######## design 1 ########
Figure 1. Metal 3 (design 1).
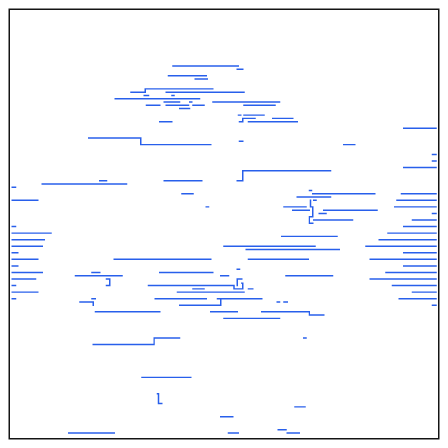

===== config.mk =====
export PLATFORM = sky130hd
export DESIGN_NAME = mem_unit
export DESIGN_NICKNAME = d
export VERILOG_FILES = /design/src/rtl/mem_unit.sv
export SDC_FILE = /design/constraint.sdc
export NUM_CORES = 1
export LEC_CHECK = 0
export ABC_AREA = 1
export CORE_MARGIN = 5
export CORE_UTILIZATION = 49
export CTS_BUF_LIST = sky130_fd_sc_hd__clkbuf_8
export DETAILED_ROUTE_END_ITERATION = 16
export PLACE_DENSITY = 0.93
export SYNTH_ARGS = -nofsm -noshare
export SYNTH_HDL_FRONTEND = slang
export SYNTH_SLANG_ARGS = --single-unit

===== constraint.sdc =====
create_clock -name clk -period 1.8 [get_ports clk]
set_input_delay 0.45 -clock clk [delete_from_list [all_inputs] [get_ports clk]]
set_output_delay 0.45 -clock clk [all_outputs]
set_load 0.005 [all_outputs]

===== src/rtl/mem_unit.sv =====
// Memory-stage unit: passes ALU results straight to writeback, or runs one
// LW/SW handshake with data memory, guarded by a 4-bit timeout counter.
module mem_unit (
    input  logic        clk,
    input  logic        rst,
    input  logic        valid_in,
    input  logic        mem_to_reg_in,
    input  logic        reg_to_mem_in,
    input  logic        ret_future_in,
    input  logic [3:0]  reg_rd_in,
    input  logic [15:0] alu_result,
    input  logic [15:0] store_data,
    input  logic [15:0] mem_rdata,
    input  logic        mem_ack,
    output logic        mem_req,
    output logic        mem_we,
    output logic [15:0] mem_addr,
    output logic [15:0] mem_wdata,
    output logic        stall,
    output logic        wb_valid,
    output logic [15:0] wb_data,
    output logic [3:0]  wb_rd,
    output logic        wb_reg_write,
    output logic        ret_wb,
    output logic        mem_err
);

    typedef enum logic [0:0] {
        IDLE   = 1'b0,
        ACCESS = 1'b1
    } state_t;

    state_t      state_r, state_s;
    logic [3:0]  cnt_r, cnt_s;
    logic [15:0] addr_r, addr_s;
    logic [15:0] wdata_r, wdata_s;
    logic [3:0]  rd_r, rd_s;
    logic        ret_r, ret_s;
    logic        we_r, we_s;
    logic        wb_valid_r, wb_valid_s;
    logic [15:0] wb_data_r, wb_data_s;
    logic [3:0]  wb_rd_r, wb_rd_s;
    logic        wb_reg_write_r, wb_reg_write_s;
    logic        ret_wb_r, ret_wb_s;
    logic        mem_err_r, mem_err_s;
    logic        is_mem_s;

    assign is_mem_s = mem_to_reg_in | reg_to_mem_in;

    // Next-state and next-output logic; a store flag wins over a load flag.
    always_comb begin
        state_s        = state_r;
        cnt_s          = cnt_r;
        addr_s         = addr_r;
        wdata_s        = wdata_r;
        rd_s           = rd_r;
        ret_s          = ret_r;
        we_s           = we_r;
        wb_valid_s     = 1'b0;
        wb_data_s      = wb_data_r;
        wb_rd_s        = wb_rd_r;
        wb_reg_write_s = 1'b0;
        ret_wb_s       = 1'b0;
        mem_err_s      = mem_err_r;
        case (state_r)
            IDLE: begin
                if (valid_in) begin
                    if (is_mem_s) begin
                        state_s = ACCESS;
                        cnt_s   = 4'd0;
                        addr_s  = alu_result;
                        wdata_s = store_data;
                        rd_s    = reg_rd_in;
                        ret_s   = ret_future_in;
                        we_s    = reg_to_mem_in;
                    end else begin
                        wb_valid_s     = 1'b1;
                        wb_data_s      = alu_result;
                        wb_rd_s        = reg_rd_in;
                        wb_reg_write_s = 1'b1;
                        ret_wb_s       = ret_future_in;
                    end
                end else begin
                    state_s = IDLE;
                end
            end
            ACCESS: begin
                if (mem_ack) begin
                    state_s    = IDLE;
                    wb_valid_s = 1'b1;
                    wb_rd_s    = rd_r;
                    ret_wb_s   = ret_r;
                    if (we_r) begin
                        wb_data_s      = addr_r;
                        wb_reg_write_s = 1'b0;
                    end else begin
                        wb_data_s      = mem_rdata;
                        wb_reg_write_s = 1'b1;
                    end
                end else if (cnt_r == 4'd15) begin
                    // Timeout: report a poisoned, non-writing result.
                    state_s    = IDLE;
                    mem_err_s  = 1'b1;
                    wb_valid_s = 1'b1;
                    wb_data_s  = 16'hFFFF;
                end else begin
                    cnt_s = cnt_r + 4'd1;
                end
            end
            default: begin
                state_s = IDLE;
            end
        endcase
    end

    // State and output registers with synchronous reset.
    always_ff @(posedge clk) begin
        if (rst) begin
            state_r        <= IDLE;
            cnt_r          <= 4'd0;
            addr_r         <= 16'd0;
            wdata_r        <= 16'd0;
            rd_r           <= 4'd0;
            ret_r          <= 1'b0;
            we_r           <= 1'b0;
            wb_valid_r     <= 1'b0;
            wb_data_r      <= 16'd0;
            wb_rd_r        <= 4'd0;
            wb_reg_write_r <= 1'b0;
            ret_wb_r       <= 1'b0;
            mem_err_r      <= 1'b0;
        end else begin
            state_r        <= state_s;
            cnt_r          <= cnt_s;
            addr_r         <= addr_s;
            wdata_r        <= wdata_s;
            rd_r           <= rd_s;
            ret_r          <= ret_s;
            we_r           <= we_s;
            wb_valid_r     <= wb_valid_s;
            wb_data_r      <= wb_data_s;
            wb_rd_r        <= wb_rd_s;
            wb_reg_write_r <= wb_reg_write_s;
            ret_wb_r       <= ret_wb_s;
            mem_err_r      <= mem_err_s;
        end
    end

    assign mem_req      = (state_r == ACCESS);
    assign mem_we       = we_r;
    assign mem_addr     = addr_r;
    assign mem_wdata    = wdata_r;
    assign stall        = (state_r == ACCESS) | (valid_in & is_mem_s);
    assign wb_valid     = wb_valid_r;
    assign wb_data      = wb_data_r;
    assign wb_rd        = wb_rd_r;
    assign wb_reg_write = wb_reg_write_r;
    assign ret_wb       = ret_wb_r;
    assign mem_err      = mem_err_r;

endmodule


######## design 2 ########
**src/rtl/decrypt_fsm.sv**
```systemverilog
// RC4 keystream generator and decryptor: S-box walk plus XOR with ciphertext, one byte per pass.
// Latency: 9 cycles per byte; DONE follows the last WR_DEC, then one fin_strobe cycle.
// Backpressure: none; memories are assumed to accept a read or write every cycle.
//
// Ports:
//   clk, rst_n                        clock, async active-low reset
//   start                             begin a run (sampled in IDLE only)
//   s_addr, s_wdata, s_wr_en, s_rdata S-box RAM (256x8, read data one cycle after address)
//   enc_addr, enc_rdata               ciphertext ROM (read data one cycle after address)
//   dec_addr, dec_wdata, dec_wr_en    plaintext RAM write port
//   fsm_on, fin_strobe                busy flag, single-cycle completion pulse
module decrypt_fsm #(
  parameter int MSG_ADDR_W = 5
) (
  input  logic                  clk,
  input  logic                  rst_n,
  input  logic                  start,
  output logic [7:0]            s_addr,
  output logic [7:0]            s_wdata,
  output logic                  s_wr_en,
  input  logic [7:0]            s_rdata,
  output logic [MSG_ADDR_W-1:0] enc_addr,
  input  logic [7:0]            enc_rdata,
  output logic [MSG_ADDR_W-1:0] dec_addr,
  output logic [7:0]            dec_wdata,
  output logic                  dec_wr_en,
  output logic                  fsm_on,
  output logic                  fin_strobe
);

  localparam logic [3:0] IDLE         = 4'd0;
  localparam logic [3:0] INC_I        = 4'd1;
  localparam logic [3:0] RD_SI        = 4'd2;
  localparam logic [3:0] STR_SI_J     = 4'd3;
  localparam logic [3:0] RD_SJ        = 4'd4;
  localparam logic [3:0] STR_SJ_WR_SI = 4'd5;
  localparam logic [3:0] WR_SJ        = 4'd6;
  localparam logic [3:0] RD_F         = 4'd7;
  localparam logic [3:0] STR_F        = 4'd8;
  localparam logic [3:0] WR_DEC       = 4'd9;
  localparam logic [3:0] DONE         = 4'd10;

  logic [3:0]            state;
  logic [7:0]            i, j, si, sj, f, e;
  logic [MSG_ADDR_W-1:0] k;

  always_ff @(posedge clk or negedge rst_n) begin
    if (!rst_n) begin
      state <= IDLE;
      i     <= 8'd0;
      j     <= 8'd0;
      si    <= 8'd0;
      sj    <= 8'd0;
      f     <= 8'd0;
      e     <= 8'd0;
      k     <= '0;
    end else begin
      case (state)
        IDLE: begin
          if (start) begin
            i     <= 8'd0;
            j     <= 8'd0;
            k     <= '0;
            state <= INC_I;
          end
        end
        INC_I: begin
          i     <= i + 8'd1;
          state <= RD_SI;
        end
        RD_SI:    state <= STR_SI_J;
        STR_SI_J: begin
          si    <= s_rdata;
          j     <= j + s_rdata;
          state <= RD_SJ;
        end
        RD_SJ:    state <= STR_SJ_WR_SI;
        // S[j] arrives this cycle while the old S[i] (held in si) is written to j.
        STR_SJ_WR_SI: begin
          sj    <= s_rdata;
          state <= WR_SJ;
        end
        WR_SJ:    state <= RD_F;
        RD_F:     state <= STR_F;
        STR_F: begin
          f     <= s_rdata;
          e     <= enc_rdata;
          state <= WR_DEC;
        end
        WR_DEC: begin
          k     <= k + MSG_ADDR_W'(1);
          state <= (k == '1) ? DONE : INC_I;
        end
        DONE:     state <= IDLE;
        default:  state <= IDLE;
      endcase
    end
  end

  // Moore output decode: only state and datapath registers feed the outputs.
  always_comb begin
    s_addr     = 8'd0;
    s_wdata    = 8'd0;
    s_wr_en    = 1'b0;
    enc_addr   = '0;
    dec_addr   = '0;
    dec_wdata  = 8'd0;
    dec_wr_en  = 1'b0;
    fin_strobe = 1'b0;
    fsm_on     = 1'b0;
    case (state)
      INC_I:        fsm_on = 1'b1;
      RD_SI: begin
        fsm_on = 1'b1;
        s_addr = i;
      end
      STR_SI_J:     fsm_on = 1'b1;
      RD_SJ: begin
        fsm_on = 1'b1;
        s_addr = j;
      end
      STR_SJ_WR_SI: begin
        fsm_on  = 1'b1;
        s_addr  = j;
        s_wdata = si;
        s_wr_en = 1'b1;
      end
      WR_SJ: begin
        fsm_on  = 1'b1;
        s_addr  = i;
        s_wdata = sj;
        s_wr_en = 1'b1;
      end
      // Sum of the swapped pair is unchanged by the swap, so si+sj indexes f directly.
      RD_F: begin
        fsm_on   = 1'b1;
        s_addr   = si + sj;
        enc_addr = k;
      end
      STR_F:        fsm_on = 1'b1;
      WR_DEC: begin
        fsm_on    = 1'b1;
        dec_addr  = k;
        dec_wdata = f ^ e;
        dec_wr_en = 1'b1;
      end
      DONE:         fin_strobe = 1'b1;
      default: ;
    endcase
  end

endmodule
```
**config.mk**
```make
export PLATFORM = sky130hd
export DESIGN_NAME = decrypt_fsm
export DESIGN_NICKNAME = d
export VERILOG_FILES = /design/src/rtl/decrypt_fsm.sv
export SDC_FILE = /design/constraint.sdc
export NUM_CORES = 1
export LEC_CHECK = 0
export ABC_AREA = 1
export CORE_MARGIN = 4
export CORE_UTILIZATION = 55
export DETAILED_ROUTE_END_ITERATION = 8
export PLACE_DENSITY = 0.78
export SYNTH_ARGS = -nofsm -noshare
export SYNTH_HDL_FRONTEND = slang
export SYNTH_SLANG_ARGS = --single-unit
```
**constraint.sdc**
```tcl
create_clock -name clk -period 4.2 [get_ports clk]
set_clock_uncertainty 0.05 [all_clocks]
set_input_delay 0.84 -clock clk [delete_from_list [all_inputs] [get_ports clk]]
set_output_delay 0.84 -clock clk [all_outputs]
set_load 0.01 [all_outputs]
```

==> screenshots <==
The metal 4 layer.
Supply wires on this layer in grey.
panel A
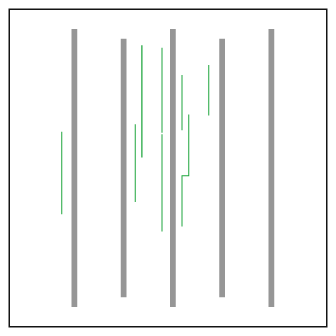
panel B
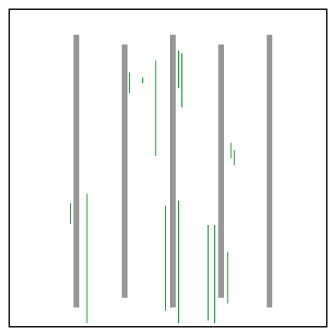
For design 2, see panel A.
For design 1, see panel B.

Key to panel A:
nets with wire on the layer: 6
longest straight run: 30.6 um

Figure 2. Signal wires on met1 (design 1).
Bar = 20 um. Supply wires on this layer in grey.
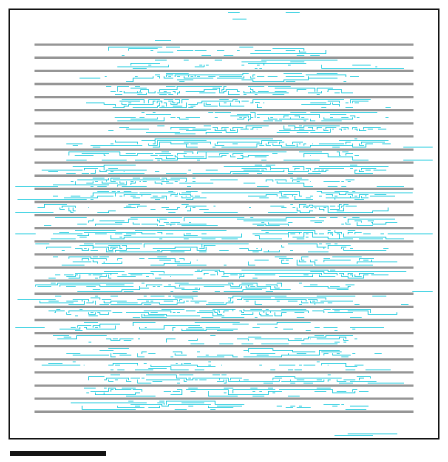
wire length on this layer: 3770 um
nets with wire on the layer: 592
longest straight run: 24.4 um
share of all routed wire: 38%
main direction: horizontal

About Figure 1:
nets with wire on the layer: 83
wire length on this layer: 778 um
met3 usage: 6.80%
DR vias: 3467
WL final: 10100 um

==> results.toml, design 1 <==
# implementation run metrics
[place]
finalWeightedCongestion = 0.861

[floorplan]
initial_utilization_pct = 50.8
num_rows = 28
num_io_pins = 118

[layout]
buf_share_pct = 31.2
num-nonclk-buffers = 147
fillers = 419

[critical_path]
crit_cells = 4
cp-start-kind = "input port"
crit_slowest_cell = "clkdlybuf4s50_1"

[yosys]
ys_seq_share_pct = 44.1
synth_nets = 523
ys_sh_adder_pct = 0.411

[routing]
drt_iter0_drc = 204
met1_length_um = 3770
dr.pass1.iters = 7

[timing]
period_used_pct = 95.0
setup_viol = 0
max_freq_mhz = 584
grt_setup_unrepaired = "false"

[global_routing]
grt_pass1_vias = 3492
antenna_found_initial = 0
use_met2_pct = 47.8

[run_status]
outcome = "finished, final reports clean"

[clock_network]
clockBufferDepth = 2
htree_levels = 3

[power_and_ir_drop]
comb_power_share_pct = 24.0
p_leak_uw = 0.00206
p_clk_uw = 1150
pg_comb_uw = 892
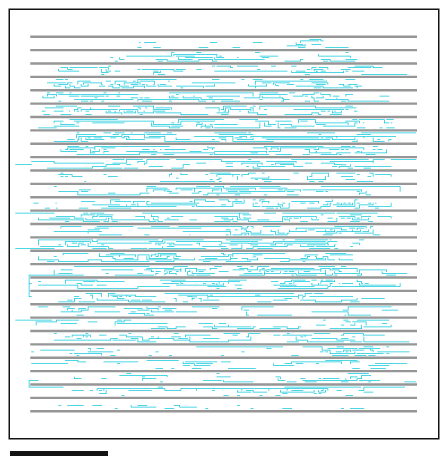
Figure 3: design 2, signal wires on met1.
Bar = 20 um. Supply wires on this layer in grey.
longest straight run: 29.9 um
nets with wire on the layer: 510
main direction: horizontal
share of all routed wire: 45%
grt met1 use: 33.6%
WL final: 8360 um
DR vias: 3201

==> results.toml, design 2 <==
# implementation run metrics
[layout]
fillers = 482
top_area_cell_class = "logic gates"
clk_share_pct = 4.84
inv_count = 65
drive_above_1_share_pct = 6.74
sh_seq_area_pct = 33.4
clock_buffers = 9
area_growth_pct = 24.2

[floorplan]
die_area_mm2 = 0.00758
num_rows = 28

[clock_network]
root_buffer = "clkbuf_8"

[global_routing]
grt_pass1_wl_um = 14500
grt_most_used_layer = "met2"
use_met3_pct = 4.54
global_route.overflow_total = 0

[yosys]
syn_area_per_cell_um2 = 7.54
yosysCellCount = 456
ys_sh_adder_pct = 7.35
ys_seq_share_pct = 41.5
top_area_cell = "dfrtp_1"
synth_chip_area_mm2 = 0.00344
yosysWarningCount = 0
synthDistinctLibCells = 29

[critical_path]
crit_chain = "inv_1 > nor2_1 > nand2_2 > inv_1 > clkdlybuf4s50_1"
r2r_start = "state[0]$_DFFE_PN0P_"
regToRegEndpoint = "k[2]$_DFFE_PN0P_"
cp-endpoint = "dec_wr_en"
cp-start-kind = "flip-flop"

[power_and_ir_drop]
p_seq_uw = 1000
ir_drop_uv = 427
pg_comb_uw = 1530

[timing]
final-max-slew-violation-count = 0
grt_setup_unrepaired = "false"
setup_viol = 0
tns_ns = 0

[routing]
drt_iter0_drc = 200
wl_met2_um = 3930
wire_per_inst_um = 14.1
maxUsedRoutingLayer = "met4"

[worst_hold_path]
whs_path_depth = 2
hold_end = "f[0]$_DFFE_PN0P_"

[run_status]
outcome = "finished, final reports clean"

######## design 3 ########
Figure 4. Track usage over the die (design 3).
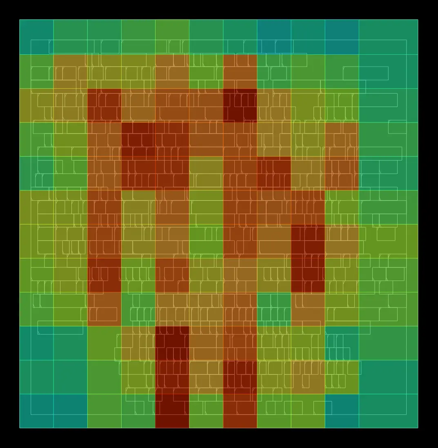

[config.mk]
export PLATFORM = sky130hd
export DESIGN_NAME = hazard_unit_ext
export DESIGN_NICKNAME = d
export VERILOG_FILES = /design/src/rtl/mips_pkg.sv /design/src/rtl/sat_counter.sv /design/src/rtl/hazard_unit_ext.sv
export SDC_FILE = /design/constraint.sdc
export NUM_CORES = 1
export LEC_CHECK = 0
export ABC_AREA = 1
export ABC_CLOCK_PERIOD_IN_PS = 1800
export CORE_AREA = 2 2 79 81
export DETAILED_ROUTE_END_ITERATION = 10
export DIE_AREA = 0 0 81 83
export PLACE_DENSITY = 0.75
export SYNTH_ARGS = -nofsm -noshare
export SYNTH_HDL_FRONTEND = slang
export SYNTH_SLANG_ARGS = --single-unit
[constraint.sdc]
create_clock -name clk -period 1.8 [get_ports clk]
set_clock_uncertainty 0.2 [all_clocks]
set_input_delay 0.18 -clock clk [delete_from_list [all_inputs] [get_ports clk]]
set_output_delay 0.18 -clock clk [all_outputs]
set_load 0.01 [all_outputs]
[src/rtl/mips_pkg.sv]
// mips_pkg: shared pipeline constants and the hazard FSM state type.
package mips_pkg;
    localparam int REG_AW_DEFAULT = 5;
    localparam logic [REG_AW_DEFAULT-1:0] REG_ZERO = '0;
    typedef enum logic {IDLE, LOAD_WAIT} hazard_state_t;
endpackage

[src/rtl/sat_counter.sv]
// sat_counter: free-running event counter that sticks at all-ones instead of wrapping.
module sat_counter #(
    parameter int W = 16
) (
    input  logic         clk,
    input  logic         rst_n,
    input  logic         inc,
    output logic [W-1:0] count
);
    logic [W-1:0] count_d, count_q;

    always_comb count_d = (inc && count_q != '1) ? count_q + W'(1) : count_q;

    always_ff @(posedge clk or negedge rst_n)
        if (!rst_n) count_q <= '0;
        else        count_q <= count_d;

    assign count = count_q;
endmodule

[src/rtl/hazard_unit_ext.sv]
// hazard_unit_ext: load-use / branch-operand stall detection with multi-cycle load
// wait, IF/ID flush on taken control transfers, and saturating stall/flush counters.
module hazard_unit_ext
    import mips_pkg::*;
#(
    parameter int REG_AW     = REG_AW_DEFAULT,
    parameter int LOAD_STALL = 1,
    parameter int CNT_W      = 16
) (
    input  logic              clk,
    input  logic              rst_n,
    input  logic [REG_AW-1:0] id_rs,
    input  logic [REG_AW-1:0] id_rt,
    input  logic              id_uses_rs,
    input  logic              id_uses_rt,
    input  logic              id_is_branch,
    input  logic              id_is_jump,
    input  logic              id_branch_taken,
    input  logic [REG_AW-1:0] ex_rd,
    input  logic              ex_reg_write,
    input  logic              ex_mem_read,
    input  logic [REG_AW-1:0] mem_rd,
    input  logic              mem_reg_write,
    input  logic              mem_mem_read,
    output logic              hold_pc,
    output logic              hold_if_id,
    output logic              bubble_id_ex,
    output logic              flush_if_id,
    output logic [CNT_W-1:0]  stall_cnt,
    output logic [CNT_W-1:0]  flush_cnt
);
    localparam int RW = $clog2(LOAD_STALL + 1);

    hazard_state_t state_d, state_q;
    logic [RW-1:0] remain_d, remain_q;
    logic load_use, br_haz, hazard, in_wait, stall, flush;
    logic unused_ok;

    // Only the EX/MEM load bit matters for a branch; ALU results there are forwarded.
    assign unused_ok = mem_reg_write;

    function automatic logic match(input logic [REG_AW-1:0] r);
        return (r != REG_AW'(REG_ZERO)) &&
               ((r == id_rs && id_uses_rs) || (r == id_rt && id_uses_rt));
    endfunction

    always_comb begin
        load_use = ex_mem_read && match(ex_rd);
        br_haz   = id_is_branch && ((ex_reg_write && match(ex_rd)) || (mem_mem_read && match(mem_rd)));
        hazard   = load_use || br_haz;
        in_wait  = state_q == LOAD_WAIT;
        stall    = rst_n && (hazard || in_wait);
        flush    = rst_n && (id_is_jump || (id_is_branch && id_branch_taken)) && !hazard && !in_wait;
        state_d  = in_wait ? (remain_q == RW'(1) ? IDLE : LOAD_WAIT)
                           : ((load_use && LOAD_STALL > 1) ? LOAD_WAIT : IDLE);
        remain_d = in_wait ? remain_q - RW'(1)
                           : ((load_use && LOAD_STALL > 1) ? RW'(LOAD_STALL - 1) : remain_q);
    end

    always_ff @(posedge clk or negedge rst_n)
        if (!rst_n) begin
            state_q  <= IDLE;
            remain_q <= '0;
        end else begin
            state_q  <= state_d;
            remain_q <= remain_d;
        end

    assign hold_pc      = stall;
    assign hold_if_id   = stall;
    assign bubble_id_ex = stall;
    assign flush_if_id  = flush;

    sat_counter #(.W(CNT_W)) u_stall_cnt (.clk(clk), .rst_n(rst_n), .inc(stall), .count(stall_cnt));
    sat_counter #(.W(CNT_W)) u_flush_cnt (.clk(clk), .rst_n(rst_n), .inc(flush), .count(flush_cnt));
endmodule

######## design 4 ########
`src/rtl/uart_matrix_loader_pkg.sv`:
```
// Shared types and width helpers for the UART matrix loader: FSM states, error codes,
// and helpers that size the matrix-select, address and per-element byte counters.
package uart_matrix_pkg;

    typedef enum logic [1:0] {
        LOAD  = 2'd0,
        CHECK = 2'd1,
        DONE  = 2'd2,
        ERR   = 2'd3
    } state_t;

    localparam logic [1:0] ERR_NONE     = 2'd0;
    localparam logic [1:0] ERR_FRAMING  = 2'd1;
    localparam logic [1:0] ERR_TIMEOUT  = 2'd2;
    localparam logic [1:0] ERR_CHECKSUM = 2'd3;

    function automatic int msel_w_calc(input int num_mat);
        return (num_mat > 1) ? $clog2(num_mat) : 1;
    endfunction

    function automatic int addr_w_calc(input int elems);
        return (elems > 1) ? $clog2(elems) : 1;
    endfunction

    function automatic int bytes_per_elem(input int data_w);
        return data_w / 8;
    endfunction

endpackage

```
`src/rtl/uart_matrix_loader_if.sv`:
```
// Byte-stream input from the UART receiver and element-write output toward the matrix memories.
// master = UART/memory side, slave = the loader.
interface uart_matrix_loader_if #(
    parameter int DATA_W = 8,
    parameter int MSEL_W = 1,
    parameter int ADDR_W = 2
);
    logic              rx_valid;
    logic [7:0]        rx_byte;
    logic              rx_ferr;
    logic              mem_we;
    logic [MSEL_W-1:0] mem_sel;
    logic [ADDR_W-1:0] mem_addr;
    logic [DATA_W-1:0] mem_wdata;

    modport master (
        output rx_valid, rx_byte, rx_ferr,
        input  mem_we, mem_sel, mem_addr, mem_wdata
    );

    modport slave (
        input  rx_valid, rx_byte, rx_ferr,
        output mem_we, mem_sel, mem_addr, mem_wdata
    );
endinterface

```
`src/rtl/uart_matrix_loader_byte_assembler.sv`:
```
// Collects DATA_W/8 bytes (first byte = least significant) into one element and
// presents it with a one-cycle elem_valid the cycle after the completing byte.
module byte_assembler
    import uart_matrix_pkg::*;
#(
    parameter int DATA_W = 8
) (
    input  logic              clk,
    input  logic              rst,
    input  logic              clear,
    input  logic              byte_valid,
    input  logic [7:0]        byte_in,
    output logic              elem_valid,
    output logic [DATA_W-1:0] elem_data
);
    localparam int BPE   = bytes_per_elem(DATA_W);
    localparam int CNT_W = (BPE > 1) ? $clog2(BPE) : 1;

    logic [DATA_W-1:0] shift_reg;
    logic [DATA_W-1:0] elem_data_reg;
    logic [CNT_W-1:0]  byte_cnt_reg;
    logic              elem_valid_reg;
    logic [DATA_W-1:0] assembled;
    logic              last_byte;

    // New byte enters at the top so the first byte ends up in the low lane.
    assign assembled = (shift_reg >> 8) | (DATA_W'(byte_in) << (DATA_W - 8));
    assign last_byte = (byte_cnt_reg == CNT_W'(BPE - 1));

    always_ff @(posedge clk or negedge rst) begin
        if (!rst) begin
            shift_reg      <= '0;
            elem_data_reg  <= '0;
            byte_cnt_reg   <= '0;
            elem_valid_reg <= 1'b0;
        end else begin
            elem_valid_reg <= 1'b0;
            if (clear) begin
                shift_reg    <= '0;
                byte_cnt_reg <= '0;
            end else if (byte_valid) begin
                shift_reg <= assembled;
                if (last_byte) begin
                    byte_cnt_reg   <= '0;
                    elem_valid_reg <= 1'b1;
                    elem_data_reg  <= assembled;
                end else begin
                    byte_cnt_reg <= byte_cnt_reg + 1'b1;
                end
            end
        end
    end

    assign elem_valid = elem_valid_reg;
    assign elem_data  = elem_data_reg;
endmodule

```
`src/rtl/uart_matrix_loader.sv`:
```
// Loads NUM_MAT matrices of ROWS x COLS elements from a UART byte stream, one memory write per element.
// Define UART_MATRIX_LOADER_CHECKSUM_EN to require a trailing XOR checksum byte before completion.
module uart_matrix_loader
    import uart_matrix_pkg::*;
#(
    parameter int NUM_MAT     = 2,
    parameter int ROWS        = 2,
    parameter int COLS        = 2,
    parameter int DATA_W      = 8,
    parameter int TIMEOUT_CYC = 100000
) (
    input  logic                 clk,
    input  logic                 rst,
    input  logic                 clear,
    uart_matrix_loader_if.slave  bus,
    output logic                 busy,
    output logic                 complete,
    output logic                 err,
    output logic [1:0]           err_code
);
    localparam int MSEL_W      = msel_w_calc(NUM_MAT);
    localparam int ELEMS       = ROWS * COLS;
    localparam int ADDR_W      = addr_w_calc(ELEMS);
    localparam int TOTAL_BYTES = NUM_MAT * ELEMS * bytes_per_elem(DATA_W);
    localparam int BCNT_W      = $clog2(TOTAL_BYTES + 1);

    state_t            state_reg, state_next;
    logic [1:0]        err_code_reg, err_code_next;
    logic [MSEL_W-1:0] sel_reg;
    logic [ADDR_W-1:0] addr_reg;
    logic [BCNT_W-1:0] bcnt_reg;
    logic              started_reg;
    logic              active, all_in, accept, tmo_hit, elem_valid;
    logic [DATA_W-1:0] elem_data;

    assign active = (state_reg == LOAD) || (state_reg == CHECK);
    // Once every data byte is in, further bytes are refused even while the final write is still pending.
    assign all_in = (bcnt_reg == BCNT_W'(TOTAL_BYTES));
    assign accept = bus.rx_valid && !bus.rx_ferr && !clear && (state_reg == LOAD) && !all_in;

    byte_assembler #(.DATA_W(DATA_W)) u_assembler (
        .clk        (clk),
        .rst        (rst),
        .clear      (clear),
        .byte_valid (accept),
        .byte_in    (bus.rx_byte),
        .elem_valid (elem_valid),
        .elem_data  (elem_data)
    );

    // Element position advances after each write, so mem_sel/mem_addr hold during the write cycle.
    always_ff @(posedge clk or negedge rst) begin
        if (!rst) begin
            sel_reg     <= '0;
            addr_reg    <= '0;
            bcnt_reg    <= '0;
            started_reg <= 1'b0;
        end else if (clear) begin
            sel_reg     <= '0;
            addr_reg    <= '0;
            bcnt_reg    <= '0;
            started_reg <= 1'b0;
        end else begin
            if (accept) begin
                bcnt_reg    <= bcnt_reg + 1'b1;
                started_reg <= 1'b1;
            end
            if (elem_valid) begin
                if (addr_reg == ADDR_W'(ELEMS - 1)) begin
                    addr_reg <= '0;
                    sel_reg  <= (sel_reg == MSEL_W'(NUM_MAT - 1)) ? '0 : sel_reg + 1'b1;
                end else begin
                    addr_reg <= addr_reg + 1'b1;
                end
            end
        end
    end

    generate
        if (TIMEOUT_CYC > 0) begin : g_tmo
            localparam int TMO_W = $clog2(TIMEOUT_CYC + 1);
            logic [TMO_W-1:0] tmo_cnt_reg;
            logic             running;

            assign running = started_reg && active;
            assign tmo_hit = running && !bus.rx_valid && (tmo_cnt_reg == TMO_W'(TIMEOUT_CYC - 1));

            always_ff @(posedge clk or negedge rst) begin
                if (!rst) begin
                    tmo_cnt_reg <= '0;
                end else if (!running || bus.rx_valid || clear) begin
                    tmo_cnt_reg <= '0;
                end else begin
                    tmo_cnt_reg <= tmo_cnt_reg + 1'b1;
                end
            end
        end else begin : g_no_tmo
            assign tmo_hit = 1'b0;
        end
    endgenerate

`ifdef UART_MATRIX_LOADER_CHECKSUM_EN
    logic [7:0] csum_reg;
    logic       last_byte;

    assign last_byte = (bcnt_reg == BCNT_W'(TOTAL_BYTES - 1));

    always_ff @(posedge clk or negedge rst) begin
        if (!rst) begin
            csum_reg <= '0;
        end else if (clear) begin
            csum_reg <= '0;
        end else if (accept) begin
            csum_reg <= csum_reg ^ bus.rx_byte;
        end
    end
`endif

    always_ff @(posedge clk or negedge rst) begin
        if (!rst) begin
            state_reg    <= LOAD;
            err_code_reg <= ERR_NONE;
        end else begin
            state_reg    <= state_next;
            err_code_reg <= err_code_next;
        end
    end

    always_comb begin
        state_next    = state_reg;
        err_code_next = err_code_reg;
        if (clear) begin
            state_next    = LOAD;
            err_code_next = ERR_NONE;
        end else begin
            case (state_reg)
                LOAD: begin
                    if (bus.rx_valid && bus.rx_ferr) begin
                        state_next    = ERR;
                        err_code_next = ERR_FRAMING;
                    end else if (tmo_hit) begin
                        state_next    = ERR;
                        err_code_next = ERR_TIMEOUT;
`ifdef UART_MATRIX_LOADER_CHECKSUM_EN
                    end else if (accept && last_byte) begin
                        state_next = CHECK;
`else
                    end else if (elem_valid && all_in) begin
                        state_next = DONE;
`endif
                    end
                end
`ifdef UART_MATRIX_LOADER_CHECKSUM_EN
                CHECK: begin
                    if (bus.rx_valid && bus.rx_ferr) begin
                        state_next    = ERR;
                        err_code_next = ERR_FRAMING;
                    end else if (bus.rx_valid) begin
                        if (bus.rx_byte == csum_reg) begin
                            state_next = DONE;
                        end else begin
                            state_next    = ERR;
                            err_code_next = ERR_CHECKSUM;
                        end
                    end else if (tmo_hit) begin
                        state_next    = ERR;
                        err_code_next = ERR_TIMEOUT;
                    end
                end
`endif
                default: ;
            endcase
        end
    end

    assign busy          = started_reg && active;
    assign complete      = (state_reg == DONE);
    assign err           = (state_reg == ERR);
    assign err_code      = err_code_reg;
    assign bus.mem_we    = elem_valid;
    assign bus.mem_sel   = sel_reg;
    assign bus.mem_addr  = addr_reg;
    assign bus.mem_wdata = elem_data;
endmodule

```
`src/flat_wrapper.sv`:
```
// flat-port wrapper written by rule: the top's interface ports become plain ports
module uart_matrix_loader_flat import uart_matrix_pkg::*;
#(
    parameter int NUM_MAT     = 2,
    parameter int ROWS        = 2,
    parameter int COLS        = 2,
    parameter int DATA_W      = 8,
    parameter int TIMEOUT_CYC = 100000
)
  (clk, rst, clear, busy, complete, err, err_code, bus_rx_valid, bus_rx_byte, bus_rx_ferr, bus_mem_we, bus_mem_sel, bus_mem_addr, bus_mem_wdata);
  uart_matrix_loader_if #(.DATA_W(DATA_W), .MSEL_W(1), .ADDR_W(2)) bus_i ();
  input  logic clk;
  input  logic rst;
  input  logic clear;
  output logic busy;
  output logic complete;
  output logic err;
  output logic [1:0] err_code;
  input wire logic [$bits(bus_i.rx_valid)-1:0] bus_rx_valid;
  input wire logic [$bits(bus_i.rx_byte)-1:0] bus_rx_byte;
  input wire logic [$bits(bus_i.rx_ferr)-1:0] bus_rx_ferr;
  output wire logic [$bits(bus_i.mem_we)-1:0] bus_mem_we;
  output wire logic [$bits(bus_i.mem_sel)-1:0] bus_mem_sel;
  output wire logic [$bits(bus_i.mem_addr)-1:0] bus_mem_addr;
  output wire logic [$bits(bus_i.mem_wdata)-1:0] bus_mem_wdata;
  assign bus_i.rx_valid = bus_rx_valid;
  assign bus_i.rx_byte = bus_rx_byte;
  assign bus_i.rx_ferr = bus_rx_ferr;
  assign bus_mem_we = bus_i.mem_we;
  assign bus_mem_sel = bus_i.mem_sel;
  assign bus_mem_addr = bus_i.mem_addr;
  assign bus_mem_wdata = bus_i.mem_wdata;
  uart_matrix_loader #(.NUM_MAT(NUM_MAT), .ROWS(ROWS), .COLS(COLS), .DATA_W(DATA_W), .TIMEOUT_CYC(TIMEOUT_CYC)) u_core (.clk(clk), .rst(rst), .clear(clear), .bus(bus_i), .busy(busy), .complete(complete), .err(err), .err_code(err_code));
endmodule
```
`config.mk`:
```
export PLATFORM = sky130hd
export DESIGN_NAME = uart_matrix_loader_flat
export DESIGN_NICKNAME = d
export VERILOG_FILES = /design/src/rtl/uart_matrix_loader_pkg.sv /design/src/rtl/uart_matrix_loader_if.sv /design/src/rtl/uart_matrix_loader_byte_assembler.sv /design/src/rtl/uart_matrix_loader.sv /design/src/flat_wrapper.sv
export SDC_FILE = /design/constraint.sdc
export NUM_CORES = 1
export LEC_CHECK = 0
export ABC_AREA = 1
export CORE_MARGIN = 3
export CORE_UTILIZATION = 40
export CTS_BUF_LIST = sky130_fd_sc_hd__clkbuf_8
export DETAILED_ROUTE_END_ITERATION = 7
export MAX_ROUTING_LAYER = met4
export PLACE_DENSITY = 0.68
export SLEW_MARGIN = 0
export SYNTH_ARGS = -nofsm -noshare
export SYNTH_HDL_FRONTEND = slang
export SYNTH_SLANG_ARGS = --single-unit
```
`constraint.sdc`:
```
create_clock -name clk -period 2 [get_ports clk]
set_clock_uncertainty 0.15 [all_clocks]
set_input_delay 0.4 -clock clk [delete_from_list [all_inputs] [get_ports clk]]
set_output_delay 0.4 -clock clk [all_outputs]
set_load 0.03 [all_outputs]
```
######## design 5 ########
`config.mk`:
```
export PLATFORM = sky130hd
export DESIGN_NAME = router_nx_top
export DESIGN_NICKNAME = d
export VERILOG_FILES = /design/src/rtl/router_nx_top.sv
export SDC_FILE = /design/constraint.sdc
export NUM_CORES = 1
export LEC_CHECK = 0
export ABC_AREA = 1
export ABC_CLOCK_PERIOD_IN_PS = 6200
export CORE_MARGIN = 5
export CORE_UTILIZATION = 29
export DETAILED_ROUTE_END_ITERATION = 16
export GPL_TIMING_DRIVEN = 0
export PLACE_DENSITY = 0.45
export SETUP_SLACK_MARGIN = 0.2
export SLEW_MARGIN = 5
export SYNTH_ARGS = -nofsm -noshare
export SYNTH_HDL_FRONTEND = slang
export SYNTH_SLANG_ARGS = --single-unit
```
`constraint.sdc`:
```
create_clock -name clock -period 6.2 [get_ports clock]
set_clock_uncertainty 0.1 [all_clocks]
set_input_delay 1.86 -clock clock [delete_from_list [all_inputs] [get_ports clock]]
set_output_delay 1.86 -clock clock [all_outputs]
set_load 0.03 [all_outputs]
```
`src/rtl/router_nx_top.sv`:
```
// Parametrised 1-to-N byte-serial packet router with per-port FIFOs,
// invalid-destination drop, parity/length checking and stall-timeout flush.
module router_nx_top #(
    parameter int DATA_W     = 8,
    parameter int NUM_PORTS  = 3,
    parameter int FIFO_DEPTH = 16,
    parameter int TIMEOUT    = 30
) (
    input  logic                          clock,
    input  logic                          reset,
    input  logic                          pkt_valid,
    input  logic [DATA_W-1:0]             data_in,
    input  logic [NUM_PORTS-1:0]          read_enb,
    output logic [NUM_PORTS*DATA_W-1:0]   data_out,
    output logic [NUM_PORTS-1:0]          valid_out,
    output logic [NUM_PORTS-1:0]          soft_reset,
    output logic                          busy,
    output logic                          error,
    output logic                          drop
);

    localparam int ADDR_W = $clog2(NUM_PORTS);
    localparam int LEN_W  = DATA_W - ADDR_W;
    localparam int CNT_W  = LEN_W + 1;
    localparam int AW     = $clog2(FIFO_DEPTH);
    localparam int PTR_W  = AW + 1;
    localparam int TO_W   = $clog2(TIMEOUT);
    localparam int DEC_N  = 1 << ADDR_W;

    typedef enum logic [1:0] {
        IDLE,
        LOAD,
        WAIT_EMPTY,
        DROP
    } state_t;

    state_t              state;
    logic [ADDR_W-1:0]   dest_q;
    logic [LEN_W-1:0]    len_q;
    logic [DATA_W-1:0]   hdr_q;
    logic [DATA_W-1:0]   parity_q;
    logic [CNT_W-1:0]    count_q;

    logic [NUM_PORTS-1:0] full;
    logic [NUM_PORTS-1:0] empty;
    logic [NUM_PORTS-1:0] wr_en;
    logic [NUM_PORTS-1:0] rd_en;
    logic [NUM_PORTS-1:0] flush;
    logic [DEC_N-1:0]     full_ext;
    logic [DEC_N-1:0]     empty_ext;

    logic [ADDR_W-1:0]    hdr_dest;
    logic                 hdr_dest_ok;
    logic                 wr_any;
    logic [ADDR_W-1:0]    wr_dest;
    logic [DATA_W-1:0]    wr_data;

    assign hdr_dest    = data_in[ADDR_W-1:0];
    assign hdr_dest_ok = (32'(hdr_dest) < NUM_PORTS);

    // Unused decode slots read as empty and never full so any address indexes safely.
    always_comb begin
        full_ext  = '0;
        empty_ext = '1;
        for (int i = 0; i < NUM_PORTS; i++) begin
            full_ext[i]  = full[i];
            empty_ext[i] = empty[i];
        end
    end

    always_comb begin
        busy = 1'b0;
        case (state)
            IDLE:       busy = 1'b0;
            LOAD:       busy = full_ext[dest_q];
            WAIT_EMPTY: busy = 1'b1;
            DROP:       busy = 1'b0;
            default:    busy = 1'b0;
        endcase
    end

    always_comb begin
        wr_any  = 1'b0;
        wr_dest = dest_q;
        wr_data = data_in;
        case (state)
            IDLE: begin
                if (pkt_valid && hdr_dest_ok && empty_ext[hdr_dest]) begin
                    wr_any  = 1'b1;
                    wr_dest = hdr_dest;
                end
            end
            WAIT_EMPTY: begin
                if (empty_ext[dest_q]) begin
                    wr_any  = 1'b1;
                    wr_data = hdr_q;
                end
            end
            LOAD: begin
                if (pkt_valid && !full_ext[dest_q]) begin
                    wr_any = 1'b1;
                end
            end
            default: wr_any = 1'b0;
        endcase
    end

    always_ff @(posedge clock or posedge reset) begin
        if (reset) begin
            state    <= IDLE;
            dest_q   <= '0;
            len_q    <= '0;
            hdr_q    <= '0;
            parity_q <= '0;
            count_q  <= '0;
            error    <= 1'b0;
            drop     <= 1'b0;
        end else begin
            drop <= 1'b0;
            case (state)
                IDLE: begin
                    if (pkt_valid) begin
                        dest_q   <= hdr_dest;
                        len_q    <= data_in[DATA_W-1:ADDR_W];
                        hdr_q    <= data_in;
                        parity_q <= data_in;
                        count_q  <= '0;
                        error    <= 1'b0;
                        if (!hdr_dest_ok) begin
                            state <= DROP;
                        end else if (empty_ext[hdr_dest]) begin
                            state <= LOAD;
                        end else begin
                            state <= WAIT_EMPTY;
                        end
                    end
                end
                WAIT_EMPTY: begin
                    if (empty_ext[dest_q]) begin
                        state <= LOAD;
                    end
                end
                LOAD: begin
                    if (!full_ext[dest_q]) begin
                        if (pkt_valid) begin
                            parity_q <= parity_q ^ data_in;
                            // Saturate so an oversized packet still mismatches its length.
                            if (count_q != '1) begin
                                count_q <= count_q + CNT_W'(1);
                            end
                        end else begin
                            error <= (parity_q != data_in) || (count_q != {1'b0, len_q});
                            state <= IDLE;
                        end
                    end
                end
                DROP: begin
                    if (!pkt_valid) begin
                        drop  <= 1'b1;
                        state <= IDLE;
                    end
                end
                default: state <= IDLE;
            endcase
        end
    end

    for (genvar i = 0; i < NUM_PORTS; i++) begin : g_port
        logic [DATA_W-1:0] mem [FIFO_DEPTH];
        logic [PTR_W-1:0]  wp;
        logic [PTR_W-1:0]  rp;
        logic [TO_W-1:0]   stall_cnt;
        logic [DATA_W-1:0] dout;
        logic              stall;

        assign empty[i]      = (wp == rp);
        assign full[i]       = (wp[AW] != rp[AW]) && (wp[AW-1:0] == rp[AW-1:0]);
        assign wr_en[i]      = wr_any && (wr_dest == ADDR_W'(i));
        assign rd_en[i]      = read_enb[i] && !empty[i];
        assign stall         = !empty[i] && !read_enb[i];
        assign flush[i]      = stall && (stall_cnt == TO_W'(TIMEOUT - 1));
        assign valid_out[i]  = !empty[i];
        assign soft_reset[i] = flush[i];
        assign data_out[i*DATA_W +: DATA_W] = dout;

        always_ff @(posedge clock) begin
            if (wr_en[i] && !flush[i]) begin
                mem[wp[AW-1:0]] <= wr_data;
            end
        end

        // A flush wins over a same-edge write; the write is simply lost.
        always_ff @(posedge clock or posedge reset) begin
            if (reset) begin
                wp   <= '0;
                rp   <= '0;
                dout <= '0;
            end else if (flush[i]) begin
                wp <= '0;
                rp <= '0;
            end else begin
                if (wr_en[i]) begin
                    wp <= wp + PTR_W'(1);
                end
                if (rd_en[i]) begin
                    dout <= mem[rp[AW-1:0]];
                    rp   <= rp + PTR_W'(1);
                end
            end
        end

        always_ff @(posedge clock or posedge reset) begin
            if (reset) begin
                stall_cnt <= '0;
            end else if (!stall || flush[i]) begin
                stall_cnt <= '0;
            end else begin
                stall_cnt <= stall_cnt + TO_W'(1);
            end
        end
    end

endmodule

```
######## design 6 ########
<file path="src/rtl/adc_capture_pkg.sv">
// adc_capture_pkg: shared state encodings, SDRAM widths and default address window for the ADC capture path
package adc_capture_pkg;
  localparam int ADDR_W = 22;
  localparam int DATA_W = 16;
  localparam logic [ADDR_W-1:0] DEF_ADDR_START = 22'h000000;
  localparam logic [ADDR_W-1:0] DEF_ADDR_LAST = 22'h3FFFFF;
  typedef enum logic [1:0] {C_IDLE, C_RUN, C_FLUSH} ctrl_state_t;
  typedef enum logic [1:0] {D_IDLE, D_REQ, D_WAIT} drain_state_t;
endpackage

</file>
<file path="src/rtl/sample_fifo.sv">
// sample_fifo: single-clock FIFO of 2^DEPTH_LOG2 samples; head word shown on rd_data while not empty
// Ports: clk, rst_n (sync active-low), push/wr_data, pop/rd_data, full, empty, level (occupancy)
module sample_fifo
  import adc_capture_pkg::*;
#(
  parameter int DEPTH_LOG2 = 4
) (
  input  logic                  clk,
  input  logic                  rst_n,
  input  logic                  push,
  input  logic [DATA_W-1:0]     wr_data,
  input  logic                  pop,
  output logic [DATA_W-1:0]     rd_data,
  output logic                  full,
  output logic                  empty,
  output logic [DEPTH_LOG2:0]   level
);
  logic [DATA_W-1:0] mem [2**DEPTH_LOG2];
  logic [DEPTH_LOG2-1:0] wr_ptr, rd_ptr;
  logic do_push, do_pop;
  assign full = level[DEPTH_LOG2];
  assign empty = level == '0;
  assign do_push = push && !full;
  assign do_pop = pop && !empty;
  assign rd_data = mem[rd_ptr];
  always_ff @(posedge clk)
    if (do_push) mem[wr_ptr] <= wr_data;
  always_ff @(posedge clk)
    if (!rst_n) begin
      wr_ptr <= '0;
      rd_ptr <= '0;
      level <= '0;
    end else begin
      if (do_push) wr_ptr <= wr_ptr + DEPTH_LOG2'(1);
      if (do_pop) rd_ptr <= rd_ptr + DEPTH_LOG2'(1);
      level <= level + (DEPTH_LOG2+1)'(do_push) - (DEPTH_LOG2+1)'(do_pop);
    end
endmodule

</file>
<file path="src/rtl/adc_sdram_writer.sv">
// adc_sdram_writer: buffers ADC samples in a FIFO and drains them as single-word SDRAM write requests
// Ports: Clk, Reset_N (sync active-low); SampleIn/SampleValid stream in; Arm/Abort/Ring control;
//   Capturing/Done/Overflow/FifoLevel/DropCount status; SdramData/Addr/Req/WnR out, SdramBusy/Ack in.
// Build option DROP_COUNTER_EN: when defined DropCount counts dropped samples, otherwise it is tied to 0.
module adc_sdram_writer
  import adc_capture_pkg::*;
#(
  parameter int                FIFO_DEPTH_LOG2 = 4,
  parameter logic [ADDR_W-1:0] ADDR_START      = DEF_ADDR_START,
  parameter logic [ADDR_W-1:0] ADDR_LAST       = DEF_ADDR_LAST
) (
  input  logic                       Clk,
  input  logic                       Reset_N,
  input  logic [DATA_W-1:0]          SampleIn,
  input  logic                       SampleValid,
  input  logic                       Arm,
  input  logic                       Abort,
  input  logic                       Ring,
  output logic                       Capturing,
  output logic                       Done,
  output logic                       Overflow,
  output logic [FIFO_DEPTH_LOG2:0]   FifoLevel,
  output logic [DATA_W-1:0]          SdramData,
  output logic [ADDR_W-1:0]          SdramAddr,
  output logic                       SdramReq,
  output logic                       SdramWnR,
  input  logic                       SdramBusy,
  input  logic                       SdramAck,
  output logic [15:0]                DropCount
);
  localparam logic [ADDR_W:0] CAP_WORDS = {1'b0, ADDR_LAST} - {1'b0, ADDR_START} + (ADDR_W+1)'(1);
  ctrl_state_t cstate;
  drain_state_t dstate;
  logic ring_mode, full, empty, arm_go, accept, push, drop, pop, last_sample, flushed;
  logic [ADDR_W:0] count;
  logic [DATA_W-1:0] head;
  logic [ADDR_W-1:0] next_addr;
  sample_fifo #(.DEPTH_LOG2(FIFO_DEPTH_LOG2)) u_fifo (
    .clk(Clk), .rst_n(Reset_N), .push(push), .wr_data(SampleIn), .pop(pop),
    .rd_data(head), .full(full), .empty(empty), .level(FifoLevel)
  );
  assign SdramWnR = 1'b1;
  assign arm_go = cstate == C_IDLE && Arm;
  // a sample coinciding with Abort is not taken: Abort stops acceptance immediately
  assign accept = cstate == C_RUN && SampleValid && !Abort;
  // full is judged on the pre-pop level, so a same-cycle pop never rescues an arriving sample
  assign push = accept && !full;
  assign drop = accept && full;
  assign pop = dstate == D_IDLE && !empty && !SdramBusy && !SdramAck;
  assign last_sample = push && !ring_mode && count + (ADDR_W+1)'(1) == CAP_WORDS;
  assign flushed = empty && dstate == D_IDLE && !SdramBusy;
  assign next_addr = SdramAddr == ADDR_LAST ? ADDR_START : SdramAddr + ADDR_W'(1);
  always_ff @(posedge Clk)
    if (!Reset_N) begin
      cstate <= C_IDLE;
      ring_mode <= 1'b0;
      count <= '0;
      Capturing <= 1'b0;
      Done <= 1'b0;
      Overflow <= 1'b0;
    end else begin
      if (drop) Overflow <= 1'b1;
      if (push) count <= count + (ADDR_W+1)'(1);
      case (cstate)
        C_IDLE: if (Arm) begin
          ring_mode <= Ring;
          Done <= 1'b0;
          Overflow <= 1'b0;
          count <= '0;
          Capturing <= 1'b1;
          cstate <= C_RUN;
        end
        C_RUN: if (Abort || last_sample) begin
          Capturing <= 1'b0;
          cstate <= C_FLUSH;
        end
        C_FLUSH: if (flushed) begin
          Done <= 1'b1;
          cstate <= C_IDLE;
        end
        default: cstate <= C_IDLE;
      endcase
    end
  always_ff @(posedge Clk)
    if (!Reset_N) begin
      dstate <= D_IDLE;
      SdramReq <= 1'b0;
      SdramData <= '0;
      SdramAddr <= ADDR_START;
    end else begin
      if (arm_go) SdramAddr <= ADDR_START;
      case (dstate)
        D_IDLE: if (pop) begin
          SdramData <= head;
          SdramReq <= 1'b1;
          dstate <= D_REQ;
        end
        D_REQ: if (SdramAck) begin
          SdramReq <= 1'b0;
          SdramAddr <= next_addr;
          dstate <= D_WAIT;
        end
        D_WAIT: if (!SdramBusy) dstate <= D_IDLE;
        default: dstate <= D_IDLE;
      endcase
    end
`ifdef DROP_COUNTER_EN
  always_ff @(posedge Clk)
    if (!Reset_N || arm_go) DropCount <= '0;
    else if (drop && DropCount != 16'hFFFF) DropCount <= DropCount + 16'd1;
`else
  assign DropCount = '0;
`endif
endmodule

</file>
<file path="config.mk">
export PLATFORM = sky130hd
export DESIGN_NAME = adc_sdram_writer
export DESIGN_NICKNAME = d
export VERILOG_FILES = /design/src/rtl/adc_capture_pkg.sv /design/src/rtl/sample_fifo.sv /design/src/rtl/adc_sdram_writer.sv
export SDC_FILE = /design/constraint.sdc
export NUM_CORES = 1
export LEC_CHECK = 0
export ABC_AREA = 1
export ABC_CLOCK_PERIOD_IN_PS = 3100
export CELL_PAD_IN_SITES_DETAIL_PLACEMENT = 0
export CELL_PAD_IN_SITES_GLOBAL_PLACEMENT = 1
export CORE_MARGIN = 2
export CORE_UTILIZATION = 51
export CTS_CLUSTER_SIZE = 10
export DETAILED_ROUTE_END_ITERATION = 12
export DONT_BUFFER_PORTS = 1
export GPL_TIMING_DRIVEN = 0
export HOLD_SLACK_MARGIN = 0.06
export PLACE_DENSITY_LB_ADDON = 0.1
export SLEW_MARGIN = 20
export SYNTH_ARGS = -nofsm -noshare
export SYNTH_HDL_FRONTEND = slang
export SYNTH_SLANG_ARGS = --single-unit
</file>
<file path="constraint.sdc">
create_clock -name Clk -period 3.1 [get_ports Clk]
set_clock_uncertainty 0.1 [all_clocks]
set_input_delay 0.465 -clock Clk [delete_from_list [all_inputs] [get_ports Clk]]
set_output_delay 0.465 -clock Clk [all_outputs]
set_load 0.005 [all_outputs]
</file>
Figure 5. Track usage over the die (design 5).
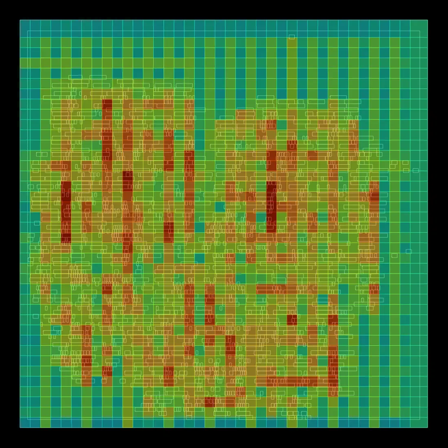
busiest grt layer: met2
met3 usage: 2.72%
grt met1 use: 21.5%
aggregate global-route resource usage: 15.3%

==> results.toml, design 5 <==
# implementation run metrics
[layout]
area_growth_pct = 18.2
regArea_mm2 = 0.0139
comb_share_pct = 23.7
final_area_mm2 = 0.0239
layout.cells.most_common = "edfxtp_1"
top_area_cell_class = "registers"
buf_share_pct = 4.66
fin_util_pct = 34.7
antenna_cells = 0

[critical_path]
required_ns = 4.24
cp_max_fo = 5
crit_slowest_cell = "clkdlybuf4s50_1"
cpMostUsedCell = "clkdlybuf4s50_1"
worstRegToRegCells = 13
worst-path-buf-inv = 2

[run_status]
outcome = "finished, final reports clean"

[power_and_ir_drop]
pwr_density_cell_mw_per_mm2 = 459
sw_frac_of_total_pct = 37.6
pg_comb_uw = 3730
clkPwrFrac_pct = 28.1
ir_drop_uv = 261
p_leak_uw = 0.00826

[clock_network]
cts_buffers = 53

[floorplan]
die_w_um = 274
num_io_pins = 47
die_h_um = 274

[routing]
drcViolationCount = 0
dr.pass1.iters = 5
wl_met2_um = 26700

[run]
cap_viol_max_count = 0
openroad.warnings = 38

[yosys]
flop_cell = "edfxtp_1"
synthCells = 1724
muxShareOfSynthArea_pct = 0
yosysWarningCount = 0
logic_family = "simple AND/OR/NAND/NOR gates"
yosysMostFrequentCell = "edfxtp_1"

[global_routing]
grt_max_degree = 80
global_route.overflow_total = 0

[timing]
period_used_pct = 91.6
setup_viol = 0

[place]
pre_cts_ws_ns = 0.498
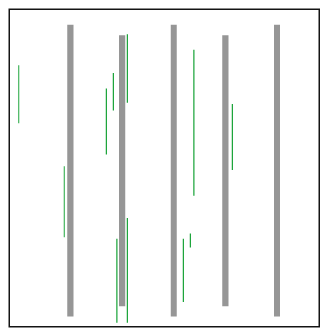
Figure 6: design 3, the metal 4 layer.
Supply wires on this layer in grey.
longest straight run: 38.1 um
main direction: vertical
share of all routed wire: 2.4%
DR vias: 3121
WL final: 8380 um

About Figure 4:
met2 usage: 42.4%
post-layout util: 68.4%
Avg WL per Cell: 14.3 um
busiest grt layer: met2

==> results.toml, design 3 <==
# implementation run metrics
[run_status]
outcome = "finished with violations"
violations = "setup timing"

[floorplan]
die_w_um = 81
num_io_pins = 67
num_rows = 28
initial_utilization_pct = 43.6
core_mm2 = 0.00582

[yosys]
netlist_top_cells_count = "nand2_1, inv_1, nand4_1"
synth_nets = 416
ys_sh_adder_pct = 0.987
top_area_cell = "dfrtp_1"
synthDistinctLibCells = 28
flop_cell = "dfrtp_1"
xor_area_share_pct = 8.29
ys_async_sr_fraction_pct = 100
logic_family = "simple AND/OR/NAND/NOR gates"
yosysWarningCount = 0
yosysCellCount = 383
edf_count = 0

[layout]
instances_no_fill = 586
clock_buffers = 7
clk_share_pct = 2.30
sh_seq_area_pct = 21.5
layout.cells.most_common = "nand2_1"
comb_share_pct = 41.6
seq_cells = 34

[routing]
maxUsedRoutingLayer = "met4"
antenna_left = 0
wl_met3_um = 392
drcViolationCount = 0
dr.pass1.iters = 5

[critical_path]
crit_chain = "buf_4 > nand2_1 > nor2_2 > nand2_2 > nor3_2 > nand3_2 > nor2_4 > nand3_1 > nand2_1 > nand2_1"
cp_data_arrival_time_ns = 1.80
critPathKind = "flip-flop to flip-flop"
cp-end-kind = "flip-flop"
worst-path-buf-inv = 1
cp_slowest_stage_delay_ns = 0.40
cp_max_fo = 4

[global_routing]
antenna_found_initial = 0
grt_util_met1_pct = 33.0

[place]
dp_hpwl_um = 5850
finalWeightedCongestion = 0.964
placed_area_mm2 = 0.00365
portBuffers = 65

[power_and_ir_drop]
sw_frac_of_total_pct = 33.0
clkPwrFrac_pct = 26.1
p_leak_uw = 0.00211
p_seq_uw = 897
comb_power_share_pct = 35.1

[worst_hold_path]
hold_end = "in_wait$_DFF_PN0_"

[timing]
hold_viol = 0
setup_ws_ns = -0.00699
period_minus_slack_ns = 1.81
worst_pin_slew_ns = 0.388
holdWs_ns = 0.262
setup_viol = 1

[clock_network]
cts_tree = "built"
post_cts_resized = 71
cts_setup_buffers = 7
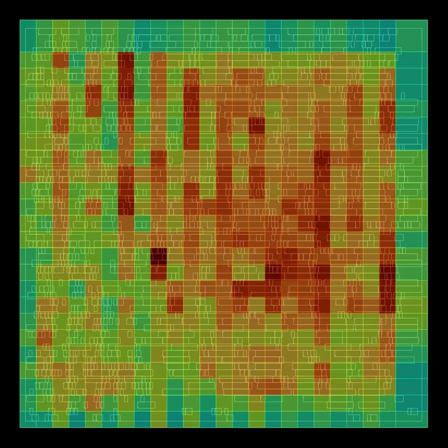
Figure 7: design 6, track usage over the die.
Avg WL per Cell: 21.8 um
busiest grt layer: met2
grt met1 use: 36.8%
met2 usage: 44.5%

==> results.toml, design 6 <==
# implementation run metrics
[run_status]
outcome = "finished, final reports clean"

[floorplan]
num_rows = 61
die_area_mm2 = 0.0296

[layout]
area_growth_pct = 14.9
inv_count = 119
drive_above_1_share_pct = 8.91
instances_no_fill = 1850
clk_share_pct = 6.90

[yosys]
synth_top_area_share_pct = 53.3
synth_chip_area_mm2 = 0.0144
muxShareOfSynthArea_pct = 0
top_area_cell = "edfxtp_1"

[global_routing]
global_route.overflow_total = 0
grt_pass1_wl_um = 59800
antenna_found_initial = 2

[critical_path]
path_delay_family = "simple AND/OR/NAND/NOR gates"
crit_path_start = "cstate[0]$_SDFFE_PN0P_"
r2r_start = "cstate[0]$_SDFFE_PN0P_"
regToRegEndpoint = "u_fifo.mem[4][6]$_DFFE_PP_"
worst-path-buf-inv = 5
required_ns = 3.24
cp-endpoint = "u_fifo.mem[4][6]$_DFFE_PP_"
r2r_slack_ns = 0.20
crit_cells = 9
crit_slowest_cell = "nor2_2"

[clock_network]
cts_tree = "built"
cts_setup_buffers = 1

[power_and_ir_drop]
comb_power_share_pct = 14.5
top_power_group = "registers"
power.internal_uw = 7890
p_clk_uw = 4200
clkPwrFrac_pct = 38.7

[worst_hold_path]
hold_end = "Overflow$_SDFF_PN0_"
hold_path_startpoint = "SampleValid"

[place]
finalWeightedCongestion = 0.848
placed_area_mm2 = 0.0152

[timing]
worst_pin_slew_ns = 0.873
holdWs_ns = 0.0913
period_used_pct = 93.7
grt_setup_unrepaired = "true"
relSlewSlack_pct = 41.8
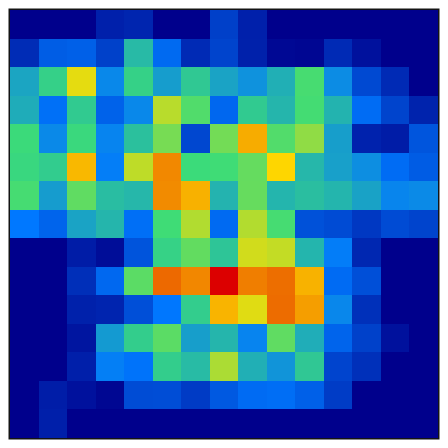
Figure 8: design 4, wiring heat map.
The die is cut into 15 by 15 equal tiles; dark blue is low, red is high, scaled to the fullest tile. Values are wire area over tile area, all layers added.
nearly empty tiles: 24%
mean over tiles: 0.11
fullest tile: 0.41
emptiest ninth of the die: lower left
tiles over half the peak: 19%

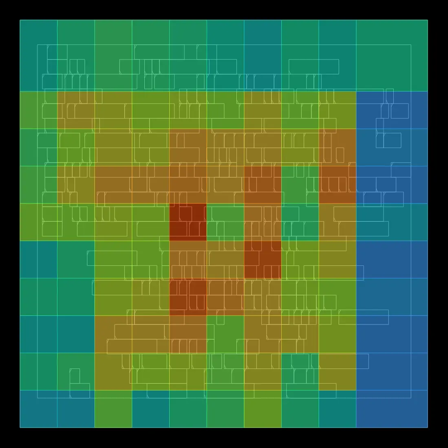
Figure 9: design 4, track usage over the die.
met2 usage: 23.8%
grt met1 use: 23.4%
busiest grt layer: met2
met3 usage: 5.15%
Avg WL per Cell: 12.2 um

==> results.toml, design 4 <==
# implementation run metrics
[run_status]
outcome = "finished, final reports clean"

[floorplan]
initial_utilization_pct = 42.6

[place]
finalWeightedCongestion = 0.876
pre_cts_ws_ns = 0.0623
portBuffers = 29
placed_area_mm2 = 0.00229

[yosys]
synth_nets = 250
ys_sh_adder_pct = 2.61
muxShareOfSynthArea_pct = 0
synthSimpleGateAreaFrac_pct = 32.1
flop_cell = "dfrtp_1"
netlist_top_cells_count = "nand2_1, dfrtp_1, nor2_1"
ys_async_sr_fraction_pct = 100
synth_top_area_share_pct = 49.5
yosysMostFrequentCell = "nand2_1"
syn_area_mm2 = 0.00192

[layout]
antenna_cells = 0
seq_cells = 38
num-nonclk-buffers = 34
regArea_um2 = 951
area_growth_pct = 26.8
clock_buffers = 5
clk_share_pct = 5.65
largest_register_ffs = 17

[timing]
max_freq_mhz = 516
period_used_pct = 96.8
grt_setup_unrepaired = "false"
hold_viol = 0
setup_viol = 0

[worst_hold_path]
whs_path_depth = 1
min_path_type = "flip-flop to flip-flop"
hold_path_startpoint = "u_core.g_tmo.tmo_cnt_reg[0]$_DFF_PN0_"

[clock_network]
root_buffer = "clkbuf_8"
post_cts_resized = 4
numClockSinks = 38
cts.hold.buffers_added = 1
cts_setup_buffers = 0
cts_tree = "built"

[power_and_ir_drop]
pg_comb_uw = 484
p_clk_uw = 791
comb_power_share_pct = 22.2
switching_power_uw = 640
sw_frac_of_total_pct = 29.3

[critical_path]
cp-start-kind = "flip-flop"
critPathKind = "flip-flop to output pin"
cp_slowest_stage_delay_ns = 0.71
cp-endpoint = "bus_mem_sel"
worstRegToRegCells = 7
r2r_start = "u_core.bcnt_reg[0]$_DFFE_PN0P_"

[routing]
met1_length_um = 1960
via_per_inst = 4.83
maxUsedRoutingLayer = "met4"
antenna_left = 0
drt_iter0_drc = 79

[global_routing]
antenna_found_initial = 0
global_route.overflow_total = 0
grt_pass1_vias = 1527

==> layout pictures side by side <==
Met2 routing.
Cells faint in the background.
shot_01.png
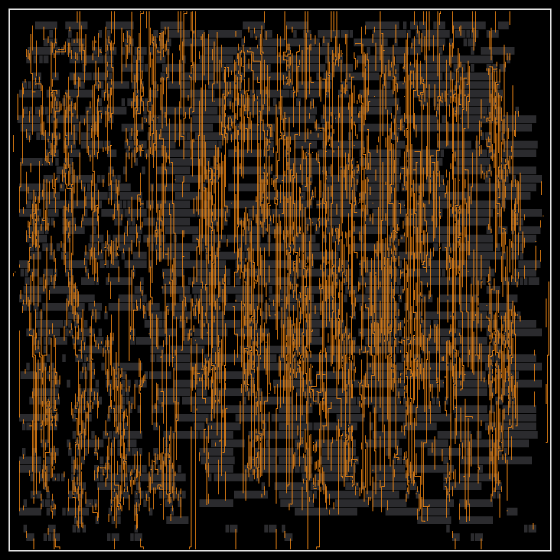
shot_02.png
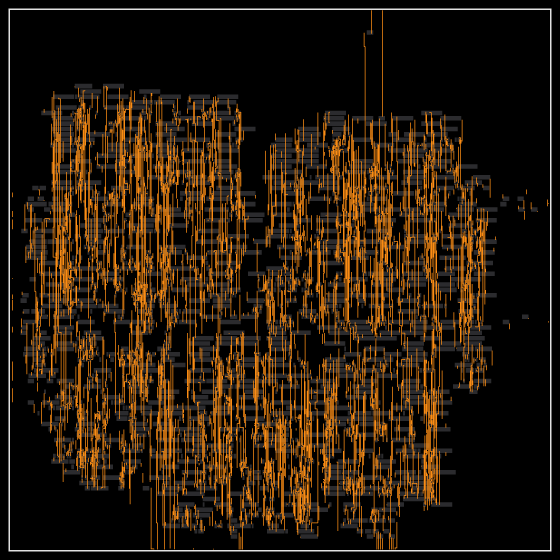
shot_03.png
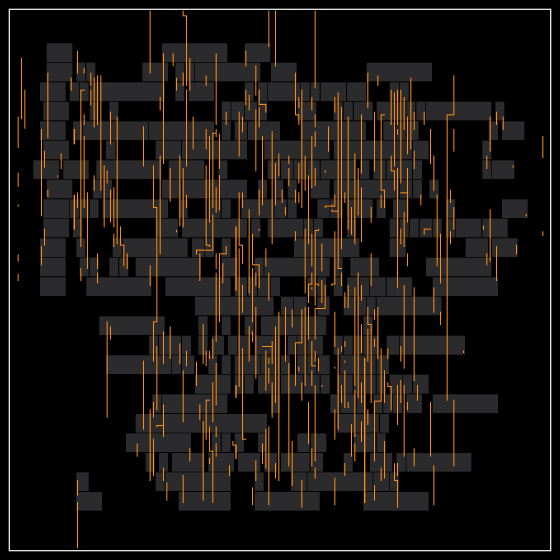
shot_04.png
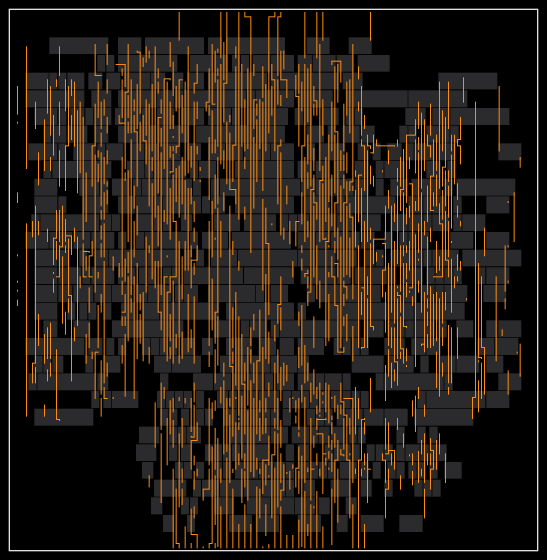
| from | picture |
|---|---|
| design 6 | shot_01.png |
| design 5 | shot_02.png |
| design 4 | shot_03.png |
| design 3 | shot_04.png |



## Gallery

Metal 3.
Plate I
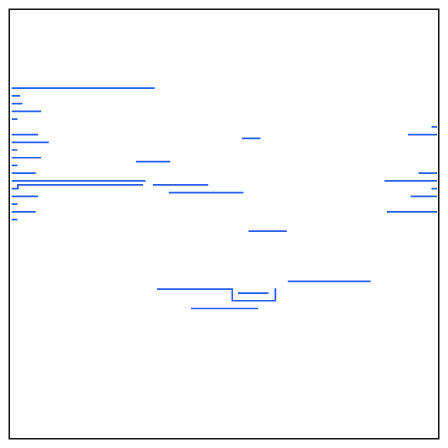
Plate II
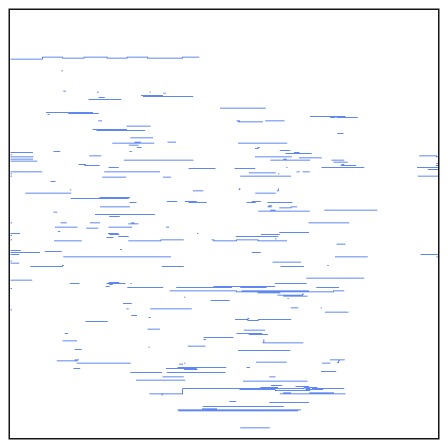
Plate III
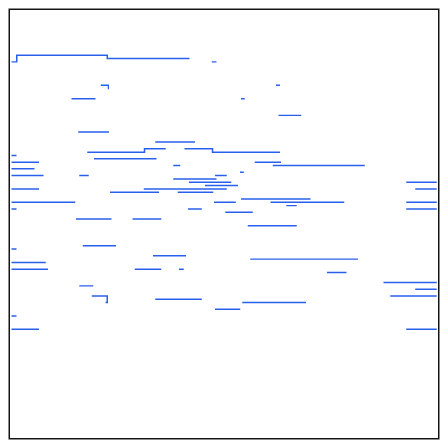
Plate IV
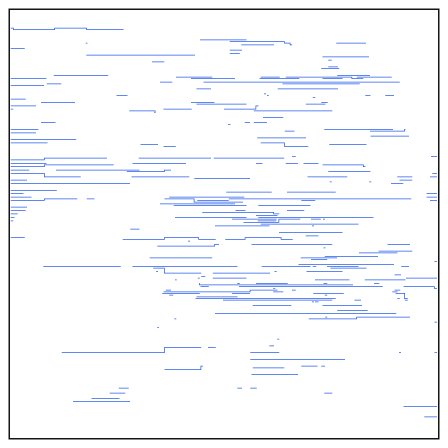
Plate V
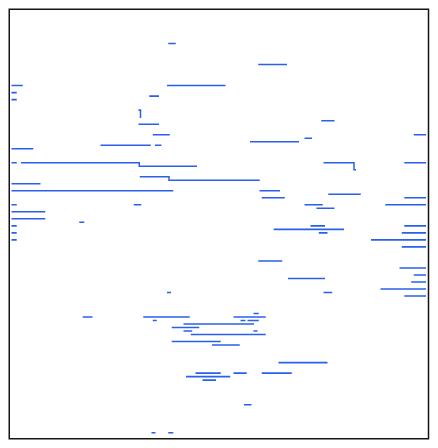
design 3 -> Plate V
design 5 -> Plate II
design 6 -> Plate IV
design 4 -> Plate I
design 2 -> Plate III


## Gallery

Signal wires on met1.
(a)
Bar = 50 um. Supply wires on this layer in grey.
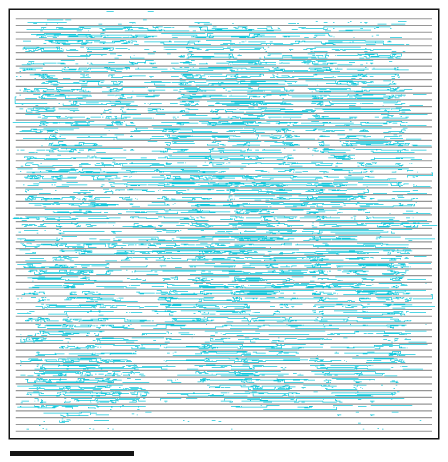
(b)
Bar = 100 um. Supply wires on this layer in grey.
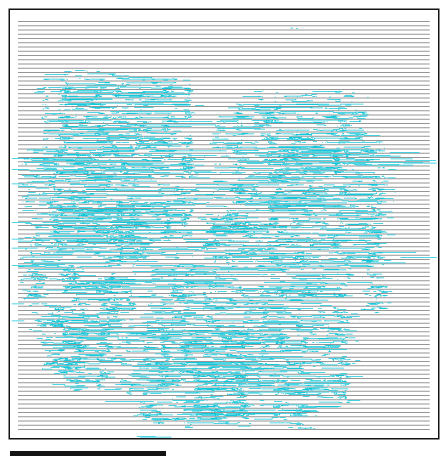
(c)
Bar = 20 um. Supply wires on this layer in grey.
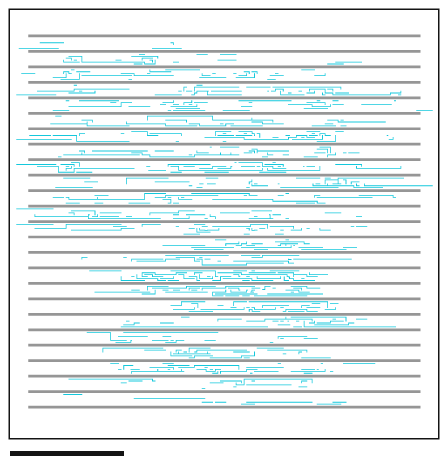
(d)
Bar = 20 um. Supply wires on this layer in grey.
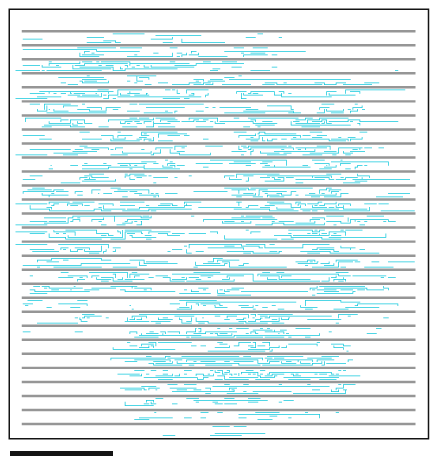
| picture | from |
|---|---|
| (b) | design 5 |
| (c) | design 4 |
| (d) | design 3 |
| (a) | design 6 |

